######## block 1 ########
$ cat config.mk
export PLATFORM = sky130hd
export DESIGN_NAME = pcm_receiver
export DESIGN_NICKNAME = d
export VERILOG_FILES = /design/src/rtl/pcm_pkg.sv /design/src/rtl/pcm_edge_sync.sv /design/src/rtl/pcm_receiver.sv
export SDC_FILE = /design/constraint.sdc
export NUM_CORES = 1
export LEC_CHECK = 0
export CELL_PAD_IN_SITES_DETAIL_PLACEMENT = 1
export CELL_PAD_IN_SITES_GLOBAL_PLACEMENT = 1
export CORE_ASPECT_RATIO = 0.9
export CORE_MARGIN = 2
export CORE_UTILIZATION = 41
export DETAILED_ROUTE_END_ITERATION = 16
export GPL_TIMING_DRIVEN = 0
export PLACE_DENSITY = 0.93
export SETUP_SLACK_MARGIN = 0.02
export SLEW_MARGIN = 20
export SYNTH_ARGS = -nofsm -noshare
export SYNTH_HDL_FRONTEND = slang
export SYNTH_SLANG_ARGS = --single-unit
export TNS_END_PERCENT = 5
$ cat constraint.sdc
create_clock -name clk_i -period 5.95 [get_ports clk_i]
set_input_delay 0.595 -clock clk_i [delete_from_list [all_inputs] [get_ports clk_i]]
set_output_delay 0.595 -clock clk_i [all_outputs]
set_load 0.01 [all_outputs]
$ cat src/rtl/pcm_pkg.sv
// ---------------------------------------------------------------------------
// pcm_pkg: shared PCM framing types and sync-code width/mask helpers.
// Rev 1.0
// ---------------------------------------------------------------------------
`default_nettype none

package pcm_pkg;

    typedef enum logic [1:0] {
        HUNT   = 2'd0,
        DATA   = 2'd1,
        VERIFY = 2'd2
    } pcm_state_t;

    // number: 0 = 4-byte code, 1 = 3, 2 = 2, 3 = 1 byte
    function automatic logic [5:0] sync_width(input logic [1:0] number);
        logic [5:0] width;
        case (number)
            2'd0:    width = 6'd32;
            2'd1:    width = 6'd24;
            2'd2:    width = 6'd16;
            default: width = 6'd8;
        endcase
        return width;
    endfunction

    function automatic logic [31:0] sync_mask(input logic [1:0] number);
        logic [31:0] mask;
        case (number)
            2'd0:    mask = 32'hFFFF_FFFF;
            2'd1:    mask = 32'h00FF_FFFF;
            2'd2:    mask = 32'h0000_FFFF;
            default: mask = 32'h0000_00FF;
        endcase
        return mask;
    endfunction

endpackage

`default_nettype wire

$ cat src/rtl/pcm_edge_sync.sv
// ---------------------------------------------------------------------------
// pcm_edge_sync: synchronizes the PCM clock/data pair and strobes on the selected edge.
// Rev 1.0
// ---------------------------------------------------------------------------
`default_nettype none

module pcm_edge_sync #(
    parameter int SYNC_STAGES = 2
) (
    input  logic clk,
    input  logic rst,
    input  logic pcm_clk,
    input  logic pcm_data,
    input  logic edge_sel,
    output logic bit_stb,
    output logic bit_data
);

    logic [SYNC_STAGES-1:0] clk_sync;
    logic [SYNC_STAGES-1:0] data_sync;
    logic                   clk_prev;
    logic                   clk_s;

    // Clock and data use equal-length chains so they stay aligned at the strobe.
    always_ff @(posedge clk or posedge rst) begin
        if (rst) begin
            clk_sync  <= '0;
            data_sync <= '0;
            clk_prev  <= 1'b0;
        end else begin
            clk_sync  <= {clk_sync[SYNC_STAGES-2:0], pcm_clk};
            data_sync <= {data_sync[SYNC_STAGES-2:0], pcm_data};
            clk_prev  <= clk_sync[SYNC_STAGES-1];
        end
    end

    assign clk_s    = clk_sync[SYNC_STAGES-1];
    assign bit_stb  = edge_sel ? (clk_s & ~clk_prev) : (~clk_s & clk_prev);
    assign bit_data = data_sync[SYNC_STAGES-1];

endmodule

`default_nettype wire

$ cat src/rtl/pcm_receiver.sv
// ---------------------------------------------------------------------------
// pcm_receiver: serial PCM frame synchronizer with flywheel lock and test-pattern checker.
// Rev 1.0
// ---------------------------------------------------------------------------
`default_nettype none

module pcm_receiver
    import pcm_pkg::*;
#(
    parameter int LOCK_MISS   = 2,
    parameter int SYNC_STAGES = 2
) (
    input  logic        clk_i,
    input  logic        rst_i,
    input  logic        enable_i,
    input  logic        pcm_clk_i,
    input  logic        pcm_data_i,
    input  logic        edge_i,
    input  logic [31:0] code_i,
    input  logic [1:0]  number_i,
    input  logic [15:0] length_i,
    output logic [7:0]  byte_o,
    output logic        byte_valid_o,
    output logic        sof_o,
    output logic        eof_o,
    output logic        locked_o,
    output logic        sync_err_o,
    output logic [31:0] frame_cnt_o,
    output logic [31:0] err_cnt_o
);

    logic        bit_stb;
    logic        bit_data;

    pcm_state_t  state_q;
    pcm_state_t  state_next;
    logic [5:0]  bit_cnt_q;
    logic [5:0]  bit_cnt_next;
    logic [15:0] byte_cnt_q;
    logic [15:0] byte_cnt_next;
    logic [3:0]  miss_q;
    logic [3:0]  miss_next;

    // The incoming bit completes the 32-bit window, so only 31 bits are stored.
    logic [30:0] shift_q;
    logic [31:0] shift_next;
    logic        code_match;
    logic [15:0] frame_len;

    logic        emit;
    logic        emit_sof;
    logic        emit_eof;
    logic        sync_miss;
    logic        lock_acq;
    logic        seed_q;
    logic [7:0]  expect_q;

    pcm_edge_sync #(
        .SYNC_STAGES (SYNC_STAGES)
    ) u_edge_sync (
        .clk      (clk_i),
        .rst      (rst_i),
        .pcm_clk  (pcm_clk_i),
        .pcm_data (pcm_data_i),
        .edge_sel (edge_i),
        .bit_stb  (bit_stb),
        .bit_data (bit_data)
    );

    assign shift_next = {shift_q, bit_data};
    assign code_match = ((shift_next ^ code_i) & sync_mask(number_i)) == 32'd0;
    assign frame_len  = (length_i == 16'd0) ? 16'd1 : length_i;
    assign locked_o   = (state_q != HUNT);

    always_ff @(posedge clk_i or posedge rst_i) begin
        if (rst_i) begin
            state_q    <= HUNT;
            bit_cnt_q  <= '0;
            byte_cnt_q <= '0;
            miss_q     <= '0;
        end else begin
            state_q    <= state_next;
            bit_cnt_q  <= bit_cnt_next;
            byte_cnt_q <= byte_cnt_next;
            miss_q     <= miss_next;
        end
    end

    always_comb begin
        state_next    = state_q;
        bit_cnt_next  = bit_cnt_q;
        byte_cnt_next = byte_cnt_q;
        miss_next     = miss_q;
        emit          = 1'b0;
        emit_sof      = 1'b0;
        emit_eof      = 1'b0;
        sync_miss     = 1'b0;
        lock_acq      = 1'b0;

        if (!enable_i) begin
            state_next    = HUNT;
            bit_cnt_next  = '0;
            byte_cnt_next = '0;
            miss_next     = '0;
        end else if (bit_stb) begin
            case (state_q)
                HUNT: begin
                    if (code_match) begin
                        state_next    = DATA;
                        bit_cnt_next  = '0;
                        byte_cnt_next = '0;
                        miss_next     = '0;
                        lock_acq      = 1'b1;
                    end
                end
                DATA: begin
                    if (bit_cnt_q == 6'd7) begin
                        emit         = 1'b1;
                        emit_sof     = (byte_cnt_q == 16'd0);
                        bit_cnt_next = '0;
                        // >= keeps a shortened length_i from overrunning the frame
                        if (byte_cnt_q >= frame_len - 16'd1) begin
                            emit_eof      = 1'b1;
                            byte_cnt_next = '0;
                            state_next    = VERIFY;
                        end else begin
                            byte_cnt_next = byte_cnt_q + 16'd1;
                        end
                    end else begin
                        bit_cnt_next = bit_cnt_q + 6'd1;
                    end
                end
                VERIFY: begin
                    if (bit_cnt_q >= sync_width(number_i) - 6'd1) begin
                        bit_cnt_next = '0;
                        state_next   = DATA;
                        if (code_match) begin
                            miss_next = '0;
                        end else begin
                            sync_miss = 1'b1;
                            miss_next = miss_q + 4'd1;
                            if (miss_q + 4'd1 >= 4'(LOCK_MISS)) begin
                                state_next = HUNT;
                            end
                        end
                    end else begin
                        bit_cnt_next = bit_cnt_q + 6'd1;
                    end
                end
                default: state_next = HUNT;
            endcase
        end
    end

    always_ff @(posedge clk_i or posedge rst_i) begin
        if (rst_i) begin
            shift_q      <= '0;
            byte_o       <= '0;
            byte_valid_o <= 1'b0;
            sof_o        <= 1'b0;
            eof_o        <= 1'b0;
            sync_err_o   <= 1'b0;
            frame_cnt_o  <= '0;
            err_cnt_o    <= '0;
            seed_q       <= 1'b0;
            expect_q     <= '0;
        end else begin
            if (bit_stb) begin
                shift_q <= shift_next[30:0];
            end
            byte_valid_o <= emit;
            sof_o        <= emit_sof;
            eof_o        <= emit_eof;
            sync_err_o   <= sync_miss;
            if (emit) begin
                byte_o <= shift_next[7:0];
            end

            if (lock_acq) begin
                frame_cnt_o <= '0;
            end else if (emit_eof && (frame_cnt_o != '1)) begin
                frame_cnt_o <= frame_cnt_o + 32'd1;
            end

            // Expected value always tracks received+1, which also reseeds after an error.
            if (lock_acq) begin
                seed_q <= 1'b1;
            end else if (emit) begin
                seed_q   <= 1'b0;
                expect_q <= shift_next[7:0] + 8'd1;
                if (!seed_q && (shift_next[7:0] != expect_q) && (err_cnt_o != '1)) begin
                    err_cnt_o <= err_cnt_o + 32'd1;
                end
            end
        end
    end

endmodule

`default_nettype wire

Fig. 1: block 1, cell outlines without signal wires
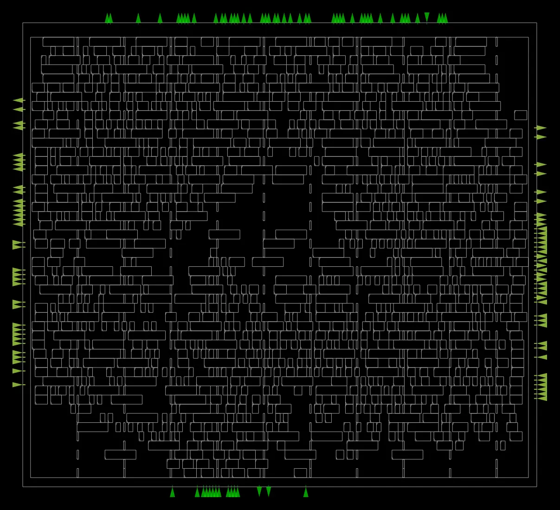
site row count: 48
fin util: 0.538

Fig. 2: block 1, cells by drive strength
(2 px per um)
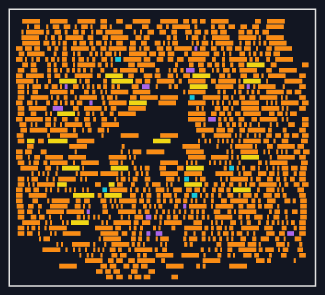
Purple marks drive 2, cells 14, share 1.3%. Cyan marks drive 3 to 4, cells 6, share 0.57%. Yellow marks drive 6 and up, cells 23, share 2.2%. Orange marks drive 1 or less, cells 1,013, share 96%.
final instance area: 10,400 um^2
area grow syn2layout: 27.6%
fin worst setup slack: 0.743 ns
Non-clk bufs: 164

==> reports/metrics.yaml <==
worst_setup_path:
  cp.required_ns: 6.24
  reg2reg_depth: 9
synthesis:
  ys_cells: 892
  ys_warn_count: 0
  synth_area_um2: 8130
  ys_ff: 149
final_timing:
  relSlewSlack: 0.325
  finalSetupViolCount: 0
global_route:
  gr-total-overflow: 0
  antenna_found_initial: 0
  gr-usage-met3: 0.0418
clock_network:
  post_cts_buffers: 0
power_and_ir_drop:
  p_per_area_nw_per_um2: 245
  power_leakage_uw: 0.00466
  swShare: 0.280
cells_and_area:
  final_cells: 1306
  layout_top_cell: "nand2_1"
outcome:
  status: "completed"
floorplan:
  die-area_um2: 21000
detailed_routing:
  route.met3.wl_um: 780

######## block 2 ########
**config.mk**
```make
export PLATFORM = sky130hd
export DESIGN_NAME = pdl_challenge_sequencer
export DESIGN_NICKNAME = d
export VERILOG_FILES = /design/src/rtl/pdl_challenge_sequencer.sv
export SDC_FILE = /design/constraint.sdc
export NUM_CORES = 1
export LEC_CHECK = 0
export CORE_ASPECT_RATIO = 1.75
export CORE_MARGIN = 2
export CORE_UTILIZATION = 59
export DETAILED_ROUTE_END_ITERATION = 6
export GPL_TIMING_DRIVEN = 0
export PLACE_DENSITY = 0.8
export SLEW_MARGIN = 25
export SYNTH_ARGS = -nofsm -noshare
export SYNTH_HDL_FRONTEND = slang
export SYNTH_SLANG_ARGS = --single-unit
```
**constraint.sdc**
```tcl
create_clock -name clk -period 8.4 [get_ports clk]
set_input_delay 1.68 -clock clk [delete_from_list [all_inputs] [get_ports clk]]
set_output_delay 1.68 -clock clk [all_outputs]
set_load 0.05 [all_outputs]
```
**src/rtl/pdl_challenge_sequencer.sv**
```systemverilog
// Host front end for the PDL PUF path: collects a byte-serial challenge frame,
// runs the mapping stage N times, and returns status, majority and stability bytes.
module pdl_challenge_sequencer #(
  parameter int IN_WIDTH  = 128,
  parameter int OUT_WIDTH = 16,
  parameter int TIMEOUT   = 64
) (
  input  logic                 clk,
  input  logic                 reset,
  input  logic [7:0]           in_data,
  input  logic                 in_valid,
  output logic                 in_ready,
  output logic [7:0]           out_data,
  output logic                 out_valid,
  input  logic                 out_ready,
  output logic                 map_trigger,
  output logic [IN_WIDTH-1:0]  map_challenge,
  output logic [15:0]          map_opA,
  output logic [15:0]          map_opB,
  input  logic                 map_done,
  input  logic [OUT_WIDTH-1:0] map_response,
  output logic                 busy
);

  localparam int IN_BYTES    = IN_WIDTH / 8;
  localparam int FRAME_BYTES = IN_BYTES + 5;
  localparam int OUT_BYTES   = OUT_WIDTH / 8;
  localparam int SEND_BYTES  = 1 + 2 * OUT_BYTES;
  localparam int SH_W        = IN_WIDTH + 32;
  localparam int OB_W        = 8 * SEND_BYTES;
  localparam int FC_W        = $clog2(FRAME_BYTES);
  localparam int SC_W        = $clog2(SEND_BYTES);
  localparam int TO_W        = $clog2(TIMEOUT + 1);

  localparam logic [2:0] S_RECV = 3'd0;
  localparam logic [2:0] S_TRIG = 3'd1;
  localparam logic [2:0] S_WAIT = 3'd2;
  localparam logic [2:0] S_EVAL = 3'd3;
  localparam logic [2:0] S_SEND = 3'd4;

  logic [2:0]           state;
  logic [FC_W-1:0]      in_cnt;
  logic [SH_W-1:0]      shadow;
  logic [SH_W+7:0]      frame;
  logic [8:0]           n_runs;
  logic [8:0]           runs_left;
  logic [TO_W-1:0]      to_cnt;
  logic                 to_flag;
  logic [8:0]           ones [OUT_WIDTH];
  logic [OB_W-1:0]      out_buf;
  logic [SC_W-1:0]      out_cnt;
  logic [OUT_WIDTH-1:0] majority;
  logic [OUT_WIDTH-1:0] stable;
  logic                 in_accept;
  logic                 frame_last;
  logic                 out_accept;
  logic                 wait_done;

  assign in_ready    = (state == S_RECV) && !reset;
  assign out_valid   = (state == S_SEND);
  assign map_trigger = (state == S_TRIG);
  assign busy        = (state != S_RECV);
  assign out_data    = out_buf[OB_W-1 -: 8];

  assign in_accept  = in_ready && in_valid;
  assign frame_last = in_accept && (in_cnt == FC_W'(FRAME_BYTES - 1));
  assign out_accept = out_valid && out_ready;
  assign wait_done  = (state == S_WAIT) && map_done;

  // Complete frame as it stands once the current byte is appended.
  assign frame = {shadow, in_data};

  always_ff @(posedge clk) begin
    if (reset) begin
      state         <= S_RECV;
      in_cnt        <= '0;
      shadow        <= '0;
      map_challenge <= '0;
      map_opA       <= '0;
      map_opB       <= '0;
      n_runs        <= '0;
      runs_left     <= '0;
      to_cnt        <= '0;
      to_flag       <= 1'b0;
      out_buf       <= '0;
      out_cnt       <= '0;
    end else begin
      case (state)
        S_RECV: begin
          if (in_accept) begin
            shadow <= frame[SH_W-1:0];
            if (frame_last) begin
              in_cnt        <= '0;
              map_challenge <= frame[SH_W+7 -: IN_WIDTH];
              map_opA       <= frame[39:24];
              map_opB       <= frame[23:8];
              n_runs        <= {1'b0, in_data} + 9'd1;
              runs_left     <= {1'b0, in_data} + 9'd1;
              to_flag       <= 1'b0;
              state         <= S_TRIG;
            end else begin
              in_cnt <= in_cnt + 1'b1;
            end
          end
        end
        S_TRIG: begin
          to_cnt <= '0;
          state  <= S_WAIT;
        end
        S_WAIT: begin
          to_cnt <= to_cnt + 1'b1;
          // A completion in the very cycle the limit is reached still counts.
          if (map_done) begin
            runs_left <= runs_left - 1'b1;
            state     <= (runs_left == 9'd1) ? S_EVAL : S_TRIG;
          end else if (to_cnt == TO_W'(TIMEOUT)) begin
            to_flag <= 1'b1;
            state   <= S_EVAL;
          end
        end
        S_EVAL: begin
          out_buf <= {7'b0, to_flag, majority, stable};
          out_cnt <= '0;
          state   <= S_SEND;
        end
        S_SEND: begin
          if (out_accept) begin
            out_buf <= {out_buf[OB_W-9:0], 8'h00};
            if (out_cnt == SC_W'(SEND_BYTES - 1)) begin
              state <= S_RECV;
            end else begin
              out_cnt <= out_cnt + 1'b1;
            end
          end
        end
        default: state <= S_RECV;
      endcase
    end
  end

  always_ff @(posedge clk) begin
    if (reset || frame_last) begin
      for (int unsigned i = 0; i < OUT_WIDTH; i++) begin
        ones[i] <= '0;
      end
    end else if (wait_done) begin
      for (int unsigned i = 0; i < OUT_WIDTH; i++) begin
        ones[i] <= ones[i] + {8'b0, map_response[i]};
      end
    end
  end

  // Strict majority: 2*ones > N, so an exact tie resolves to 0.
  always_comb begin
    majority = '0;
    stable   = '0;
    for (int unsigned i = 0; i < OUT_WIDTH; i++) begin
      majority[i] = ({ones[i], 1'b0} > {1'b0, n_runs}) && !to_flag;
      stable[i]   = ((ones[i] == 9'd0) || (ones[i] == n_runs)) && !to_flag;
    end
  end

endmodule

```
Fig. 3: block 2, cells by drive strength
(1.5 px per um)
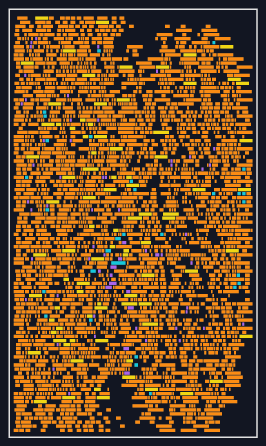
Orange marks drive 1 or less, cells 2,877, share 94%. Purple marks drive 2, cells 63, share 2.1%. Cyan marks drive 3 to 4, cells 30, share 0.98%. Yellow marks drive 6 and up, cells 85, share 2.8%.

Fig. 4: block 2, cell outlines without signal wires
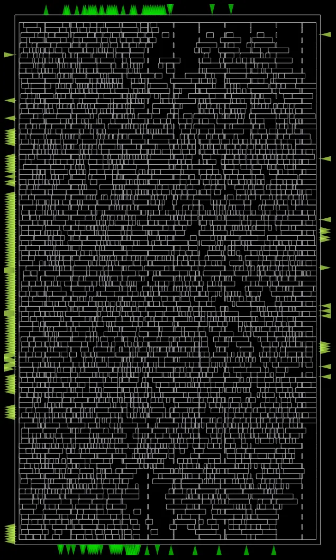
fin util: 0.698
registers: 541

==> reports/metrics.yaml <==
synthesis:
  ff_type: "dfxtp_1"
  largest_area_cell: "dfxtp_1"
  top_logic_kind: "simple AND/OR/NAND/NOR gates"
  top_area_frac: 0.300
power_and_ir_drop:
  p_seq_uw: 2800
  clock_power_uw: 2320
  internal_power_uw: 4160
worst_setup_path:
  worst_setup_path_end_kind: "output pin"
  cp.required_ns: 6.72
  timing.rr.start: "n_runs[6]$_SDFFE_PP0P_"
final_timing:
  fin_tns_setup_ns: 0
cells_and_area:
  drive_gt1_frac: 0.0583
  n_all_buffers: 369
  largestClassByArea: "multi-input combinational cells"
clock_network:
  cts_buffer_depth: 3
  cts_root_buf: "clkbuf_16"
min_path:
  min_from: "map_challenge[107]$_SDFFE_PP0P_"
floorplan:
  fp_util: 0.598
detailed_routing:
  dr.first_iter.drc_count: 1668
  dr.max_layer_used: "met5"
outcome:
  status: "completed"
Fig. 5: block 2, register map, names as in the netlist
(1.5 px per um) Other sequential cells in the stronger grey, the rest of the logic in the fainter grey.
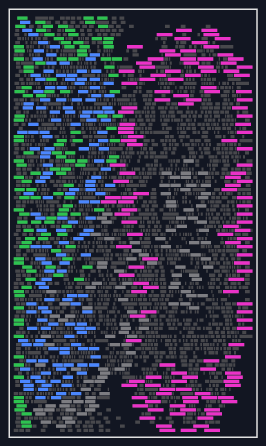
Green marks map_challenge, sequential cells 128. Magenta marks ones, sequential cells 144. Blue marks shadow, sequential cells 160.
Another 109 sequential cells are not coloured.
Seq/total area: 0.397
FF+latch area: 12,300 um^2


######## block 3 ########
`src/rtl/muldiv_pkg.sv`:
```
// Shared types and constants for the iterative MULTU/DIVU sequencer.
package muldiv_pkg;
  typedef enum logic [1:0] {
    ST_IDLE = 2'd0,
    ST_RUN  = 2'd1,
    ST_DONE = 2'd2
  } state_e;

  typedef enum logic {
    OP_MULTU = 1'b0,
    OP_DIVU  = 1'b1
  } op_e;

  localparam int          ITER_COUNT = 32;
  localparam int          ITER_W     = $clog2(ITER_COUNT);
  localparam logic [31:0] DIV0_LO    = 32'hFFFFFFFF;
endpackage

```
`src/rtl/muldiv_iter_core.sv`:
```
// One-bit-per-cycle datapath: shift-add multiply and restoring divide
// sharing a 64-bit accumulator. Divide path exists only when
// MULDIV_SEQUENCER_DIV_EN is defined.
module muldiv_iter_core
  import muldiv_pkg::*;
(
  input  logic        clk,
  input  logic        rst_n,
  input  logic        load_i,
  input  logic        step_i,
`ifdef MULDIV_SEQUENCER_DIV_EN
  input  logic        op_div_i,
`endif
  input  logic [31:0] a_i,
  input  logic [31:0] b_i,
  output logic [63:0] acc_o
);
  logic [63:0] acc_q, acc_d;
  logic [31:0] opnd_q;
  logic [32:0] mul_sum, mul_hi;
  logic [63:0] mul_nxt;
`ifdef MULDIV_SEQUENCER_DIV_EN
  logic        div_q;
  logic [64:0] div_shl;
  logic [32:0] div_diff;
  logic [63:0] div_nxt;
`endif

  // Multiply: acc = {partial, multiplier}; add multiplicand when LSB set, then shift right with carry.
  assign mul_sum = {1'b0, acc_q[63:32]} + {1'b0, opnd_q};
  assign mul_hi  = acc_q[0] ? mul_sum : {1'b0, acc_q[63:32]};
  assign mul_nxt = {mul_hi, acc_q[31:1]};

`ifdef MULDIV_SEQUENCER_DIV_EN
  // Divide: acc = {remainder, dividend/quotient}; shift left, keep the subtraction if it did not borrow.
  assign div_shl  = {acc_q, 1'b0};
  assign div_diff = div_shl[64:32] - {1'b0, opnd_q};
  assign div_nxt  = div_diff[32] ? div_shl[63:0] : {div_diff[31:0], div_shl[31:1], 1'b1};
`endif

  // Next accumulator value: load operands, step the selected algorithm, or hold.
  always_comb begin
    acc_d = acc_q;
    if (load_i) begin
      acc_d = {32'd0, b_i};
`ifdef MULDIV_SEQUENCER_DIV_EN
      if (op_div_i) acc_d = {32'd0, a_i};
`endif
    end else if (step_i) begin
      acc_d = mul_nxt;
`ifdef MULDIV_SEQUENCER_DIV_EN
      if (div_q) acc_d = div_nxt;
`endif
    end
  end

  // Accumulator and operand registers.
  always_ff @(posedge clk or negedge rst_n) begin
    if (!rst_n) begin
      acc_q  <= '0;
      opnd_q <= '0;
`ifdef MULDIV_SEQUENCER_DIV_EN
      div_q  <= 1'b0;
`endif
    end else begin
      acc_q <= acc_d;
      if (load_i) begin
        opnd_q <= a_i;
`ifdef MULDIV_SEQUENCER_DIV_EN
        div_q  <= op_div_i;
        if (op_div_i) opnd_q <= b_i;
`endif
      end
    end
  end

  assign acc_o = acc_q;
endmodule

```
`src/rtl/muldiv_sequencer.sv`:
```
// MULTU/DIVU sequencer: IDLE -> RUN (32 iterations) -> DONE, owns HI/LO
// and the pipeline stall. Divide support under MULDIV_SEQUENCER_DIV_EN.
module muldiv_sequencer
  import muldiv_pkg::*;
(
  input  logic        clk,
  input  logic        rst_n,
  input  logic        op_valid,
  input  logic        op_div,
  input  logic [31:0] rs_data,
  input  logic [31:0] rt_data,
  input  logic        mfhi_req,
  input  logic        mflo_req,
  output logic [31:0] hi,
  output logic [31:0] lo,
  output logic        busy,
  output logic        stall,
  output logic        op_err
);
  state_e            state_q;
  logic [ITER_W-1:0] iter_q;
  logic [31:0]       hi_q, lo_q;
  logic [63:0]       acc;
  logic              core_load;

`ifdef MULDIV_SEQUENCER_DIV_EN
  logic div0_q;
  logic div0;
  assign div0      = (op_div == OP_DIVU) && (rt_data == '0);
  assign core_load = (state_q == ST_IDLE) && op_valid;
  assign op_err    = 1'b0;
`else
  logic op_err_q;
  // Unsupported divides never reach the datapath.
  assign core_load = (state_q == ST_IDLE) && op_valid && (op_div == OP_MULTU);
  assign op_err    = op_err_q;
`endif

  muldiv_iter_core u_core (
    .clk      (clk),
    .rst_n    (rst_n),
    .load_i   (core_load),
    .step_i   (state_q == ST_RUN),
`ifdef MULDIV_SEQUENCER_DIV_EN
    .op_div_i (op_div),
`endif
    .a_i      (rs_data),
    .b_i      (rt_data),
    .acc_o    (acc)
  );

  // Control FSM with iteration counter and HI/LO commit at the DONE edge.
  always_ff @(posedge clk or negedge rst_n) begin
    if (!rst_n) begin
      state_q  <= ST_IDLE;
      iter_q   <= '0;
      hi_q     <= '0;
      lo_q     <= '0;
`ifdef MULDIV_SEQUENCER_DIV_EN
      div0_q   <= 1'b0;
`else
      op_err_q <= 1'b0;
`endif
    end else begin
`ifndef MULDIV_SEQUENCER_DIV_EN
      op_err_q <= 1'b0;
`endif
      case (state_q)
        ST_IDLE: if (op_valid) begin
`ifdef MULDIV_SEQUENCER_DIV_EN
          iter_q  <= '0;
          div0_q  <= div0;
          state_q <= div0 ? ST_DONE : ST_RUN;
`else
          if (op_div == OP_DIVU) begin
            op_err_q <= 1'b1;
          end else begin
            iter_q  <= '0;
            state_q <= ST_RUN;
          end
`endif
        end
        ST_RUN: begin
          iter_q <= iter_q + 1'b1;
          if (iter_q == ITER_W'(ITER_COUNT - 1)) state_q <= ST_DONE;
        end
        ST_DONE: begin
          hi_q    <= acc[63:32];
          lo_q    <= acc[31:0];
`ifdef MULDIV_SEQUENCER_DIV_EN
          // Divide by zero: the dividend is still sitting in the low half.
          if (div0_q) begin
            hi_q <= acc[31:0];
            lo_q <= DIV0_LO;
          end
          div0_q  <= 1'b0;
`endif
          state_q <= ST_IDLE;
        end
        default: state_q <= ST_IDLE;
      endcase
    end
  end

  assign busy  = (state_q != ST_IDLE);
  assign stall = (op_valid | mfhi_req | mflo_req) & busy;
  assign hi    = hi_q;
  assign lo    = lo_q;
endmodule

```
`config.mk`:
```
export PLATFORM = sky130hd
export DESIGN_NAME = muldiv_sequencer
export DESIGN_NICKNAME = d
export VERILOG_FILES = /design/src/rtl/muldiv_pkg.sv /design/src/rtl/muldiv_iter_core.sv /design/src/rtl/muldiv_sequencer.sv
export SDC_FILE = /design/constraint.sdc
export NUM_CORES = 1
export LEC_CHECK = 0
export CORE_MARGIN = 5
export CORE_UTILIZATION = 45
export CTS_CLUSTER_DIAMETER = 120
export CTS_CLUSTER_SIZE = 14
export DETAILED_ROUTE_END_ITERATION = 7
export PLACE_DENSITY = 0.77
export SYNTH_ARGS = -nofsm -noshare
export SYNTH_HDL_FRONTEND = slang
export SYNTH_SLANG_ARGS = --single-unit
```
`constraint.sdc`:
```
create_clock -name clk -period 5.7 [get_ports clk]
set_clock_uncertainty 0.05 [all_clocks]
set_input_delay 0.855 -clock clk [delete_from_list [all_inputs] [get_ports clk]]
set_output_delay 0.855 -clock clk [all_outputs]
set_load 0.01 [all_outputs]
```
Fig. 6: block 3, signal wires on met3
(2 px per um)
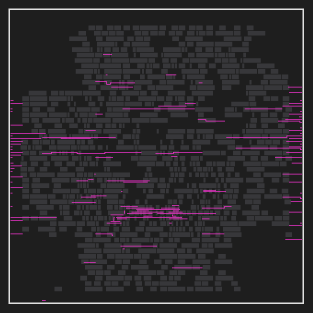
97 nets have wire on it. The layer holds 5.2% of the routed length. The wires run mostly horizontal.

==> reports/metrics.yaml <==
synthesis:
  yosysUniqueCellTypes: 60
  synth_nets: 843
  xor_share: 0.0241
floorplan:
  n_tap_cell: 229
worst_setup_path:
  cp-startpoint: "op_valid"
  crit_path_max_fanout: 4
  worstSetupStartpointType: "primary input"
placed_design:
  post-place-ws_ns: 2.45
  dp_hpwl_um: 13700
  portBuffers: 136
clock_network:
  holdBufCountCts: 0
  cts_root_buf: "clkbuf_16"
global_route:
  grt_util_met1: 0.257
cells_and_area:
  ff_count: 168
  clock_buffers: 19
  n_antenna_cell: 0
  final_cell_area_um2: 10500
outcome:
  status: "completed"
detailed_routing:
  drt-pass1-iter-count: 7
  drt-vias-per-instance: 5.60
  wirelength_um: 19500
power_and_ir_drop:
  p_seq_uw: 1890
final_timing:
  relSlewSlack: 0.459

######## block 4 ########
Fig. 7: block 4, cells coloured by class
(10 px per um)
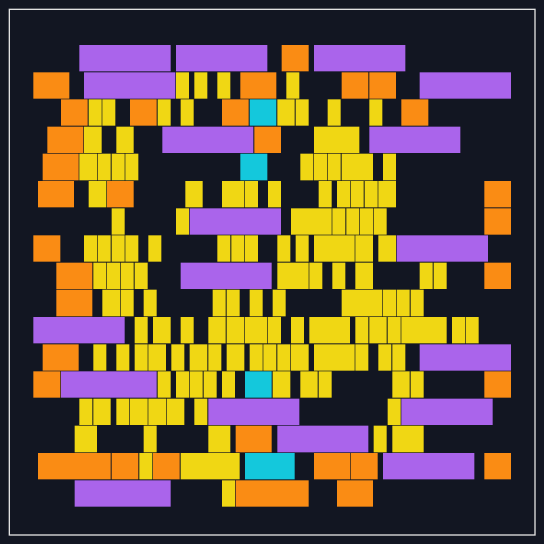
Fig. 8: block 4, cells by drive strength
(8 px per um)
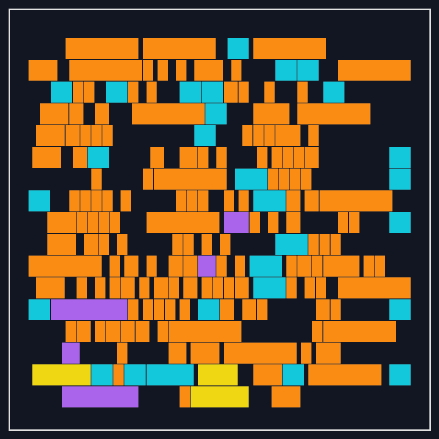
===== config.mk =====
export PLATFORM = sky130hd
export DESIGN_NAME = turn_scheduler
export DESIGN_NICKNAME = d
export VERILOG_FILES = /design/src/rtl/turn_scheduler.sv
export SDC_FILE = /design/constraint.sdc
export NUM_CORES = 1
export LEC_CHECK = 0
export ABC_AREA = 1
export CAP_MARGIN = 20
export CORE_MARGIN = 2
export CORE_UTILIZATION = 46
export DETAILED_ROUTE_END_ITERATION = 12
export GPL_ROUTABILITY_DRIVEN = 0
export PLACE_DENSITY_LB_ADDON = 0.2
export SYNTH_ARGS = -nofsm -noshare
export SYNTH_HDL_FRONTEND = slang
export SYNTH_SLANG_ARGS = --single-unit

===== constraint.sdc =====
create_clock -name clk -period 1.8 [get_ports clk]
set_clock_uncertainty 0.05 [all_clocks]
set_input_delay 0.27 -clock clk [delete_from_list [all_inputs] [get_ports clk]]
set_output_delay 0.27 -clock clk [all_outputs]
set_load 0.05 [all_outputs]

===== src/rtl/turn_scheduler.sv =====
// Turn sequencer and fire-request arbiter for the two-player battleship datapath.
// Optional feature: define TURN_TIMEOUT_EN to forfeit a turn after TIMEOUT idle ARMED cycles.
module turn_scheduler #(
  parameter int WIN_SCORE = 4,
  parameter int TIMEOUT   = 500,
  parameter int TW        = 10
) (
  input  logic       clk,
  input  logic       rst,
  input  logic       start,
  input  logic       pA_req,
  input  logic       pB_req,
  input  logic [1:0] X,
  input  logic [1:0] Y,
  output logic       fire_valid,
  input  logic       fire_ready,
  output logic       fire_player,
  output logic [1:0] fire_x,
  output logic [1:0] fire_y,
  input  logic       result_valid,
  input  logic       result_hit,
  output logic       turn,
  output logic [2:0] score_a,
  output logic [2:0] score_b,
  output logic       game_over,
  output logic       winner,
  output logic       illegal_pulse,
  output logic       timeout_pulse,
  output logic [2:0] state
);

  if (WIN_SCORE < 1 || WIN_SCORE > 7) begin : g_bad_win
    $error("turn_scheduler: WIN_SCORE must be in 1..7");
  end
  if (TIMEOUT < 2 || TW < 1 || TW > 30 || (1 << TW) <= TIMEOUT) begin : g_bad_timeout
    $error("turn_scheduler: need TIMEOUT >= 2 and 2**TW > TIMEOUT");
  end

  typedef enum logic [2:0] {
    IDLE     = 3'd0,
    ARMED    = 3'd1,
    ISSUE    = 3'd2,
    WAIT_RES = 3'd3,
    UPDATE   = 3'd4,
    OVER     = 3'd5
  } state_t;

  localparam logic [2:0] WIN = 3'(WIN_SCORE);

  state_t     state_q, state_d;
  logic       turn_d, fire_player_d, game_over_d, winner_d, illegal_d;
  logic [1:0] fire_x_d, fire_y_d;
  logic [2:0] score_a_d, score_b_d;
  logic       accept, expire;
  logic [2:0] shooter_score;

  assign state         = state_q;
  assign fire_valid    = (state_q == ISSUE);
  assign accept        = turn ? pB_req : pA_req;
  assign shooter_score = fire_player ? score_b : score_a;

`ifdef TURN_TIMEOUT_EN
  localparam logic [TW-1:0] LAST = TW'(TIMEOUT - 1);
  logic [TW-1:0] cnt;

  // An accepted request on the expiry cycle wins over the forfeit.
  assign expire = (state_q == ARMED) && !accept && (cnt == LAST);

  always_ff @(posedge clk or posedge rst) begin
    if (rst) begin
      cnt           <= '0;
      timeout_pulse <= 1'b0;
    end else begin
      timeout_pulse <= expire;
      if (state_q != ARMED || accept || expire) cnt <= '0;
      else                                      cnt <= cnt + TW'(1);
    end
  end
`else
  assign expire        = 1'b0;
  assign timeout_pulse = 1'b0;
`endif

  always_comb begin
    // NOTE: every output of this block gets a default first, so no path can infer a latch.
    state_d       = state_q;
    turn_d        = turn;
    score_a_d     = score_a;
    score_b_d     = score_b;
    fire_player_d = fire_player;
    fire_x_d      = fire_x;
    fire_y_d      = fire_y;
    game_over_d   = game_over;
    winner_d      = winner;
    illegal_d     = 1'b0;
    unique case (state_q)
      IDLE: if (start) begin
        state_d   = ARMED;
        turn_d    = 1'b0;
        score_a_d = '0;
        score_b_d = '0;
      end
      ARMED: begin
        illegal_d = turn ? pA_req : pB_req;
        if (accept) begin
          fire_x_d      = X;
          fire_y_d      = Y;
          fire_player_d = turn;
          state_d       = ISSUE;
        end else if (expire) begin
          turn_d = ~turn;
        end
      end
      ISSUE: if (fire_ready) state_d = WAIT_RES;
      WAIT_RES: if (result_valid) begin
        if (result_hit) begin
          if (fire_player) score_b_d = score_b + 3'd1;
          else             score_a_d = score_a + 3'd1;
        end
        state_d = UPDATE;
      end
      UPDATE: if (shooter_score == WIN) begin
        state_d     = OVER;
        game_over_d = 1'b1;
        winner_d    = fire_player;
      end else begin
        turn_d  = ~turn;
        state_d = ARMED;
      end
      OVER: if (start) begin
        state_d     = IDLE;
        game_over_d = 1'b0;
        score_a_d   = '0;
        score_b_d   = '0;
      end
      default: state_d = IDLE;
    endcase
  end

  always_ff @(posedge clk or posedge rst) begin
    if (rst) begin
      state_q       <= IDLE;
      turn          <= 1'b0;
      score_a       <= '0;
      score_b       <= '0;
      fire_player   <= 1'b0;
      fire_x        <= '0;
      fire_y        <= '0;
      game_over     <= 1'b0;
      winner        <= 1'b0;
      illegal_pulse <= 1'b0;
    end else begin
      // NOTE: non-blocking so every register samples the pre-edge values of the others.
      state_q       <= state_d;
      turn          <= turn_d;
      score_a       <= score_a_d;
      score_b       <= score_b_d;
      fire_player   <= fire_player_d;
      fire_x        <= fire_x_d;
      fire_y        <= fire_y_d;
      game_over     <= game_over_d;
      winner        <= winner_d;
      illegal_pulse <= illegal_d;
    end
  end

endmodule


==> reports/metrics.yaml <==
outcome:
  status: "completed"
worst_setup_path:
  critical_path_class: "flop to output pin"
  cp-startpoint: "state[1]$_DFFE_PP0P_"
  r2r_end: "fire_y[0]$_DFFE_PP0P_"
  crit_path_top_delay_cell: "dfrtp_2"
global_route:
  gr-total-overflow: 0
  antenna_found_initial: 0
final_timing:
  fmax_mhz: 610
  finalSetupViolCount: 0
cells_and_area:
  inv_count: 16
synthesis:
  common_cells: "nand2_1 (55), nor2_1 (19), dfrtp_1 (18)"
  ff_type: "dfrtp_1"
  ys_cells: 152
job:
  tool_warnings: 26
About Fig. 7:
Orange marks other buffers and delay cells, cells 32, share of their area 21%. Yellow marks all other logic, cells 132, share of their area 44%. Cyan marks clock drivers and dummy loads, cells 4, share of their area 2.6%. Purple marks flops, cells 18, share of their area 32%.

About Fig. 8:
Purple marks drive 2, cells 5, share 2.7%. Yellow marks drive 6 and up, cells 3, share 1.6%. Orange marks drive 1 or less, cells 150, share 81%. Cyan marks drive 3 to 4, cells 28, share 15%.
area grow syn2layout: 33.3%
final instance area: 1440 um^2
Non-clk bufs: 32
fin worst setup slack: 0.160 ns


######## block 5 ########
===== src/rtl/mips_pkg.sv =====
// ---------------------------------------------------------------------------
// mips_pkg
// Shared definitions for the multi-cycle MIPS32 datapath front end.
//   WORD_W / ADDR_W    : instruction word width and word-address width
//   RESET_PC_DEFAULT   : word address loaded on reset (byte 0x0000_3000)
//   TIMEOUT_DEFAULT    : default WAIT-state timeout in cycles
//   fetch_state_e      : fetch engine states IDLE / REQ / WAIT
//   word_to_byte()     : word address -> byte address
// ---------------------------------------------------------------------------
package mips_pkg;

    localparam int WORD_W = 32;
    localparam int ADDR_W = 30;

    localparam logic [ADDR_W-1:0] RESET_PC_DEFAULT = 30'h0000_0C00;
    localparam int                TIMEOUT_DEFAULT  = 16;

    typedef enum logic [1:0] {
        FETCH_IDLE = 2'd0,
        FETCH_REQ  = 2'd1,
        FETCH_WAIT = 2'd2
    } fetch_state_e;

    function automatic logic [WORD_W-1:0] word_to_byte(input logic [ADDR_W-1:0] word_addr);
        return {word_addr, 2'b00};
    endfunction

endpackage


===== src/rtl/fetch_timeout_ctr.sv =====
// ---------------------------------------------------------------------------
// fetch_timeout_ctr
// Cycle counter used to bound the time the fetch engine spends in WAIT.
//   clk, rst_n : clock, asynchronous active-low reset
//   clr        : reset the count to zero (takes priority over en)
//   en         : advance the count by one
//   expired    : count has reached TIMEOUT-1 (the last allowed WAIT cycle)
// ---------------------------------------------------------------------------
module fetch_timeout_ctr #(
    parameter int TIMEOUT = 16
) (
    input  logic clk,
    input  logic rst_n,
    input  logic clr,
    input  logic en,
    output logic expired
);

    // At least one bit so TIMEOUT = 1 still yields a legal counter.
    localparam int CW = (TIMEOUT > 1) ? $clog2(TIMEOUT) : 1;
    localparam logic [CW-1:0] LAST = CW'(TIMEOUT - 1);

    logic [CW-1:0] count_reg;
    logic [CW-1:0] count_next;

    always_comb begin
        count_next = count_reg;
        if (clr) begin
            count_next = '0;
        end else if (en && (count_reg != LAST)) begin
            // Saturates at LAST so a late enable can never wrap the count.
            count_next = count_reg + CW'(1);
        end
    end

    always_ff @(posedge clk or negedge rst_n) begin
        if (!rst_n) begin
            count_reg <= '0;
        end else begin
            count_reg <= count_next;
        end
    end

    assign expired = (count_reg == LAST);

endmodule


===== src/rtl/pc_fetch_unit.sv =====
// ---------------------------------------------------------------------------
// pc_fetch_unit
// Program-counter register and instruction-fetch engine.
//   clk, rst_n   : clock, asynchronous active-low reset
//   pc_we, npc   : commit strobe and next word address (cur_pc <= npc)
//   fetch_start  : start a fetch at the current PC (accepted only when idle)
//   cur_pc, pc32 : current PC as word address / byte address
//   imem_req, imem_addr, imem_gnt, imem_rvalid, imem_rdata
//                : request/grant/response instruction-memory port
//   ir, ir_valid : instruction register and its validity for cur_pc
//   busy         : a fetch is in flight (REQ or WAIT)
//   fetch_err    : one-cycle pulse when a fetch is abandoned on timeout
// ---------------------------------------------------------------------------
module pc_fetch_unit
    import mips_pkg::*;
#(
    parameter logic [ADDR_W-1:0] RESET_PC = RESET_PC_DEFAULT,
    parameter int                TIMEOUT  = TIMEOUT_DEFAULT
) (
    input  logic              clk,
    input  logic              rst_n,
    input  logic              pc_we,
    input  logic [ADDR_W-1:0] npc,
    input  logic              fetch_start,
    output logic [ADDR_W-1:0] cur_pc,
    output logic [WORD_W-1:0] pc32,
    output logic              imem_req,
    output logic [ADDR_W-1:0] imem_addr,
    input  logic              imem_gnt,
    input  logic              imem_rvalid,
    input  logic [WORD_W-1:0] imem_rdata,
    output logic [WORD_W-1:0] ir,
    output logic              ir_valid,
    output logic              busy,
    output logic              fetch_err
);

    localparam logic [1:0] ST_IDLE = FETCH_IDLE;
    localparam logic [1:0] ST_REQ  = FETCH_REQ;
    localparam logic [1:0] ST_WAIT = FETCH_WAIT;

    logic [1:0]        state_reg,    state_next;
    logic [ADDR_W-1:0] cur_pc_reg,   cur_pc_next;
    logic [ADDR_W-1:0] addr_reg,     addr_next;
    logic              req_reg,      req_next;
    logic [WORD_W-1:0] ir_reg,       ir_next;
    logic              ir_valid_reg, ir_valid_next;
    logic              stale_reg,    stale_next;
    logic              err_reg,      err_next;

    logic ctr_clr;
    logic ctr_en;
    logic ctr_expired;
    logic capture;
    logic in_flight;

    fetch_timeout_ctr #(
        .TIMEOUT (TIMEOUT)
    ) u_timeout (
        .clk     (clk),
        .rst_n   (rst_n),
        .clr     (ctr_clr),
        .en      (ctr_en),
        .expired (ctr_expired)
    );

    assign in_flight = (state_reg == ST_REQ) || (state_reg == ST_WAIT);

    always_comb begin
        state_next    = state_reg;
        cur_pc_next   = pc_we ? npc : cur_pc_reg;
        addr_next     = addr_reg;
        req_next      = req_reg;
        ir_next       = ir_reg;
        ir_valid_next = ir_valid_reg;
        stale_next    = stale_reg;
        err_next      = 1'b0;
        ctr_clr       = 1'b0;
        ctr_en        = 1'b0;
        capture       = 1'b0;

        // Any commit moves cur_pc away from whatever ir holds.
        if (pc_we) begin
            ir_valid_next = 1'b0;
        end
        // The handshake cannot be withdrawn, so a redirect while in flight
        // only marks the eventual response for discard.
        if (pc_we && in_flight) begin
            stale_next = 1'b1;
        end

        case (state_reg)
            ST_IDLE: begin
                if (fetch_start) begin
                    state_next    = ST_REQ;
                    req_next      = 1'b1;
                    // A commit in the same cycle means the fetch targets the new PC.
                    addr_next     = pc_we ? npc : cur_pc_reg;
                    ir_valid_next = 1'b0;
                end
            end
            ST_REQ: begin
                if (imem_gnt) begin
                    req_next = 1'b0;
                    if (imem_rvalid) begin
                        capture    = 1'b1;
                        state_next = ST_IDLE;
                    end else begin
                        ctr_clr    = 1'b1;
                        state_next = ST_WAIT;
                    end
                end
            end
            ST_WAIT: begin
                if (imem_rvalid) begin
                    capture    = 1'b1;
                    state_next = ST_IDLE;
                end else if (ctr_expired) begin
                    err_next   = 1'b1;
                    state_next = ST_IDLE;
                    // Abandoned fetch: nothing left to discard.
                    stale_next = 1'b0;
                end else begin
                    ctr_en = 1'b1;
                end
            end
            default: begin
                state_next = ST_IDLE;
                req_next   = 1'b0;
            end
        endcase

        // A response that coincides with a commit belongs to the old PC and
        // is dropped just like one flagged stale earlier.
        if (capture) begin
            if (stale_reg || pc_we) begin
                stale_next = 1'b0;
            end else begin
                ir_next       = imem_rdata;
                ir_valid_next = 1'b1;
            end
        end
    end

    always_ff @(posedge clk or negedge rst_n) begin
        if (!rst_n) begin
            state_reg    <= ST_IDLE;
            cur_pc_reg   <= RESET_PC;
            addr_reg     <= RESET_PC;
            req_reg      <= 1'b0;
            ir_reg       <= '0;
            ir_valid_reg <= 1'b0;
            stale_reg    <= 1'b0;
            err_reg      <= 1'b0;
        end else begin
            state_reg    <= state_next;
            cur_pc_reg   <= cur_pc_next;
            addr_reg     <= addr_next;
            req_reg      <= req_next;
            ir_reg       <= ir_next;
            ir_valid_reg <= ir_valid_next;
            stale_reg    <= stale_next;
            err_reg      <= err_next;
        end
    end

    assign cur_pc    = cur_pc_reg;
    assign pc32      = word_to_byte(cur_pc_reg);
    assign imem_req  = req_reg;
    assign imem_addr = addr_reg;
    assign ir        = ir_reg;
    assign ir_valid  = ir_valid_reg;
    assign busy      = in_flight;
    assign fetch_err = err_reg;

endmodule


===== config.mk =====
export PLATFORM = sky130hd
export DESIGN_NAME = pc_fetch_unit
export DESIGN_NICKNAME = d
export VERILOG_FILES = /design/src/rtl/mips_pkg.sv /design/src/rtl/fetch_timeout_ctr.sv /design/src/rtl/pc_fetch_unit.sv
export SDC_FILE = /design/constraint.sdc
export NUM_CORES = 1
export LEC_CHECK = 0
export ABC_AREA = 0
export CORE_MARGIN = 5
export CORE_UTILIZATION = 41
export DETAILED_ROUTE_END_ITERATION = 8
export GPL_ROUTABILITY_DRIVEN = 0
export GPL_TIMING_DRIVEN = 1
export PLACE_DENSITY = 0.8
export SLEW_MARGIN = 30
export SYNTH_ARGS = -nofsm -noshare
export SYNTH_HDL_FRONTEND = slang
export SYNTH_SLANG_ARGS = --single-unit

===== constraint.sdc =====
create_clock -name clk -period 2.55 [get_ports clk]
set_input_delay 0.6375 -clock clk [delete_from_list [all_inputs] [get_ports clk]]
set_output_delay 0.6375 -clock clk [all_outputs]
set_load 0.01 [all_outputs]

Fig. 9: block 5, cells coloured by class
(4 px per um)
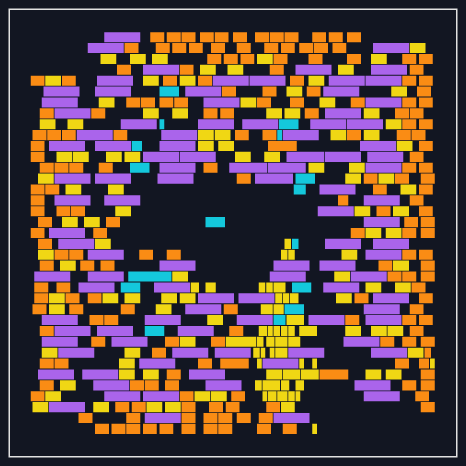
Yellow marks all other logic, cells 139, share of their area 22%. Purple marks flops, cells 102, share of their area 42%. Cyan marks clock drivers and dummy loads, cells 16, share of their area 3.1%. Orange marks other buffers and delay cells, cells 197, share of their area 33%.

Fig. 10: block 5, register map, names as in the netlist
(3 px per um) Other sequential cells in the stronger grey, the rest of the logic in the fainter grey.
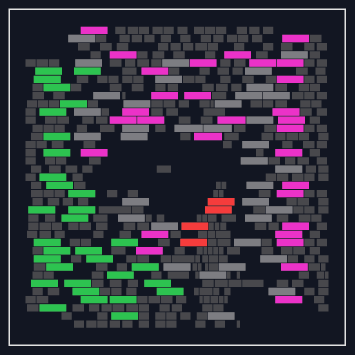
Magenta marks cur_pc, sequential cells 30. Green marks ir, sequential cells 32, where a vertical strip on the left. Red marks u_timeout.count_reg, sequential cells 4.

==> reports/metrics.yaml <==
power_and_ir_drop:
  swShare: 0.293
  p_per_area_nw_per_um2: 911
floorplan:
  die_x_um: 112
  num_rows: 37
synthesis:
  yosysSeqAreaShare: 0.605
  simple_gate_share: 0.0349
  top_logic_kind: "multiplexers"
  synthTopCellsByArea: "dfrtp_1 (58%), mux2_2 (24%), buf_4 (5.7%)"
  async_reset_ff_frac: 1.00
  synth-area-yosys_um2: 4230
  synth_cells: 283
  ff_type: "dfrtp_1"
placed_design:
  portBuffers: 193
global_route:
  top_usage_layer: "met2"
  grt_max_degree: 46
cells_and_area:
  largestClassByArea: "sequential cells"
  clock_buffers: 11
final_timing:
  drv_slew: 0
  period_minus_slack_ns: 2.36
  hold_viol: 0
worst_setup_path:
  worst_setup_path_end_kind: "output pin"
  crit_path_max_fanout: 3
  r2r_end: "ir[5]$_DFFE_PN0P_"
outcome:
  status: "completed"
detailed_routing:
  drc: 0
Fig. 11: block 5, cells by drive strength
(3 px per um)
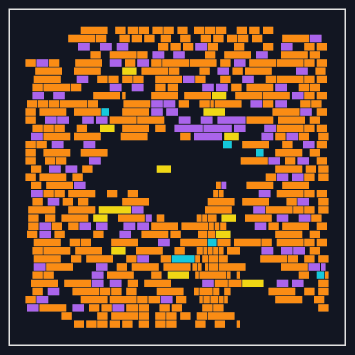
Orange marks drive 1 or less, cells 337, share 74%. Cyan marks drive 3 to 4, cells 6, share 1.3%. Yellow marks drive 6 and up, cells 13, share 2.9%. Purple marks drive 2, cells 98, share 22%.


######## block 6 ########
<file path="config.mk">
export PLATFORM = sky130hd
export DESIGN_NAME = morse_frame_controller
export DESIGN_NICKNAME = d
export VERILOG_FILES = /design/src/rtl/morse_pkg.sv /design/src/rtl/morse_symbol_packer.sv /design/src/rtl/morse_frame_controller.sv
export SDC_FILE = /design/constraint.sdc
export NUM_CORES = 1
export LEC_CHECK = 0
export CAP_MARGIN = 20
export CORE_ASPECT_RATIO = 1.4
export CORE_MARGIN = 3
export CORE_UTILIZATION = 51
export CTS_CLUSTER_SIZE = 10
export DETAILED_ROUTE_END_ITERATION = 12
export PLACE_DENSITY_LB_ADDON = 0.25
export SLEW_MARGIN = 20
export SYNTH_ARGS = -nofsm -noshare
export SYNTH_HDL_FRONTEND = slang
export SYNTH_SLANG_ARGS = --single-unit
</file>
<file path="constraint.sdc">
create_clock -name clk -period 28.5 [get_ports clk]
set_input_delay 5.7 -clock clk [delete_from_list [all_inputs] [get_ports clk]]
set_output_delay 5.7 -clock clk [all_outputs]
set_load 0.01 [all_outputs]
</file>
<file path="src/rtl/morse_pkg.sv">
// Shared Morse frame definitions: symbol codes, codeword constants, FSM states
// and a helper that writes one codeword into a numbered frame slot.
package morse_pkg;

  localparam int unsigned SLOTS   = 16;
  localparam int unsigned FIELDS  = 5;
  localparam int unsigned CW_W    = 10;
  localparam int unsigned FRAME_W = SLOTS * CW_W;
  localparam int unsigned ASCII_W = 128;
  localparam int unsigned CNT_W   = 5;
  localparam int unsigned LAT_W   = 4;
  localparam int unsigned PTR_W   = 3;

  localparam logic [1:0] SYM_DOT  = 2'b00;
  localparam logic [1:0] SYM_DASH = 2'b01;
  localparam logic [1:0] SYM_LE   = 2'b10;
  localparam logic [1:0] SYM_WE   = 2'b11;
  localparam logic [1:0] PAD      = 2'b11;

  localparam logic [CW_W-1:0] SPACE_CW   = {2'b10, {4{PAD}}};
  localparam logic [CW_W-1:0] INVALID_CW = {FIELDS{PAD}};

  typedef enum logic [1:0] {
    COLLECT,
    LAUNCH,
    CAPTURE,
    OUTPUT
  } state_e;

  // Slot k sits at bits [FRAME_W-1-CW_W*k -: CW_W]; idx >= SLOTS leaves the frame unchanged.
  function automatic logic [FRAME_W-1:0] put_slot(input logic [FRAME_W-1:0] frame,
                                                  input logic [CNT_W-1:0]   idx,
                                                  input logic [CW_W-1:0]    cw);
    logic [FRAME_W-1:0] r;
    r = frame;
    for (int k = 0; k < SLOTS; k++) begin
      if (idx == CNT_W'(k)) r[FRAME_W-1-CW_W*k -: CW_W] = cw;
    end
    return r;
  endfunction

endpackage

</file>
<file path="src/rtl/morse_symbol_packer.sv">
// Builds one letter codeword from dot/dash symbols; cw_c/has_sym_c show the
// letter including any symbol pushed this cycle so it can be closed immediately.
module morse_symbol_packer
  import morse_pkg::*;
(
  input  logic            clk,
  input  logic            rst,
  input  logic            push,
  input  logic            dash,
  input  logic            clear,
  output logic [CW_W-1:0] cw_c,
  output logic            has_sym_c
);

  logic [CW_W-1:0]  cw_q, cw_n;
  logic [PTR_W-1:0] ptr_q, ptr_n;
  logic             ovf_q, ovf_n;

  always_comb begin
    cw_n  = cw_q;
    ptr_n = ptr_q;
    ovf_n = ovf_q;
    if (push) begin
      if (ptr_q == PTR_W'(FIELDS)) begin
        ovf_n = 1'b1;
      end else begin
        for (int k = 0; k < FIELDS; k++) begin
          if (ptr_q == PTR_W'(k)) cw_n[CW_W-1-2*k -: 2] = {1'b0, dash};
        end
        ptr_n = ptr_q + PTR_W'(1);
      end
    end
    cw_c      = ovf_n ? INVALID_CW : cw_n;
    has_sym_c = (ptr_n != '0);
  end

  // Clear wins over push: a symbol closed in the same cycle is not kept.
  always_ff @(posedge clk or posedge rst) begin
    if (rst) begin
      cw_q  <= INVALID_CW;
      ptr_q <= '0;
      ovf_q <= 1'b0;
    end else if (clear) begin
      cw_q  <= INVALID_CW;
      ptr_q <= '0;
      ovf_q <= 1'b0;
    end else begin
      cw_q  <= cw_n;
      ptr_q <= ptr_n;
      ovf_q <= ovf_n;
    end
  end

endmodule

</file>
<file path="src/rtl/morse_frame_controller.sv">
// Collects Morse letters into 16-slot frames, presents each frame to an external
// translator for TRANSLATE_LAT cycles and returns the ASCII result with a handshake.
module morse_frame_controller
  import morse_pkg::*;
#(
  parameter int unsigned TRANSLATE_LAT = 2
) (
  input  logic               clk,
  input  logic               rst,
  input  logic               sym_valid,
  input  logic [1:0]         sym_data,
  output logic               sym_ready,
  input  logic               flush,
  output logic [FRAME_W-1:0] seq_bus,
  input  logic [ASCII_W-1:0] letters_in,
  output logic [ASCII_W-1:0] out_letters,
  output logic [CNT_W-1:0]   out_count,
  output logic               out_valid,
  input  logic               out_ready,
  output logic               busy
);

  state_e             state_q, state_n;
  logic [FRAME_W-1:0] frame_n;
  logic [CNT_W-1:0]   slot_q, slot_n;
  logic               pend_q, pend_n;
  logic [LAT_W-1:0]   lat_q, lat_n;
  logic [ASCII_W-1:0] letters_n;
  logic [CNT_W-1:0]   count_n;
  logic               accept, end_sym, pk_push, pk_dash, pk_clear, pk_has_sym, close;
  logic [CW_W-1:0]    pk_cw;

  assign accept   = sym_valid && sym_ready;
  assign end_sym  = accept && (sym_data == SYM_LE || sym_data == SYM_WE);
  assign pk_push  = accept && (sym_data == SYM_DOT || sym_data == SYM_DASH);
  assign pk_dash  = (sym_data == SYM_DASH);
  assign pk_clear = (state_q == COLLECT) && (end_sym || flush);

  morse_symbol_packer u_packer (
    .clk       (clk),
    .rst       (rst),
    .push      (pk_push),
    .dash      (pk_dash),
    .clear     (pk_clear),
    .cw_c      (pk_cw),
    .has_sym_c (pk_has_sym)
  );

  always_comb begin
    state_n   = state_q;
    frame_n   = seq_bus;
    slot_n    = slot_q;
    pend_n    = pend_q;
    lat_n     = lat_q;
    letters_n = out_letters;
    count_n   = out_count;
    close     = 1'b0;
    case (state_q)
      COLLECT: begin
        // Symbol first, then flush: a mark arriving with flush is closed with its letter.
        close = pk_has_sym && (end_sym || flush);
        if (close) begin
          frame_n = put_slot(frame_n, slot_n, pk_cw);
          slot_n  = slot_n + CNT_W'(1);
        end
        if (accept && sym_data == SYM_WE) begin
          if (slot_n == CNT_W'(SLOTS)) begin
            pend_n = 1'b1;
          end else begin
            frame_n = put_slot(frame_n, slot_n, SPACE_CW);
            slot_n  = slot_n + CNT_W'(1);
          end
        end
        if (slot_n == CNT_W'(SLOTS) || (flush && slot_n != '0)) begin
          state_n = LAUNCH;
          lat_n   = '0;
        end
      end
      LAUNCH: begin
        if (lat_q == LAT_W'(TRANSLATE_LAT)) state_n = CAPTURE;
        else lat_n = lat_q + LAT_W'(1);
      end
      CAPTURE: begin
        letters_n = letters_in;
        count_n   = slot_q;
        frame_n   = '1;
        slot_n    = '0;
        lat_n     = '0;
        state_n   = OUTPUT;
      end
      OUTPUT: begin
        if (out_ready) begin
          state_n = COLLECT;
          if (pend_q) begin
            frame_n = put_slot(frame_n, '0, SPACE_CW);
            slot_n  = CNT_W'(1);
            pend_n  = 1'b0;
          end
        end
      end
      default: state_n = COLLECT;
    endcase
  end

  always_ff @(posedge clk or posedge rst) begin
    if (rst) begin
      state_q     <= COLLECT;
      seq_bus     <= '1;
      slot_q      <= '0;
      pend_q      <= 1'b0;
      lat_q       <= '0;
      out_letters <= '0;
      out_count   <= '0;
      out_valid   <= 1'b0;
      busy        <= 1'b0;
      sym_ready   <= 1'b0;
    end else begin
      state_q     <= state_n;
      seq_bus     <= frame_n;
      slot_q      <= slot_n;
      pend_q      <= pend_n;
      lat_q       <= lat_n;
      out_letters <= letters_n;
      out_count   <= count_n;
      out_valid   <= (state_n == OUTPUT);
      busy        <= (state_n != COLLECT);
      sym_ready   <= (state_n == COLLECT) && !pend_n;
    end
  end

endmodule

</file>
Fig. 12: block 6, cell outlines without signal wires
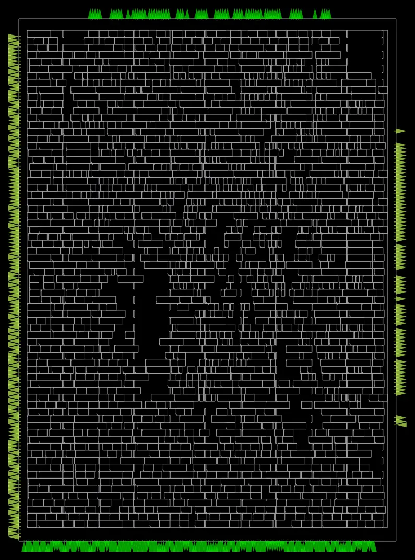
Core ar.: 27,100 um^2
Non-Filler Instances: 1,998
site row count: 71
tapcell count: 365

Fig. 13: block 6, cells by drive strength
(2 px per um)
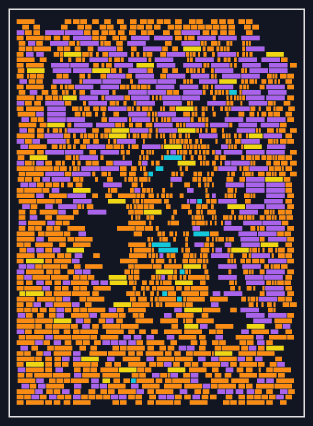
Cyan marks drive 3 to 4, cells 12, share 0.74%. Orange marks drive 1 or less, cells 1,253, share 77%. Yellow marks drive 6 and up, cells 46, share 2.8%. Purple marks drive 2, cells 321, share 20%.

==> reports/metrics.yaml <==
final_timing:
  finalSetupViolCount: 0
cells_and_area:
  fill_cells: 1834
  largest_register_ffs: 160
  clock_buffers: 53
clock_network:
  clock_sinks: 322
  ctsResizeCount: 0
  numCtsBuffers: 38
outcome:
  status: "completed"
power_and_ir_drop:
  p_comb_uw: 1170
  seqPwrFrac: 0.360
worst_setup_path:
  worst_setup_path_end_kind: "flop"
  cp-startpoint: "sym_data[1]"
  worstSetupStartpointType: "primary input"
job:
  maxCapViolCount: 0
placed_design:
  placed_area_um2: 18700
synthesis:
  top_area_frac: 0.316
  common_cells: "dfstp_2 (170), dfrtp_1 (152), mux2_2 (134)"
  synthAoiAreaFrac: 0.167
  largest_area_cell: "dfstp_2"

######## block 7 ########
Fig. 14: block 7, cells coloured by class
(2 px per um)
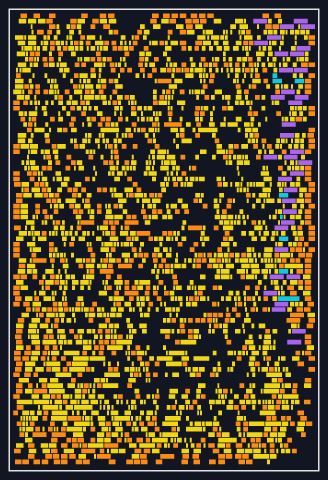
Fig. 15: block 7, cell outlines without signal wires
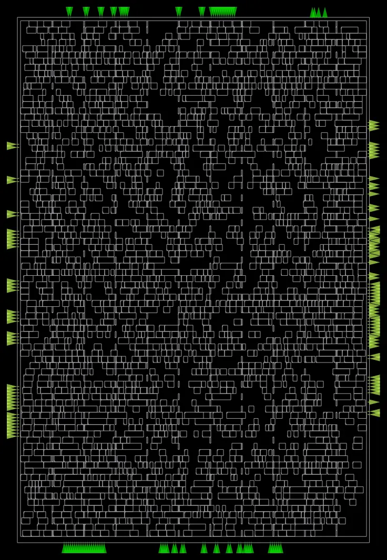
Fig. 16: block 7, routed metal per tile
(1.5 px per um) The die is cut into 15 by 23 equal tiles; white is low, dark blue is high, scaled to the fullest tile. Values are wire area over tile area, all layers added.
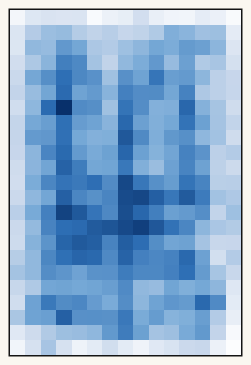
File: src/rtl/alu_pkg.sv
// alu_pkg -- shared definitions for the two-requester ALU arbiter.
//   Opcode constants (ALU_ADD..ALU_COPYA), requester-id width and ids,
//   and the operation bundle carried from a requester into the ALU.
package alu_pkg;

  localparam int REQ_ID_W = 1;
  localparam int DATA_W   = 32;
  localparam int OP_W     = 4;

  localparam logic [REQ_ID_W-1:0] REQ_ID0 = REQ_ID_W'(0);
  localparam logic [REQ_ID_W-1:0] REQ_ID1 = REQ_ID_W'(1);

  localparam logic [OP_W-1:0] ALU_ADD   = 4'd1;
  localparam logic [OP_W-1:0] ALU_SUB   = 4'd2;
  localparam logic [OP_W-1:0] ALU_AND   = 4'd3;
  localparam logic [OP_W-1:0] ALU_OR    = 4'd4;
  localparam logic [OP_W-1:0] ALU_XOR   = 4'd5;
  localparam logic [OP_W-1:0] ALU_SLT   = 4'd6;
  localparam logic [OP_W-1:0] ALU_SLTU  = 4'd7;
  localparam logic [OP_W-1:0] ALU_SLL   = 4'd8;
  localparam logic [OP_W-1:0] ALU_SRL   = 4'd9;
  localparam logic [OP_W-1:0] ALU_SRA   = 4'd10;
  localparam logic [OP_W-1:0] ALU_COPYA = 4'd11;

  typedef struct packed {
    logic [DATA_W-1:0] a;
    logic [DATA_W-1:0] b;
    logic [OP_W-1:0]   op;
  } alu_req_t;

endpackage

File: src/rtl/alu_core.sv
// alu_core -- purely combinational 32-bit ALU shared by both requesters.
//   op   : opcode (alu_pkg constants); undefined opcodes yield 0
//   a, b : operands; shifts use b[4:0] as the shift amount
//   res  : result
//   zero : res == 0
module alu_core
  import alu_pkg::*;
(
  input  logic [OP_W-1:0]   op,
  input  logic [DATA_W-1:0] a,
  input  logic [DATA_W-1:0] b,
  output logic [DATA_W-1:0] res,
  output logic              zero
);

  logic [4:0] shamt;
  assign shamt = b[4:0];

  always_comb begin
    res = '0;
    case (op)
      ALU_ADD:   res = a + b;
      ALU_SUB:   res = a - b;
      ALU_AND:   res = a & b;
      ALU_OR:    res = a | b;
      ALU_XOR:   res = a ^ b;
      ALU_SLT:   res = {{(DATA_W-1){1'b0}}, $signed(a) < $signed(b)};
      ALU_SLTU:  res = {{(DATA_W-1){1'b0}}, a < b};
      ALU_SLL:   res = a << shamt;
      ALU_SRL:   res = a >> shamt;
      ALU_SRA:   res = $unsigned($signed(a) >>> shamt);
      ALU_COPYA: res = a;
      default:   res = '0;
    endcase
  end

  assign zero = (res == '0);

endmodule

File: src/rtl/alu_arbiter.sv
// alu_arbiter -- round-robin time-sharing of one ALU between two requesters,
// with a single result register returned to whichever requester owns it.
//   clk, reset               : clock, synchronous active-high reset
//   io_reqN_valid/ready      : request handshake, N = 0,1 (ready = grant)
//   io_reqN_a/b/op           : operands and opcode
//   io_respN_valid           : held result belongs to requester N
//   io_resp_ready            : owner consumes the held result this cycle
//   io_resp_out/io_resp_zero : held result and its zero flag
// Optional macro ALU_ARB_PERF_EN adds saturating 16-bit counters:
//   io_perf_grant0/1 (grants per requester), io_perf_stall (cycles with a
//   valid request and no grant).
module alu_arbiter
  import alu_pkg::*;
(
  input  logic              clk,
  input  logic              reset,
  input  logic              io_req0_valid,
  output logic              io_req0_ready,
  input  logic [DATA_W-1:0] io_req0_a,
  input  logic [DATA_W-1:0] io_req0_b,
  input  logic [OP_W-1:0]   io_req0_op,
  input  logic              io_req1_valid,
  output logic              io_req1_ready,
  input  logic [DATA_W-1:0] io_req1_a,
  input  logic [DATA_W-1:0] io_req1_b,
  input  logic [OP_W-1:0]   io_req1_op,
  output logic              io_resp0_valid,
  output logic              io_resp1_valid,
  input  logic              io_resp_ready,
  output logic [DATA_W-1:0] io_resp_out,
  output logic              io_resp_zero
`ifdef ALU_ARB_PERF_EN
  ,
  output logic [15:0]       io_perf_grant0,
  output logic [15:0]       io_perf_grant1,
  output logic [15:0]       io_perf_stall
`endif
);

  logic [DATA_W-1:0]   res_q;
  logic                zero_q;
  logic [REQ_ID_W-1:0] owner_q;
  logic                full_q;
  logic [REQ_ID_W-1:0] prio_q;

  alu_req_t req0, req1, sel;
  logic     slot_free, grant0, grant1, grant_any;

  assign req0 = '{a: io_req0_a, b: io_req0_b, op: io_req0_op};
  assign req1 = '{a: io_req1_a, b: io_req1_b, op: io_req1_op};

  // A consume in the same cycle frees the slot, giving 1 op/cycle throughput.
  // Grants are masked during reset so nothing is accepted in the reset cycle.
  assign slot_free = (!full_q || io_resp_ready) && !reset;

  // Contention goes to prio_q; a lone requester always wins.
  assign grant0 = slot_free && io_req0_valid &&
                  (!io_req1_valid || (prio_q == REQ_ID0));
  assign grant1 = slot_free && io_req1_valid &&
                  (!io_req0_valid || (prio_q == REQ_ID1));
  assign grant_any = grant0 || grant1;

  assign io_req0_ready = grant0;
  assign io_req1_ready = grant1;

  assign sel = grant1 ? req1 : req0;

  logic [DATA_W-1:0] alu_res;
  logic              alu_zero;

  alu_core u_alu (
    .op   (sel.op),
    .a    (sel.a),
    .b    (sel.b),
    .res  (alu_res),
    .zero (alu_zero)
  );

  always_ff @(posedge clk) begin
    if (reset) begin
      res_q   <= '0;
      zero_q  <= 1'b0;
      owner_q <= REQ_ID0;
      full_q  <= 1'b0;
      prio_q  <= REQ_ID0;
    end else if (grant_any) begin
      res_q   <= alu_res;
      zero_q  <= alu_zero;
      owner_q <= grant1 ? REQ_ID1 : REQ_ID0;
      full_q  <= 1'b1;
      // Pointer moves to the requester that did not win.
      prio_q  <= grant1 ? REQ_ID0 : REQ_ID1;
    end else if (full_q && io_resp_ready) begin
      full_q  <= 1'b0;
    end
  end

  // Valids are masked in the reset cycle so a discarded result is never seen.
  assign io_resp0_valid = full_q && (owner_q == REQ_ID0) && !reset;
  assign io_resp1_valid = full_q && (owner_q == REQ_ID1) && !reset;
  assign io_resp_out    = full_q ? res_q : '0;
  assign io_resp_zero   = full_q && zero_q;

`ifdef ALU_ARB_PERF_EN
  logic [15:0] grant0_cnt_q, grant1_cnt_q, stall_cnt_q;
  logic        stall;

  assign stall = (io_req0_valid || io_req1_valid) && !grant_any;

  always_ff @(posedge clk) begin
    if (reset) begin
      grant0_cnt_q <= '0;
      grant1_cnt_q <= '0;
      stall_cnt_q  <= '0;
    end else begin
      if (grant0 && grant0_cnt_q != 16'hFFFF) grant0_cnt_q <= grant0_cnt_q + 16'd1;
      if (grant1 && grant1_cnt_q != 16'hFFFF) grant1_cnt_q <= grant1_cnt_q + 16'd1;
      if (stall  && stall_cnt_q  != 16'hFFFF) stall_cnt_q  <= stall_cnt_q  + 16'd1;
    end
  end

  assign io_perf_grant0 = grant0_cnt_q;
  assign io_perf_grant1 = grant1_cnt_q;
  assign io_perf_stall  = stall_cnt_q;
`endif

endmodule

File: config.mk
export PLATFORM = sky130hd
export DESIGN_NAME = alu_arbiter
export DESIGN_NICKNAME = d
export VERILOG_FILES = /design/src/rtl/alu_pkg.sv /design/src/rtl/alu_core.sv /design/src/rtl/alu_arbiter.sv
export SDC_FILE = /design/constraint.sdc
export NUM_CORES = 1
export LEC_CHECK = 0
export CAP_MARGIN = 10
export CORE_ASPECT_RATIO = 1.5
export CORE_UTILIZATION = 36
export CTS_BUF_LIST = sky130_fd_sc_hd__clkbuf_4 sky130_fd_sc_hd__clkbuf_8
export DETAILED_ROUTE_END_ITERATION = 8
export PLACE_DENSITY_LB_ADDON = 0.25
export SLEW_MARGIN = 20
export SYNTH_ARGS = -nofsm -noshare
export SYNTH_HDL_FRONTEND = slang
export SYNTH_HIERARCHICAL = 1
export SYNTH_SLANG_ARGS = --single-unit
File: constraint.sdc
create_clock -name clk -period 5.65 [get_ports clk]
set_clock_uncertainty 0.15 [all_clocks]
set_input_delay 0.565 -clock clk [delete_from_list [all_inputs] [get_ports clk]]
set_output_delay 0.565 -clock clk [all_outputs]
set_load 0.005 [all_outputs]
==> reports/metrics.yaml <==
worst_setup_path:
  cp.required_ns: 5.75
  path_depth: 22
  reg2reg_depth: 20
  path_buffers: 9
detailed_routing:
  drt-vias-per-instance: 6.23
power_and_ir_drop:
  seqPwrFrac: 0.093
  p_comb_uw: 2560
  netSwitchingPower_uw: 1510
clock_network:
  clock_sinks: 36
cells_and_area:
  lay_top_cells: "buf_4 (490), clkdlybuf4s50_1 (177), nand2_1 (173)"
  logic_gate_count: 1470
  inv_count: 107
  drive_gt1_frac: 0.303
final_timing:
  fin_tns_setup_ns: 0
  hold_ws_ns: 0.333
global_route:
  grt_pass1_vias: 16644
synthesis:
  top_area_frac: 0.100
min_path:
  min_to: "res_q[31]$_SDFFE_PP0P_"
outcome:
  status: "completed"
floorplan:
  die_x_um: 154
## Picture notes: Fig. 14
Orange marks other buffers and delay cells, cells 687, share of their area 33%. Cyan marks clock drivers and dummy loads, cells 8, share of their area 0.62%. Yellow marks all other logic, cells 1,577, share of their area 63%. Purple marks flops, cells 36, share of their area 4.0%.
Core ar.: 34,200 um^2
site row count: 83
Seq/total area: 0.0391

## Picture notes: Fig. 15
fin util: 0.539
registers: 36
Non-Filler Instances: 2,733

## Picture notes: Fig. 16
The fullest tile reaches 0.74. 0.30% of the tiles are nearly empty. The mean over all tiles is 0.36.


######## block 8 ########
**src/rtl/can_bridge_pkg.sv**
```systemverilog
// can_bridge_pkg: shared types and field lengths
// for the CAN receive scheduler.
package can_bridge_pkg;

  typedef enum logic [2:0] {
    ST_IDLE,
    ST_SOF,
    ST_ID,
    ST_CTRL,
    ST_DATA,
    ST_CRC,
    ST_ACK,
    ST_EOF
  } can_state_e;

  localparam int ID_BITS   = 11;
  localparam int CTRL_BITS = 8;
  localparam int CRC_BITS  = 11;
  localparam int EOF_BITS  = 7;
  localparam int IDLE_BITS = 11;
  localparam int MAX_DLC   = 8;

  function automatic logic [3:0] clamp_dlc(
    input logic [3:0] raw
  );
    return (raw > 4'(MAX_DLC)) ? 4'(MAX_DLC) : raw;
  endfunction

endpackage

```
**src/rtl/can_byte_fifo.sv**
```systemverilog
// can_byte_fifo: first-word-fall-through byte FIFO
// with a sticky overflow flag for dropped pushes.
module can_byte_fifo #(
  parameter int DEPTH = 8
) (
  input  logic       clock,
  input  logic       reset,
  input  logic       push_i,
  input  logic [7:0] wdata_i,
  input  logic       pop_i,
  output logic [7:0] rdata_o,
  output logic       valid_o,
  output logic       ovf_o
);

  localparam int AW = (DEPTH > 1) ? $clog2(DEPTH) : 1;
  localparam logic [AW:0] FULL_CNT = (AW+1)'(DEPTH);
  localparam logic [AW:0] CNT_ONE = (AW+1)'(1);
  localparam logic [AW-1:0] PTR_ONE = AW'(1);

  logic [7:0]    mem_q [DEPTH];
  logic [AW-1:0] wr_q;
  logic [AW-1:0] rd_q;
  logic [AW:0]   cnt_q;
  logic [AW:0]   cnt_d;
  logic          ovf_q;
  logic          empty;
  logic          full;
  logic          do_pop;
  logic          do_push;

  assign empty   = (cnt_q == '0);
  assign full    = (cnt_q == FULL_CNT);
  assign do_pop  = pop_i && !empty;
  // A pop in the same clock frees the slot.
  assign do_push = push_i && (!full || do_pop);

  assign rdata_o = empty ? 8'h00 : mem_q[rd_q];
  assign valid_o = !empty;
  assign ovf_o   = ovf_q;

  // Occupancy next-state from push/pop pair.
  always_comb begin
    cnt_d = cnt_q;
    unique case ({do_push, do_pop})
      2'b10:   cnt_d = cnt_q + CNT_ONE;
      2'b01:   cnt_d = cnt_q - CNT_ONE;
      default: cnt_d = cnt_q;
    endcase
  end

  // Storage array, written on accepted push.
  always_ff @(posedge clock) begin
    if (do_push) mem_q[wr_q] <= wdata_i;
  end

  // Pointers, occupancy and sticky overflow.
  always_ff @(posedge clock) begin
    if (reset) begin
      wr_q  <= '0;
      rd_q  <= '0;
      cnt_q <= '0;
      ovf_q <= 1'b0;
    end else begin
      cnt_q <= cnt_d;
      if (do_push) wr_q <= wr_q + PTR_ONE;
      if (do_pop)  rd_q <= rd_q + PTR_ONE;
      if (push_i && !do_push) ovf_q <= 1'b1;
    end
  end

endmodule

```
**src/rtl/can_rx_sched.sv**
```systemverilog
// can_rx_sched: CAN receive bit scheduler. Hard-syncs
// on SOF, samples once per bit, pushes data bytes.
module can_rx_sched
  import can_bridge_pkg::*;
#(
  parameter int BIT_CLKS   = 10,
  parameter int SAMPLE_PT  = 6,
  parameter int FIFO_DEPTH = 8
) (
  input  logic       clock,
  input  logic       reset,
  input  logic       Can_rx,
  output logic       R_frame,
  output logic       frame_active,
  output logic [3:0] dlc,
  output logic [7:0] m_data,
  output logic       m_valid,
  input  logic       m_ready,
  output logic       frame_done,
  output logic       frame_error,
  output logic       overflow
);

  localparam logic [15:0] IDLE_CLKS =
    16'(IDLE_BITS * BIT_CLKS);
  localparam logic [7:0] TQ_LAST = 8'(BIT_CLKS - 1);
  localparam logic [7:0] TQ_SMP  = 8'(SAMPLE_PT);

  logic [2:0]  sync_q;
  logic        rxs;
  logic        rxs_prev;
  logic [15:0] idle_cnt_q;
  logic        bus_idle_q;
  can_state_e  state_q;
  logic [7:0]  tq_q;
  logic [6:0]  bit_q;
  logic [6:0]  sh_q;
  logic [3:0]  dlc_q;
  logic        active_q;
  logic        done_q;
  logic        err_q;

  logic        smp;
  logic        sof_ok;
  logic        eof_bad;
  logic        start;
  logic        push;
  logic [3:0]  dlc_new;
  logic [6:0]  data_last;
  logic [7:0]  byte_new;

  assign rxs      = sync_q[1];
  assign rxs_prev = sync_q[2];

  assign smp     = (state_q != ST_IDLE) && (tq_q == TQ_SMP);
  assign sof_ok  = smp && (state_q == ST_SOF) && !rxs;
  assign eof_bad = smp && (state_q == ST_EOF) && !rxs;
  assign start   = (state_q == ST_IDLE) && bus_idle_q
                && rxs_prev && !rxs;

  assign dlc_new   = clamp_dlc({sh_q[2:0], rxs});
  assign data_last = {dlc_q, 3'b000} - 7'd1;
  assign byte_new  = {sh_q, rxs};
  assign push      = smp && (state_q == ST_DATA)
                  && (bit_q[2:0] == 3'b111);

  assign R_frame      = smp;
  assign frame_active = active_q;
  assign dlc          = dlc_q;
  assign frame_done   = done_q;
  assign frame_error  = err_q;

  // Two-flop synchroniser plus one delay for edge detect.
  always_ff @(posedge clock) begin
    if (reset) sync_q <= 3'b111;
    else       sync_q <= {sync_q[1:0], Can_rx};
  end

  // Recessive run counter and sticky bus-idle flag;
  // a SOF glitch leaves the flag set.
  always_ff @(posedge clock) begin
    if (reset) begin
      idle_cnt_q <= '0;
      bus_idle_q <= 1'b0;
    end else begin
      if (!rxs || eof_bad)
        idle_cnt_q <= '0;
      else if (idle_cnt_q != IDLE_CLKS)
        idle_cnt_q <= idle_cnt_q + 16'd1;
      if (sof_ok || eof_bad)
        bus_idle_q <= 1'b0;
      else if (rxs && idle_cnt_q == IDLE_CLKS - 16'd1)
        bus_idle_q <= 1'b1;
    end
  end

  // Frame FSM: bit timing, field walk, registered pulses.
  always_ff @(posedge clock) begin
    if (reset) begin
      state_q  <= ST_IDLE;
      tq_q     <= '0;
      bit_q    <= '0;
      sh_q     <= '0;
      dlc_q    <= '0;
      active_q <= 1'b0;
      done_q   <= 1'b0;
      err_q    <= 1'b0;
    end else begin
      done_q <= 1'b0;
      err_q  <= 1'b0;
      if (state_q == ST_IDLE) begin
        tq_q  <= '0;
        bit_q <= '0;
        if (start) state_q <= ST_SOF;
      end else begin
        tq_q <= (tq_q == TQ_LAST) ? 8'd0 : tq_q + 8'd1;
        if (smp) begin
          sh_q  <= {sh_q[5:0], rxs};
          bit_q <= bit_q + 7'd1;
          unique case (state_q)
            ST_SOF: begin
              bit_q <= '0;
              if (rxs) begin
                state_q <= ST_IDLE;
              end else begin
                state_q  <= ST_ID;
                active_q <= 1'b1;
              end
            end
            ST_ID: begin
              if (bit_q == 7'(ID_BITS - 1)) begin
                bit_q   <= '0;
                state_q <= ST_CTRL;
              end
            end
            ST_CTRL: begin
              if (bit_q == 7'(CTRL_BITS - 1)) begin
                bit_q   <= '0;
                dlc_q   <= dlc_new;
                state_q <= (dlc_new == 4'd0) ? ST_CRC
                                             : ST_DATA;
              end
            end
            ST_DATA: begin
              if (bit_q == data_last) begin
                bit_q   <= '0;
                state_q <= ST_CRC;
              end
            end
            ST_CRC: begin
              if (bit_q == 7'(CRC_BITS - 1)) begin
                bit_q   <= '0;
                state_q <= ST_ACK;
              end
            end
            ST_ACK: begin
              bit_q   <= '0;
              state_q <= ST_EOF;
            end
            ST_EOF: begin
              if (!rxs) begin
                err_q    <= 1'b1;
                active_q <= 1'b0;
                state_q  <= ST_IDLE;
              end else if (bit_q == 7'(EOF_BITS - 1)) begin
                done_q   <= 1'b1;
                active_q <= 1'b0;
                state_q  <= ST_IDLE;
              end
            end
            default: state_q <= ST_IDLE;
          endcase
        end
      end
    end
  end

  can_byte_fifo #(
    .DEPTH(FIFO_DEPTH)
  ) u_fifo (
    .clock   (clock),
    .reset   (reset),
    .push_i  (push),
    .wdata_i (byte_new),
    .pop_i   (m_ready),
    .rdata_o (m_data),
    .valid_o (m_valid),
    .ovf_o   (overflow)
  );

endmodule

```
**config.mk**
```make
export PLATFORM = sky130hd
export DESIGN_NAME = can_rx_sched
export DESIGN_NICKNAME = d
export VERILOG_FILES = /design/src/rtl/can_bridge_pkg.sv /design/src/rtl/can_byte_fifo.sv /design/src/rtl/can_rx_sched.sv
export SDC_FILE = /design/constraint.sdc
export NUM_CORES = 1
export LEC_CHECK = 0
export CORE_AREA = 2 2 114 116
export CTS_BUF_LIST = sky130_fd_sc_hd__clkbuf_4
export CTS_CLUSTER_DIAMETER = 150
export DETAILED_ROUTE_END_ITERATION = 6
export DIE_AREA = 0 0 116 118
export SYNTH_ARGS = -nofsm -noshare
export SYNTH_HDL_FRONTEND = slang
export SYNTH_HIERARCHICAL = 1
export SYNTH_SLANG_ARGS = --single-unit
```
**constraint.sdc**
```tcl
create_clock -name clock -period 3.1 [get_ports clock]
set_input_delay 0.775 -clock clock [delete_from_list [all_inputs] [get_ports clock]]
set_output_delay 0.775 -clock clock [all_outputs]
set_load 0.01 [all_outputs]
```
Fig. 17: block 8, cell outlines without signal wires
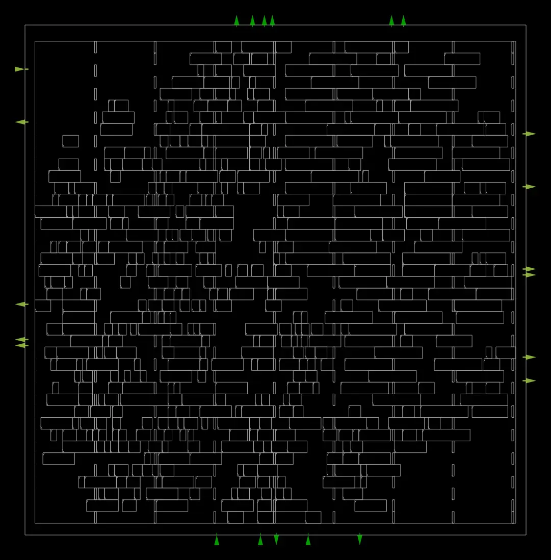
fillers: 1,098
fin util: 0.526

Fig. 18: block 8, cells coloured by class
(4 px per um)
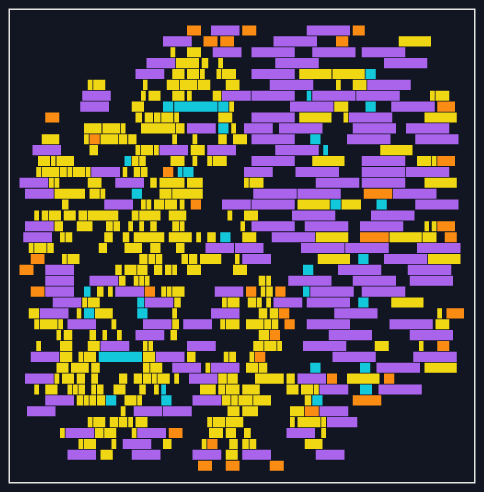
Cyan marks clock drivers and dummy loads, cells 32, share of their area 4.1%. Yellow marks all other logic, cells 318, share of their area 39%. Orange marks other buffers and delay cells, cells 37, share of their area 5.9%. Purple marks flops, cells 130, share of their area 51%.

Fig. 19: block 8, register map, names as in the netlist
(3 px per um) Other sequential cells in the stronger grey, the rest of the logic in the fainter grey.
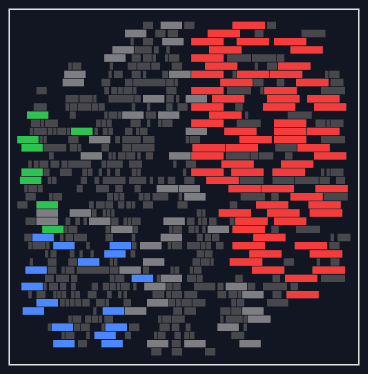
Green marks tq_q, sequential cells 8, where middle left. Red marks u_fifo/mem_q, sequential cells 64. Blue marks idle_cnt_q, sequential cells 16, where lower left.

==> reports/metrics.yaml <==
worst_setup_path:
  crit_path_max_fanout: 11
  critPathTopFamily: "multiplexers"
  reg2reg_depth: 11
  crit_path_top_delay_cell: "mux4_2"
outcome:
  status: "completed"
final_timing:
  period_minus_slack_ns: 2.97
  drv_slew: 0
  worstMarginPinSlew_ns: 0.864
  fin_tns_setup_ns: 0
  finClkSkew_ns: 0.0115
cells_and_area:
  finalNetCount: 523
  largestClassByArea: "sequential cells"
  n_all_buffers: 37
synthesis:
  synth-area-yosys_um2: 5760
  ys_warn_count: 6
  most_common_cell: "nor2_1"
  yosysUniqueCellTypes: 60
floorplan:
  n_tap_cell: 172
  coreArea_um2: 12400
job:
  maxCapViolCount: 0
power_and_ir_drop:
  comb_power_share: 0.011

######## block 9 ########
`src/rtl/core_sequencer_if.sv`:
```
// Bus between the accumulator-core sequencer and its surroundings
// (program memory, decode, ALU, register file).
interface core_sequencer_if #(
    parameter int unsigned PC_W = 6
);
    logic            run;
    logic [7:0]      prog_data;
    logic            dest_f;
    logic            alu_zero;
    logic            bit_val;
    logic [PC_W-1:0] pc;
    logic [7:0]      ir;
    logic            w_we;
    logic            f_we;
    logic            busy;
    logic [15:0]     retired;

    modport slave (
        input  run, prog_data, dest_f, alu_zero, bit_val,
        output pc, ir, w_we, f_we, busy, retired
    );

    modport master (
        output run, prog_data, dest_f, alu_zero, bit_val,
        input  pc, ir, w_we, f_we, busy, retired
    );
endinterface

```
`src/rtl/core_sequencer.sv`:
```
// Fetch/execute/writeback sequencer for the 8-bit accumulator core: owns pc/ir,
// W/F write enables, GOTO and the conditional-skip instructions.
module core_sequencer #(
    parameter int unsigned PC_W     = 6,
    parameter int unsigned RESET_PC = 0
) (
    input  logic              clk,
    input  logic              reset,
    core_sequencer_if.slave   bus
);
    typedef enum logic [1:0] {
        S_IDLE  = 2'd0,
        S_FETCH = 2'd1,
        S_EXEC  = 2'd2,
        S_WB    = 2'd3
    } state_t;

    state_t          r_state;
    state_t          w_state_nxt;
    logic            r_busy;
    logic [PC_W-1:0] r_pc;
    logic [PC_W-1:0] w_pc_nxt;
    logic [7:0]      r_ir;
    logic [7:0]      w_ir_nxt;
    logic            r_w_we;
    logic            w_wwe_nxt;
    logic            r_f_we;
    logic            w_fwe_nxt;
    logic            r_skip_pend;
    logic            w_skip_nxt;
    logic [15:0]     r_retired;
    logic [15:0]     w_retired_nxt;

    // State register plus all registered outputs
    always_ff @(posedge clk or posedge reset) begin
        if (reset) begin
            r_state     <= S_IDLE;
            r_busy      <= 1'b0;
            r_pc        <= PC_W'(RESET_PC);
            r_ir        <= 8'h00;
            r_w_we      <= 1'b0;
            r_f_we      <= 1'b0;
            r_skip_pend <= 1'b0;
            r_retired   <= 16'd0;
        end else begin
            r_state     <= w_state_nxt;
            r_busy      <= (w_state_nxt != S_IDLE);
            r_pc        <= w_pc_nxt;
            r_ir        <= w_ir_nxt;
            r_w_we      <= w_wwe_nxt;
            r_f_we      <= w_fwe_nxt;
            r_skip_pend <= w_skip_nxt;
            r_retired   <= w_retired_nxt;
        end
    end

    // Next-state logic
    always_comb begin
        w_state_nxt = r_state;
        unique case (r_state)
            S_IDLE:  if (bus.run) w_state_nxt = S_FETCH;
            S_FETCH: w_state_nxt = S_EXEC;
            S_EXEC:  w_state_nxt = S_WB;
            S_WB:    w_state_nxt = bus.run ? S_FETCH : S_IDLE;
            default: w_state_nxt = S_IDLE;
        endcase
    end

    // Datapath / output next values; write enables only ever live for the WB cycle
    always_comb begin
        w_pc_nxt      = r_pc;
        w_ir_nxt      = r_ir;
        w_wwe_nxt     = 1'b0;
        w_fwe_nxt     = 1'b0;
        w_skip_nxt    = r_skip_pend;
        w_retired_nxt = r_retired;
        unique case (r_state)
            S_FETCH: begin
                w_ir_nxt = bus.prog_data;
                w_pc_nxt = r_pc + PC_W'(1);
            end
            S_EXEC: begin
                unique case (r_ir[7:6])
                    2'b00: begin
                        // ir[5:2]=0000 with d=0 is NOP
                        if (!(r_ir[5:2] == 4'b0000 && !bus.dest_f)) begin
                            w_fwe_nxt = bus.dest_f;
                            w_wwe_nxt = ~bus.dest_f;
                        end
                        if ((r_ir[5:2] == 4'b1011 || r_ir[5:2] == 4'b1111) && bus.alu_zero)
                            w_skip_nxt = 1'b1;
                    end
                    2'b01: begin
                        unique case (r_ir[5:4])
                            2'b00, 2'b01: w_fwe_nxt = 1'b1;
                            2'b10:        if (!bus.bit_val) w_skip_nxt = 1'b1;
                            2'b11:        if (bus.bit_val)  w_skip_nxt = 1'b1;
                            default:      w_fwe_nxt = 1'b0;
                        endcase
                    end
                    2'b10:   w_pc_nxt  = r_ir[PC_W-1:0];
                    2'b11:   w_wwe_nxt = 1'b1;
                    default: w_wwe_nxt = 1'b0;
                endcase
            end
            S_WB: begin
                w_retired_nxt = r_retired + 16'd1;
                if (r_skip_pend) begin
                    w_pc_nxt   = r_pc + PC_W'(1);
                    w_skip_nxt = 1'b0;
                end
            end
            default: w_skip_nxt = r_skip_pend;
        endcase
    end

    assign bus.pc      = r_pc;
    assign bus.ir      = r_ir;
    assign bus.w_we    = r_w_we;
    assign bus.f_we    = r_f_we;
    assign bus.busy    = r_busy;
    assign bus.retired = r_retired;
endmodule

```
`src/flat_wrapper.sv`:
```
// flat-port wrapper written by rule: the top's interface ports become plain ports
module core_sequencer_flat 
#(
    parameter int unsigned PC_W     = 6,
    parameter int unsigned RESET_PC = 0
)
  (clk, reset, bus_run, bus_prog_data, bus_dest_f, bus_alu_zero, bus_bit_val, bus_pc, bus_ir, bus_w_we, bus_f_we, bus_busy, bus_retired);
  core_sequencer_if #(.PC_W(PC_W)) bus_i ();
  input  logic clk;
  input  logic reset;
  input wire logic [$bits(bus_i.run)-1:0] bus_run;
  input wire logic [$bits(bus_i.prog_data)-1:0] bus_prog_data;
  input wire logic [$bits(bus_i.dest_f)-1:0] bus_dest_f;
  input wire logic [$bits(bus_i.alu_zero)-1:0] bus_alu_zero;
  input wire logic [$bits(bus_i.bit_val)-1:0] bus_bit_val;
  output wire logic [$bits(bus_i.pc)-1:0] bus_pc;
  output wire logic [$bits(bus_i.ir)-1:0] bus_ir;
  output wire logic [$bits(bus_i.w_we)-1:0] bus_w_we;
  output wire logic [$bits(bus_i.f_we)-1:0] bus_f_we;
  output wire logic [$bits(bus_i.busy)-1:0] bus_busy;
  output wire logic [$bits(bus_i.retired)-1:0] bus_retired;
  assign bus_i.run = bus_run;
  assign bus_i.prog_data = bus_prog_data;
  assign bus_i.dest_f = bus_dest_f;
  assign bus_i.alu_zero = bus_alu_zero;
  assign bus_i.bit_val = bus_bit_val;
  assign bus_pc = bus_i.pc;
  assign bus_ir = bus_i.ir;
  assign bus_w_we = bus_i.w_we;
  assign bus_f_we = bus_i.f_we;
  assign bus_busy = bus_i.busy;
  assign bus_retired = bus_i.retired;
  core_sequencer #(.PC_W(PC_W), .RESET_PC(RESET_PC)) u_core (.clk(clk), .reset(reset), .bus(bus_i));
endmodule
```
`config.mk`:
```
export PLATFORM = sky130hd
export DESIGN_NAME = core_sequencer_flat
export DESIGN_NICKNAME = d
export VERILOG_FILES = /design/src/rtl/core_sequencer_if.sv /design/src/rtl/core_sequencer.sv /design/src/flat_wrapper.sv
export SDC_FILE = /design/constraint.sdc
export NUM_CORES = 1
export LEC_CHECK = 0
export ABC_CLOCK_PERIOD_IN_PS = 2000
export CAP_MARGIN = 20
export CORE_MARGIN = 2
export CORE_UTILIZATION = 35
export CTS_BUF_LIST = sky130_fd_sc_hd__clkbuf_4 sky130_fd_sc_hd__clkbuf_8 sky130_fd_sc_hd__clkbuf_16
export DETAILED_ROUTE_END_ITERATION = 8
export PLACE_DENSITY = 0.65
export SLEW_MARGIN = 15
export SYNTH_ARGS = -nofsm -noshare
export SYNTH_HDL_FRONTEND = slang
export SYNTH_SLANG_ARGS = --single-unit
```
`constraint.sdc`:
```
create_clock -name clk -period 2 [get_ports clk]
set_clock_uncertainty 0.2 [all_clocks]
set_input_delay 0.4 -clock clk [delete_from_list [all_inputs] [get_ports clk]]
set_output_delay 0.4 -clock clk [all_outputs]
set_load 0.02 [all_outputs]
```
Fig. 20: block 9, register map, names as in the netlist
(4 px per um) Other sequential cells in the stronger grey, the rest of the logic in the fainter grey.
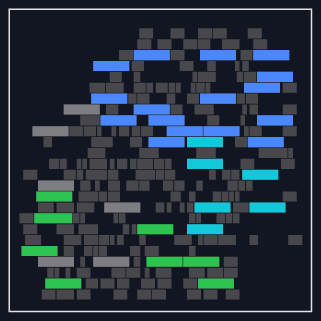
Green marks u_core.bus.ir, sequential cells 8. Cyan marks u_core.bus.pc, sequential cells 6. Blue marks u_core.bus.retired, sequential cells 16.
Another 6 sequential cells are not coloured.
FF+latch area: 902 um^2
Seq/total area: 0.363
fin util: 0.516
Flop+latch power: 1230 uW

Fig. 21: block 9, cell outlines without signal wires
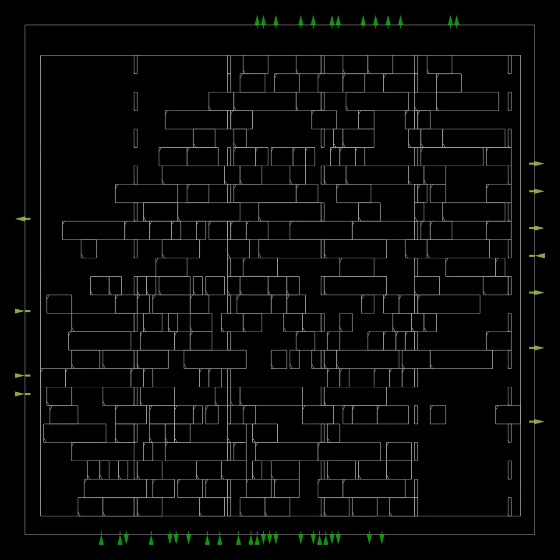
tapcell count: 67
fillers: 467
registers: 36

Fig. 22: block 9, cells by drive strength
(4 px per um)
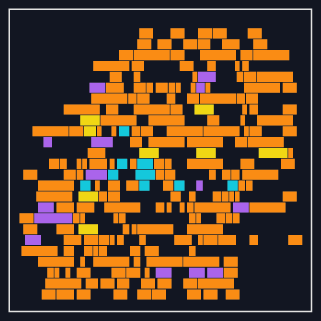
Purple marks drive 2, cells 14, share 6.3%. Yellow marks drive 6 and up, cells 8, share 3.6%. Cyan marks drive 3 to 4, cells 9, share 4.0%. Orange marks drive 1 or less, cells 192, share 86%.
fin worst setup slack: 0.0571 ns
area grow syn2layout: 40.1%
Non-clk bufs: 54
final instance area: 2490 um^2

==> reports/metrics.yaml <==
synthesis:
  ys_sh_mux: 0.0437
  yosysSeqAreaShare: 0.508
  synth_area_um2: 1770
final_timing:
  relSlewSlack: 0.713
  rsz0062_at_grt: "no"
  fin_crit_sh: 0.971
outcome:
  status: "completed"
detailed_routing:
  dr.first_iter.drc_count: 85
  drt-pass1-iter-count: 4
cells_and_area:
  clock_area_frac: 0.0388
  n_antenna_cell: 0
power_and_ir_drop:
  swShare: 0.392
  clock_power_uw: 545
  power_uw: 3530
worst_setup_path:
  r2r_end: "u_core.bus.pc[5]$_DFFE_PP0P_"
  cp.arrival_ns: 1.34
clock_network:
  clock_sinks: 36
  cts_max_level: 2
  holdBufCountCts: 0
global_route:
  grt_max_degree: 37
  grt_use_met2: 0.224
placed_design:
  portBuffers: 46
  dp_cells: 281
floorplan:
  pin_count: 47

######## block 10 ########
`config.mk`:
```
export PLATFORM = sky130hd
export DESIGN_NAME = apb_master_flat
export DESIGN_NICKNAME = d
export VERILOG_FILES = /design/src/rtl/apb_pkg.sv /design/src/rtl/apb_master_if.sv /design/src/rtl/apb_wait_timer.sv /design/src/rtl/apb_master.sv /design/src/flat_wrapper.sv
export SDC_FILE = /design/constraint.sdc
export NUM_CORES = 1
export LEC_CHECK = 0
export ABC_CLOCK_PERIOD_IN_PS = 2700
export CAP_MARGIN = 10
export CORE_MARGIN = 2
export CORE_UTILIZATION = 42
export CTS_BUF_LIST = sky130_fd_sc_hd__clkbuf_8
export DETAILED_ROUTE_END_ITERATION = 12
export GPL_TIMING_DRIVEN = 0
export PLACE_DENSITY = 0.82
export SLEW_MARGIN = 40
export SYNTH_ARGS = -nofsm -noshare
export SYNTH_HDL_FRONTEND = slang
export SYNTH_SLANG_ARGS = --single-unit
```
`constraint.sdc`:
```
create_clock -name i_clk -period 2.7 [get_ports i_clk]
set_clock_uncertainty 0.2 [all_clocks]
set_input_delay 0.675 -clock i_clk [delete_from_list [all_inputs] [get_ports i_clk]]
set_output_delay 0.675 -clock i_clk [all_outputs]
set_load 0.02 [all_outputs]
```
`src/rtl/apb_pkg.sv`:
```
// Shared APB definitions: bus width defaults, requester FSM encoding, timer sizing.
// Latency: n/a (types and constants only).
// Backpressure: n/a.
package apb_pkg;

    localparam int APB_ADDR_WIDTH = 32;
    localparam int APB_DATA_WIDTH = 32;

    typedef enum logic [1:0] {
        IDLE   = 2'd0,
        SETUP  = 2'd1,
        ACCESS = 2'd2,
        RESP   = 2'd3
    } apb_master_state_t;

    // Width needed to count up to cycles without wrapping; never narrower than 1 bit.
    function automatic int timer_width(input int cycles);
        int w;
        w = $clog2(cycles + 1);
        return (w < 1) ? 1 : w;
    endfunction

endpackage

```
`src/rtl/apb_master_if.sv`:
```
// Command, response and APB bus signals between the requester and its environment.
// Latency: n/a (wiring only).
// Backpressure: cmd valid/ready, rsp valid/ready, APB completion via pready.
interface apb_master_if #(
    parameter int ADDR_WIDTH = apb_pkg::APB_ADDR_WIDTH,
    parameter int DATA_WIDTH = apb_pkg::APB_DATA_WIDTH
);
    logic                  cmd_valid;
    logic                  cmd_ready;
    logic [ADDR_WIDTH-1:0] cmd_addr;
    logic                  cmd_write;
    logic [DATA_WIDTH-1:0] cmd_wdata;

    logic                  rsp_valid;
    logic                  rsp_ready;
    logic [DATA_WIDTH-1:0] rsp_rdata;
    logic                  rsp_err;
    logic                  rsp_timeout;

    logic [ADDR_WIDTH-1:0] paddr;
    logic                  pwrite;
    logic [DATA_WIDTH-1:0] pwdata;
    logic                  psel;
    logic                  penable;
    logic [DATA_WIDTH-1:0] prdata;
    logic                  pready;
    logic                  pslverr;

    modport master (
        input  cmd_valid, cmd_addr, cmd_write, cmd_wdata, rsp_ready,
        input  prdata, pready, pslverr,
        output cmd_ready, rsp_valid, rsp_rdata, rsp_err, rsp_timeout,
        output paddr, pwrite, pwdata, psel, penable
    );

    modport slave (
        output cmd_valid, cmd_addr, cmd_write, cmd_wdata, rsp_ready,
        output prdata, pready, pslverr,
        input  cmd_ready, rsp_valid, rsp_rdata, rsp_err, rsp_timeout,
        input  paddr, pwrite, pwdata, psel, penable
    );
endinterface

```
`src/rtl/apb_wait_timer.sv`:
```
// Counts ACCESS cycles spent waiting for pready; flags the last allowed cycle.
// Latency: expired is combinational from the registered count.
// Backpressure: none; saturates instead of wrapping, never expires when TIMEOUT_CYCLES is 0.
module apb_wait_timer
    import apb_pkg::*;
#(
    parameter int TIMEOUT_CYCLES = 16
) (
    input  logic i_clk,
    input  logic i_reset_n,
    input  logic clear,
    input  logic enable,
    output logic expired
);
    localparam int             W       = timer_width(TIMEOUT_CYCLES);
    localparam logic [W-1:0]   CNT_MAX = '1;
    localparam logic [W-1:0]   LIMIT   = (TIMEOUT_CYCLES == 0) ? '0 : W'(TIMEOUT_CYCLES - 1);

    logic [W-1:0] count;

    // Wait counter: cleared on entry to ACCESS, counts stalled cycles, saturates at all-ones.
    always_ff @(posedge i_clk) begin
        if (!i_reset_n) begin
            count <= '0;
        end else if (clear) begin
            count <= '0;
        end else if (enable && (count != CNT_MAX)) begin
            count <= count + W'(1);
        end
    end

    // Pre-increment compare: the cycle seen with count == LIMIT is the last one allowed.
    assign expired = (TIMEOUT_CYCLES != 0) && (count == LIMIT);

endmodule

```
`src/rtl/apb_master.sv`:
```
// APB requester: one command at a time through SETUP and ACCESS, response on valid/ready.
// Latency: accept at T, psel at T+1, penable at T+2, response valid at T+3 best case.
// Backpressure: cmd_ready only in IDLE; response held until rsp_ready; pready wait bounded by timer.
module apb_master
    import apb_pkg::*;
#(
    parameter int ADDR_WIDTH     = APB_ADDR_WIDTH,
    parameter int DATA_WIDTH     = APB_DATA_WIDTH,
    parameter int TIMEOUT_CYCLES = 16
) (
    input  logic            i_clk,
    input  logic            i_reset_n,
    apb_master_if.master    bus
);
    apb_master_state_t state_q, state_d;

    logic [ADDR_WIDTH-1:0] paddr_q, paddr_d;
    logic                  pwrite_q, pwrite_d;
    logic [DATA_WIDTH-1:0] pwdata_q, pwdata_d;
    logic                  psel_q, psel_d;
    logic                  penable_q, penable_d;
    logic                  rsp_valid_q, rsp_valid_d;
    logic [DATA_WIDTH-1:0] rsp_rdata_q, rsp_rdata_d;
    logic                  rsp_err_q, rsp_err_d;
    logic                  rsp_timeout_q, rsp_timeout_d;

    logic timer_clear;
    logic timer_enable;
    logic timer_expired;

    apb_wait_timer #(.TIMEOUT_CYCLES(TIMEOUT_CYCLES)) u_wait_timer (
        .i_clk     (i_clk),
        .i_reset_n (i_reset_n),
        .clear     (timer_clear),
        .enable    (timer_enable),
        .expired   (timer_expired)
    );

    // State and every bus/response output are registered; reset wins over everything.
    always_ff @(posedge i_clk) begin
        if (!i_reset_n) begin
            state_q       <= IDLE;
            paddr_q       <= '0;
            pwrite_q      <= 1'b0;
            pwdata_q      <= '0;
            psel_q        <= 1'b0;
            penable_q     <= 1'b0;
            rsp_valid_q   <= 1'b0;
            rsp_rdata_q   <= '0;
            rsp_err_q     <= 1'b0;
            rsp_timeout_q <= 1'b0;
        end else begin
            state_q       <= state_d;
            paddr_q       <= paddr_d;
            pwrite_q      <= pwrite_d;
            pwdata_q      <= pwdata_d;
            psel_q        <= psel_d;
            penable_q     <= penable_d;
            rsp_valid_q   <= rsp_valid_d;
            rsp_rdata_q   <= rsp_rdata_d;
            rsp_err_q     <= rsp_err_d;
            rsp_timeout_q <= rsp_timeout_d;
        end
    end

    // Next state and next register values; everything holds unless the phase changes it.
    always_comb begin
        state_d       = state_q;
        paddr_d       = paddr_q;
        pwrite_d      = pwrite_q;
        pwdata_d      = pwdata_q;
        psel_d        = psel_q;
        penable_d     = penable_q;
        rsp_valid_d   = rsp_valid_q;
        rsp_rdata_d   = rsp_rdata_q;
        rsp_err_d     = rsp_err_q;
        rsp_timeout_d = rsp_timeout_q;
        timer_clear   = 1'b0;
        timer_enable  = 1'b0;

        case (state_q)
            IDLE: begin
                if (bus.cmd_valid) begin
                    paddr_d   = bus.cmd_addr;
                    pwrite_d  = bus.cmd_write;
                    pwdata_d  = bus.cmd_wdata;
                    psel_d    = 1'b1;
                    penable_d = 1'b0;
                    state_d   = SETUP;
                end
            end
            SETUP: begin
                penable_d   = 1'b1;
                timer_clear = 1'b1;
                state_d     = ACCESS;
            end
            ACCESS: begin
                // Completion is checked first so a late pready still beats the timeout.
                if (bus.pready) begin
                    rsp_rdata_d   = pwrite_q ? '0 : bus.prdata;
                    rsp_err_d     = bus.pslverr;
                    rsp_timeout_d = 1'b0;
                    rsp_valid_d   = 1'b1;
                    psel_d        = 1'b0;
                    penable_d     = 1'b0;
                    state_d       = RESP;
                end else begin
                    timer_enable = 1'b1;
                    if (timer_expired) begin
                        rsp_rdata_d   = '0;
                        rsp_err_d     = 1'b1;
                        rsp_timeout_d = 1'b1;
                        rsp_valid_d   = 1'b1;
                        psel_d        = 1'b0;
                        penable_d     = 1'b0;
                        state_d       = RESP;
                    end
                end
            end
            RESP: begin
                if (bus.rsp_ready) begin
                    rsp_valid_d = 1'b0;
                    state_d     = IDLE;
                end
            end
            default: begin
                state_d = IDLE;
            end
        endcase
    end

    assign bus.cmd_ready   = (state_q == IDLE) & i_reset_n;
    assign bus.paddr       = paddr_q;
    assign bus.pwrite      = pwrite_q;
    assign bus.pwdata      = pwdata_q;
    assign bus.psel        = psel_q;
    assign bus.penable     = penable_q;
    assign bus.rsp_valid   = rsp_valid_q;
    assign bus.rsp_rdata   = rsp_rdata_q;
    assign bus.rsp_err     = rsp_err_q;
    assign bus.rsp_timeout = rsp_timeout_q;

endmodule

```
`src/flat_wrapper.sv`:
```
// flat-port wrapper written by rule: the top's interface ports become plain ports
module apb_master_flat import apb_pkg::*;
#(
    parameter int ADDR_WIDTH     = APB_ADDR_WIDTH,
    parameter int DATA_WIDTH     = APB_DATA_WIDTH,
    parameter int TIMEOUT_CYCLES = 16
)
  (i_clk, i_reset_n, bus_cmd_valid, bus_cmd_addr, bus_cmd_write, bus_cmd_wdata, bus_rsp_ready, bus_prdata, bus_pready, bus_pslverr, bus_cmd_ready, bus_rsp_valid, bus_rsp_rdata, bus_rsp_err, bus_rsp_timeout, bus_paddr, bus_pwrite, bus_pwdata, bus_psel, bus_penable);
  apb_master_if #(.ADDR_WIDTH(ADDR_WIDTH), .DATA_WIDTH(DATA_WIDTH)) bus_i ();
  input  logic i_clk;
  input  logic i_reset_n;
  input wire logic [$bits(bus_i.cmd_valid)-1:0] bus_cmd_valid;
  input wire logic [$bits(bus_i.cmd_addr)-1:0] bus_cmd_addr;
  input wire logic [$bits(bus_i.cmd_write)-1:0] bus_cmd_write;
  input wire logic [$bits(bus_i.cmd_wdata)-1:0] bus_cmd_wdata;
  input wire logic [$bits(bus_i.rsp_ready)-1:0] bus_rsp_ready;
  input wire logic [$bits(bus_i.prdata)-1:0] bus_prdata;
  input wire logic [$bits(bus_i.pready)-1:0] bus_pready;
  input wire logic [$bits(bus_i.pslverr)-1:0] bus_pslverr;
  output wire logic [$bits(bus_i.cmd_ready)-1:0] bus_cmd_ready;
  output wire logic [$bits(bus_i.rsp_valid)-1:0] bus_rsp_valid;
  output wire logic [$bits(bus_i.rsp_rdata)-1:0] bus_rsp_rdata;
  output wire logic [$bits(bus_i.rsp_err)-1:0] bus_rsp_err;
  output wire logic [$bits(bus_i.rsp_timeout)-1:0] bus_rsp_timeout;
  output wire logic [$bits(bus_i.paddr)-1:0] bus_paddr;
  output wire logic [$bits(bus_i.pwrite)-1:0] bus_pwrite;
  output wire logic [$bits(bus_i.pwdata)-1:0] bus_pwdata;
  output wire logic [$bits(bus_i.psel)-1:0] bus_psel;
  output wire logic [$bits(bus_i.penable)-1:0] bus_penable;
  assign bus_i.cmd_valid = bus_cmd_valid;
  assign bus_i.cmd_addr = bus_cmd_addr;
  assign bus_i.cmd_write = bus_cmd_write;
  assign bus_i.cmd_wdata = bus_cmd_wdata;
  assign bus_i.rsp_ready = bus_rsp_ready;
  assign bus_i.prdata = bus_prdata;
  assign bus_i.pready = bus_pready;
  assign bus_i.pslverr = bus_pslverr;
  assign bus_cmd_ready = bus_i.cmd_ready;
  assign bus_rsp_valid = bus_i.rsp_valid;
  assign bus_rsp_rdata = bus_i.rsp_rdata;
  assign bus_rsp_err = bus_i.rsp_err;
  assign bus_rsp_timeout = bus_i.rsp_timeout;
  assign bus_paddr = bus_i.paddr;
  assign bus_pwrite = bus_i.pwrite;
  assign bus_pwdata = bus_i.pwdata;
  assign bus_psel = bus_i.psel;
  assign bus_penable = bus_i.penable;
  apb_master #(.ADDR_WIDTH(ADDR_WIDTH), .DATA_WIDTH(DATA_WIDTH), .TIMEOUT_CYCLES(TIMEOUT_CYCLES)) u_core (.i_clk(i_clk), .i_reset_n(i_reset_n), .bus(bus_i));
endmodule
```
Fig. 23: block 10, register map, names as in the netlist
(4 px per um) Other sequential cells in the stronger grey, the rest of the logic in the fainter grey.
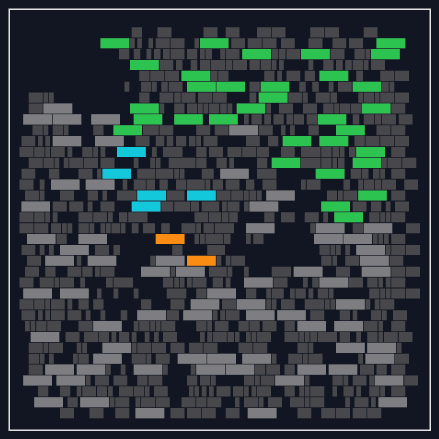
Orange marks u_core.state_q, sequential cells 2. Cyan marks u_core.u_wait_timer.count, sequential cells 5. Green marks u_core.bus.rsp_rdata, sequential cells 32.

Fig. 24: block 10, cells coloured by class
(4 px per um)
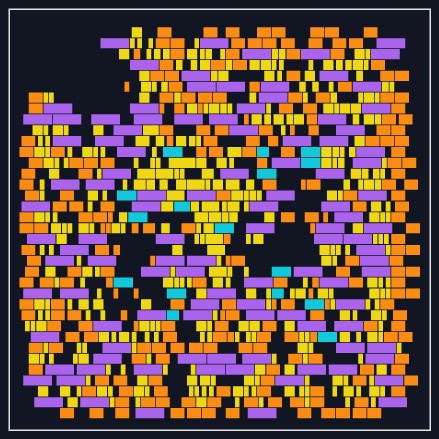
Purple marks flops, cells 109, share of their area 34%. Yellow marks all other logic, cells 348, share of their area 29%. Orange marks other buffers and delay cells, cells 241, share of their area 34%. Cyan marks clock drivers and dummy loads, cells 16, share of their area 3.1%.
fin util: 0.680
Core ar.: 9820 um^2
final instance area: 6680 um^2
site row count: 36
Seq/total area: 0.327

Fig. 25: block 10, signal wires on met3
(3 px per um)
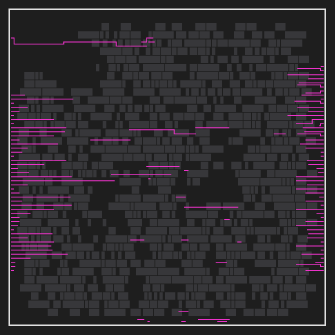
The wires run mostly horizontal. The longest straight run is 34.3 um. The layer carries 861 um of wire.
Routed WL: 11,900 um
GR Layer Usage met3: 0.0805
via count: 4,101

==> reports/metrics.yaml <==
cells_and_area:
  comb_area_um2: 1890
  largestClassByArea: "buffers"
  ff_count: 109
  logic_gate_count: 343
  layout_top_cell: "clkdlybuf4s50_1"
clock_network:
  cts_root_buf: "clkbuf_8"
  holdBufCountCts: 0
worst_setup_path:
  path_buffers: 2
  cp.arrival_ns: 1.56
  crit_path_max_fanout: 5
  path_depth: 4
detailed_routing:
  drt-pass1-iter-count: 6
  final_antenna_net_count: 0
global_route:
  gr-total-overflow: 0
  antenna_found_initial: 0
power_and_ir_drop:
  clock_power_uw: 991
  comb_power_share: 0.373
  power_uw: 4720
synthesis:
  synthTopCellsByArea: "dfxtp_1 (51%), nand2_1 (15%), a21boi_0 (12%)"
  largest_area_cell: "dfxtp_1"
  async_reset_ff_frac: 0
  syn_area_per_cell_um2: 8.63
floorplan:
  die_x_um: 105
placed_design:
  placed_area_um2: 6480
outcome:
  status: "completed"
final_timing:
  relSlewSlack: 0.682

######## block 11 ########
Fig. 26: block 11, register map, names as in the netlist
(4 px per um) Other sequential cells in the stronger grey, the rest of the logic in the fainter grey.
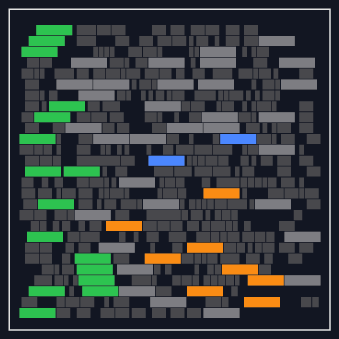
Fig. 27: block 11, cells coloured by class
(6 px per um)
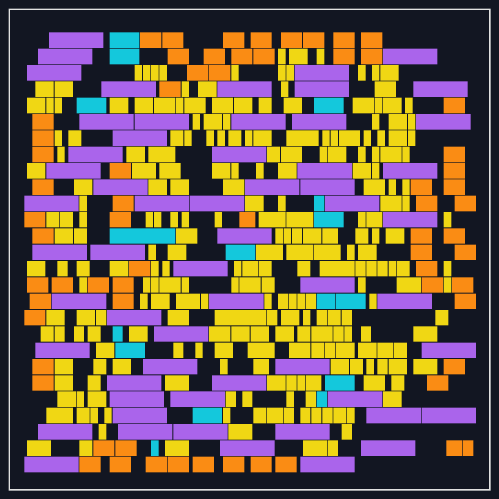
### config.mk
export PLATFORM = sky130hd
export DESIGN_NAME = fifo_pkt_writer
export DESIGN_NICKNAME = d
export VERILOG_FILES = /design/src/rtl/fifo_pkt_pkg.sv /design/src/rtl/fifo_pkt_writer.sv
export SDC_FILE = /design/constraint.sdc
export NUM_CORES = 1
export LEC_CHECK = 0
export CORE_MARGIN = 2
export CORE_UTILIZATION = 55
export DETAILED_ROUTE_END_ITERATION = 10
export GPL_ROUTABILITY_DRIVEN = 0
export PLACE_DENSITY_LB_ADDON = 0.15
export SYNTH_ARGS = -nofsm -noshare
export SYNTH_HDL_FRONTEND = slang
export SYNTH_SLANG_ARGS = --single-unit
### constraint.sdc
create_clock -name wr_clk -period 5.5 [get_ports wr_clk]
set_clock_uncertainty 0.15 [all_clocks]
set_input_delay 0.55 -clock wr_clk [delete_from_list [all_inputs] [get_ports wr_clk]]
set_output_delay 0.55 -clock wr_clk [all_outputs]
set_load 0.01 [all_outputs]
### src/rtl/fifo_pkt_pkg.sv
`default_nettype none
// ============================================================================
//  Module      : fifo_pkt_pkg
//  Description : Shared definitions for the FIFO packet writer: FSM state
//                encoding, sequence-number width, packet-count width and
//                header field placement.
//  Revision    : 1.0  initial release
// ============================================================================
package fifo_pkt_pkg;

  // Writer FSM states, explicit 2-bit encoding.
  typedef enum logic [1:0] {
    IDLE    = 2'd0,
    HEADER  = 2'd1,
    PAYLOAD = 2'd2,
    TRAILER = 2'd3
  } pkt_state_e;

  // Width of the per-packet sequence number carried in the header.
  localparam int SEQ_WIDTH = 8;

  // Width of the saturating completed-packet counter.
  localparam int PKT_COUNT_WIDTH = 16;

  // Header layout (LSB first): length field at bit 0, sequence number
  // directly above it, remaining upper bits zero.
  localparam int HDR_LEN_LSB = 0;

  // The sequence field starts right above the length field, so its
  // position depends on the configured length width.
  function automatic int hdr_seq_lsb(input int len_width);
    return HDR_LEN_LSB + len_width;
  endfunction

endpackage : fifo_pkt_pkg
`default_nettype wire

### src/rtl/fifo_pkt_writer.sv
`default_nettype none
// ============================================================================
//  Module      : fifo_pkt_writer
//  Description : Frames payload words into packets written to a FIFO:
//                header {seq, len}, len payload words passed straight
//                through, then an XOR checksum trailer. Stalls on full
//                without losing or repeating words.
//  Revision    : 1.0  initial release
//
//  Ports
//    wr_clk     in   write-domain clock
//    wr_rst_n   in   asynchronous active-low reset
//    req_valid  in   packet request valid
//    req_ready  out  request accepted when req_valid && req_ready
//    req_len    in   payload word count for the request
//    s_valid    in   payload word valid
//    s_ready    out  payload word accepted when s_valid && s_ready
//    s_data     in   payload word
//    wr_en      out  FIFO write strobe (never asserted while full)
//    wr_data    out  FIFO write word
//    full       in   FIFO full flag, wr_clk domain
//    busy       out  high whenever a packet is in progress
//    pkt_count  out  completed packets, saturates at all-ones
//
//  DATA_WIDTH must be at least LEN_WIDTH + SEQ_WIDTH so the header fits.
// ============================================================================
module fifo_pkt_writer
  import fifo_pkt_pkg::*;
#(
  parameter int DATA_WIDTH = 16,
  parameter int LEN_WIDTH  = 8
) (
  input  logic                       wr_clk,
  input  logic                       wr_rst_n,
  input  logic                       req_valid,
  output logic                       req_ready,
  input  logic [LEN_WIDTH-1:0]       req_len,
  input  logic                       s_valid,
  output logic                       s_ready,
  input  logic [DATA_WIDTH-1:0]      s_data,
  output logic                       wr_en,
  output logic [DATA_WIDTH-1:0]      wr_data,
  input  logic                       full,
  output logic                       busy,
  output logic [PKT_COUNT_WIDTH-1:0] pkt_count
);

  localparam int SEQ_LSB = hdr_seq_lsb(LEN_WIDTH);

  pkt_state_e                 state_q,     state_d;
  logic [SEQ_WIDTH-1:0]       seq_q,       seq_d;
  logic [LEN_WIDTH-1:0]       len_q,       len_d;
  logic [LEN_WIDTH-1:0]       cnt_q,       cnt_d;
  logic [DATA_WIDTH-1:0]      csum_q,      csum_d;
  logic [PKT_COUNT_WIDTH-1:0] pkt_count_q, pkt_count_d;

  logic [DATA_WIDTH-1:0]      hdr_word;
  logic [LEN_WIDTH-1:0]       cnt_inc;

  // Header built from registered fields only, so it holds steady across
  // any full stall.
  always_comb begin
    hdr_word                              = '0;
    hdr_word[HDR_LEN_LSB +: LEN_WIDTH]    = len_q;
    hdr_word[SEQ_LSB +: SEQ_WIDTH]        = seq_q;
  end

  assign cnt_inc = cnt_q + LEN_WIDTH'(1);

  // --------------------------------------------------------------------------
  // Next-state and output logic
  // --------------------------------------------------------------------------
  always_comb begin
    state_d     = state_q;
    seq_d       = seq_q;
    len_d       = len_q;
    cnt_d       = cnt_q;
    csum_d      = csum_q;
    pkt_count_d = pkt_count_q;

    req_ready   = 1'b0;
    s_ready     = 1'b0;
    wr_en       = 1'b0;
    wr_data     = '0;

    case (state_q)
      IDLE: begin
        // Gated by reset so req_ready is low for the whole reset window,
        // even though the state register already reads IDLE.
        req_ready = wr_rst_n;
        if (req_valid) begin
          len_d   = req_len;
          csum_d  = '0;
          cnt_d   = '0;
          state_d = HEADER;
        end
      end

      HEADER: begin
        wr_data = hdr_word;
        wr_en   = !full;
        if (!full) begin
          state_d = (len_q != '0) ? PAYLOAD : TRAILER;
        end
      end

      PAYLOAD: begin
        // Zero-latency pass-through: the FIFO sees s_data in the same cycle
        // it is accepted, and full back-pressures the source directly.
        s_ready = !full;
        wr_en   = s_valid && !full;
        wr_data = s_data;
        if (s_valid && !full) begin
          csum_d = csum_q ^ s_data;
          cnt_d  = cnt_inc;
          if (cnt_inc == len_q) begin
            state_d = TRAILER;
          end
        end
      end

      TRAILER: begin
        wr_data = csum_q;
        wr_en   = !full;
        if (!full) begin
          seq_d = seq_q + SEQ_WIDTH'(1);
          if (pkt_count_q != '1) begin
            pkt_count_d = pkt_count_q + PKT_COUNT_WIDTH'(1);
          end
          state_d = IDLE;
        end
      end

      default: begin
        state_d = IDLE;
      end
    endcase
  end

  // --------------------------------------------------------------------------
  // State register
  // --------------------------------------------------------------------------
  always_ff @(posedge wr_clk or negedge wr_rst_n) begin
    if (!wr_rst_n) begin
      state_q     <= IDLE;
      seq_q       <= '0;
      len_q       <= '0;
      cnt_q       <= '0;
      csum_q      <= '0;
      pkt_count_q <= '0;
    end else begin
      state_q     <= state_d;
      seq_q       <= seq_d;
      len_q       <= len_d;
      cnt_q       <= cnt_d;
      csum_q      <= csum_d;
      pkt_count_q <= pkt_count_d;
    end
  end

  assign busy      = (state_q != IDLE);
  assign pkt_count = pkt_count_q;

endmodule : fifo_pkt_writer
`default_nettype wire
==> reports/metrics.yaml <==
synthesis:
  ys_warn_count: 0
  ys_ff: 58
  ys_cells: 321
  common_cells: "dfrtp_1 (58), nor2_1 (46), nand2_1 (37)"
  top_logic_kind: "simple AND/OR/NAND/NOR gates"
  top_area_frac: 0.459
  synth_cells: 321
final_timing:
  rsz0062_at_grt: "no"
  finalSetupViolCount: 0
  hold_ws_ns: 0.217
worst_setup_path:
  reg2reg_slack_ns: 2.29
  cp.arrival_ns: 2.65
detailed_routing:
  met2WireLength_um: 3570
  drt-pass1-iter-count: 7
job:
  tool_warnings: 30
global_route:
  gr-usage-met3: 0.0882
  grt_max_degree: 60
outcome:
  status: "completed"
cells_and_area:
  final_cell_area_um2: 4030
  largestClassByArea: "multi-input combinational cells"
  area_delta_synth_final_pct: 27.3
power_and_ir_drop:
  power_leakage_uw: 0.00172
clock_network:
  cts_buffer_depth: 2
## Picture notes: Fig. 26
Blue marks state_q, sequential cells 2. Orange marks cnt_q, sequential cells 8. Green marks pkt_count, sequential cells 16.

## Picture notes: Fig. 27
Cyan marks clock drivers and dummy loads, cells 16, share of their area 5.0%. Yellow marks all other logic, cells 247, share of their area 42%. Orange marks other buffers and delay cells, cells 66, share of their area 17%. Purple marks flops, cells 58, share of their area 37%.



==> layout pictures side by side <==
Register map, names as in the netlist.
shot_01.png
(2 px per um) Other sequential cells in the stronger grey, the rest of the logic in the fainter grey.
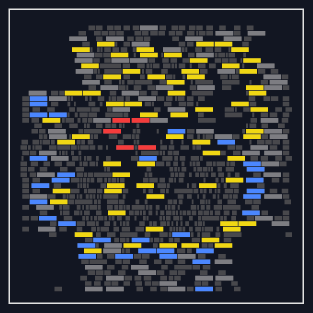
shot_02.png
(8 px per um) Other sequential cells in the stronger grey, the rest of the logic in the fainter grey.
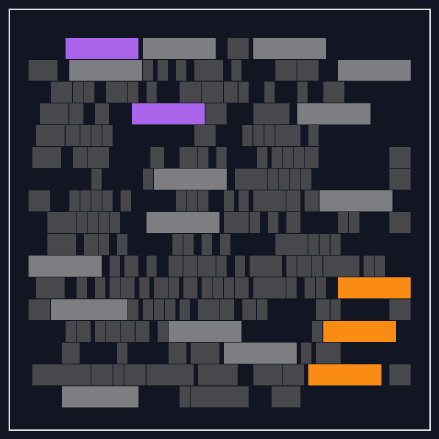
shot_03.png
(2 px per um) Other sequential cells in the stronger grey, the rest of the logic in the fainter grey.
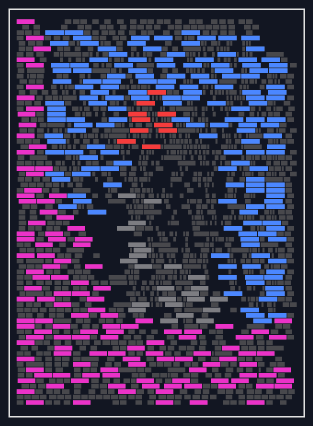
shot_04.png
(2 px per um) Other sequential cells in the stronger grey, the rest of the logic in the fainter grey.
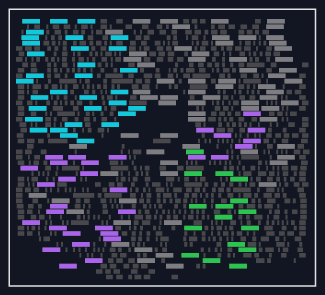
- shot_02.png = block 4
- shot_01.png = block 3
- shot_03.png = block 6
- shot_04.png = block 1
The one with the fewest cells is shot_02.png.

Key to shot_04.png:
Purple marks shift_q, sequential cells 31. Green marks byte_cnt_q, sequential cells 16. Cyan marks frame_cnt_o, sequential cells 32.


==> layout pictures side by side <==
Cells coloured by class.
(a)
(3 px per um)
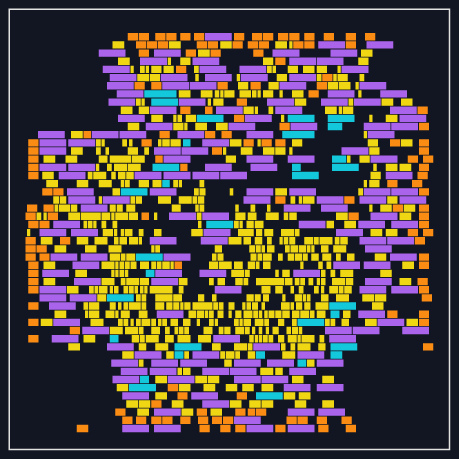
(b)
(2 px per um)
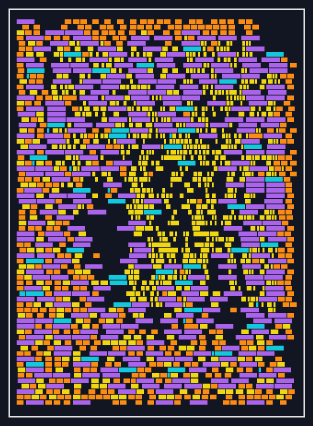
(c)
(6 px per um)
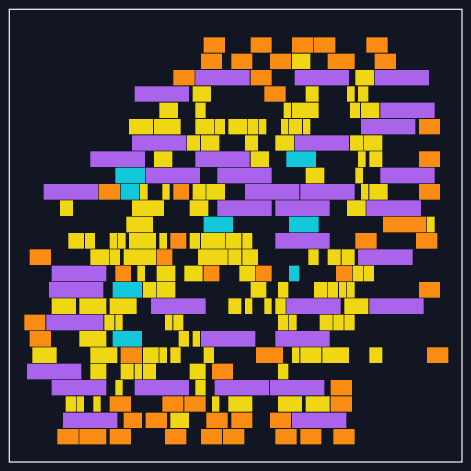
(d)
(3 px per um)
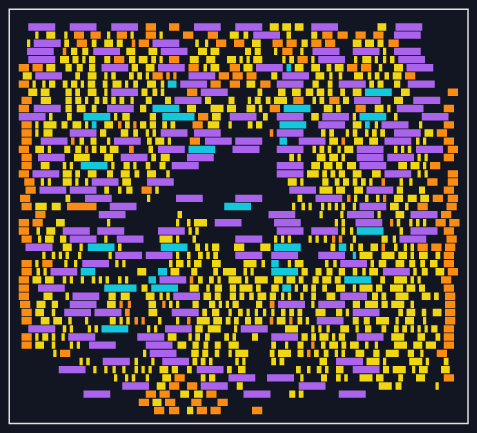
(e)
(2 px per um)
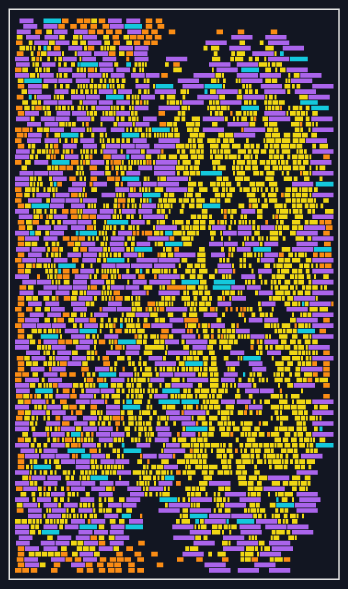
Of these, most cells: (e)
Of these, most sequential cells: (e)
(d) comes from block 1.
(c) comes from block 9.
(a) comes from block 3.
(e) comes from block 2.
(b) comes from block 6.

Key to (c):
Yellow marks all other logic, cells 125, share of their area 36%. Cyan marks clock drivers and dummy loads, cells 8, share of their area 4.0%. Orange marks other buffers and delay cells, cells 54, share of their area 22%. Purple marks flops, cells 36, share of their area 38%.

Power is estimated from default activity; no workload was simulated.
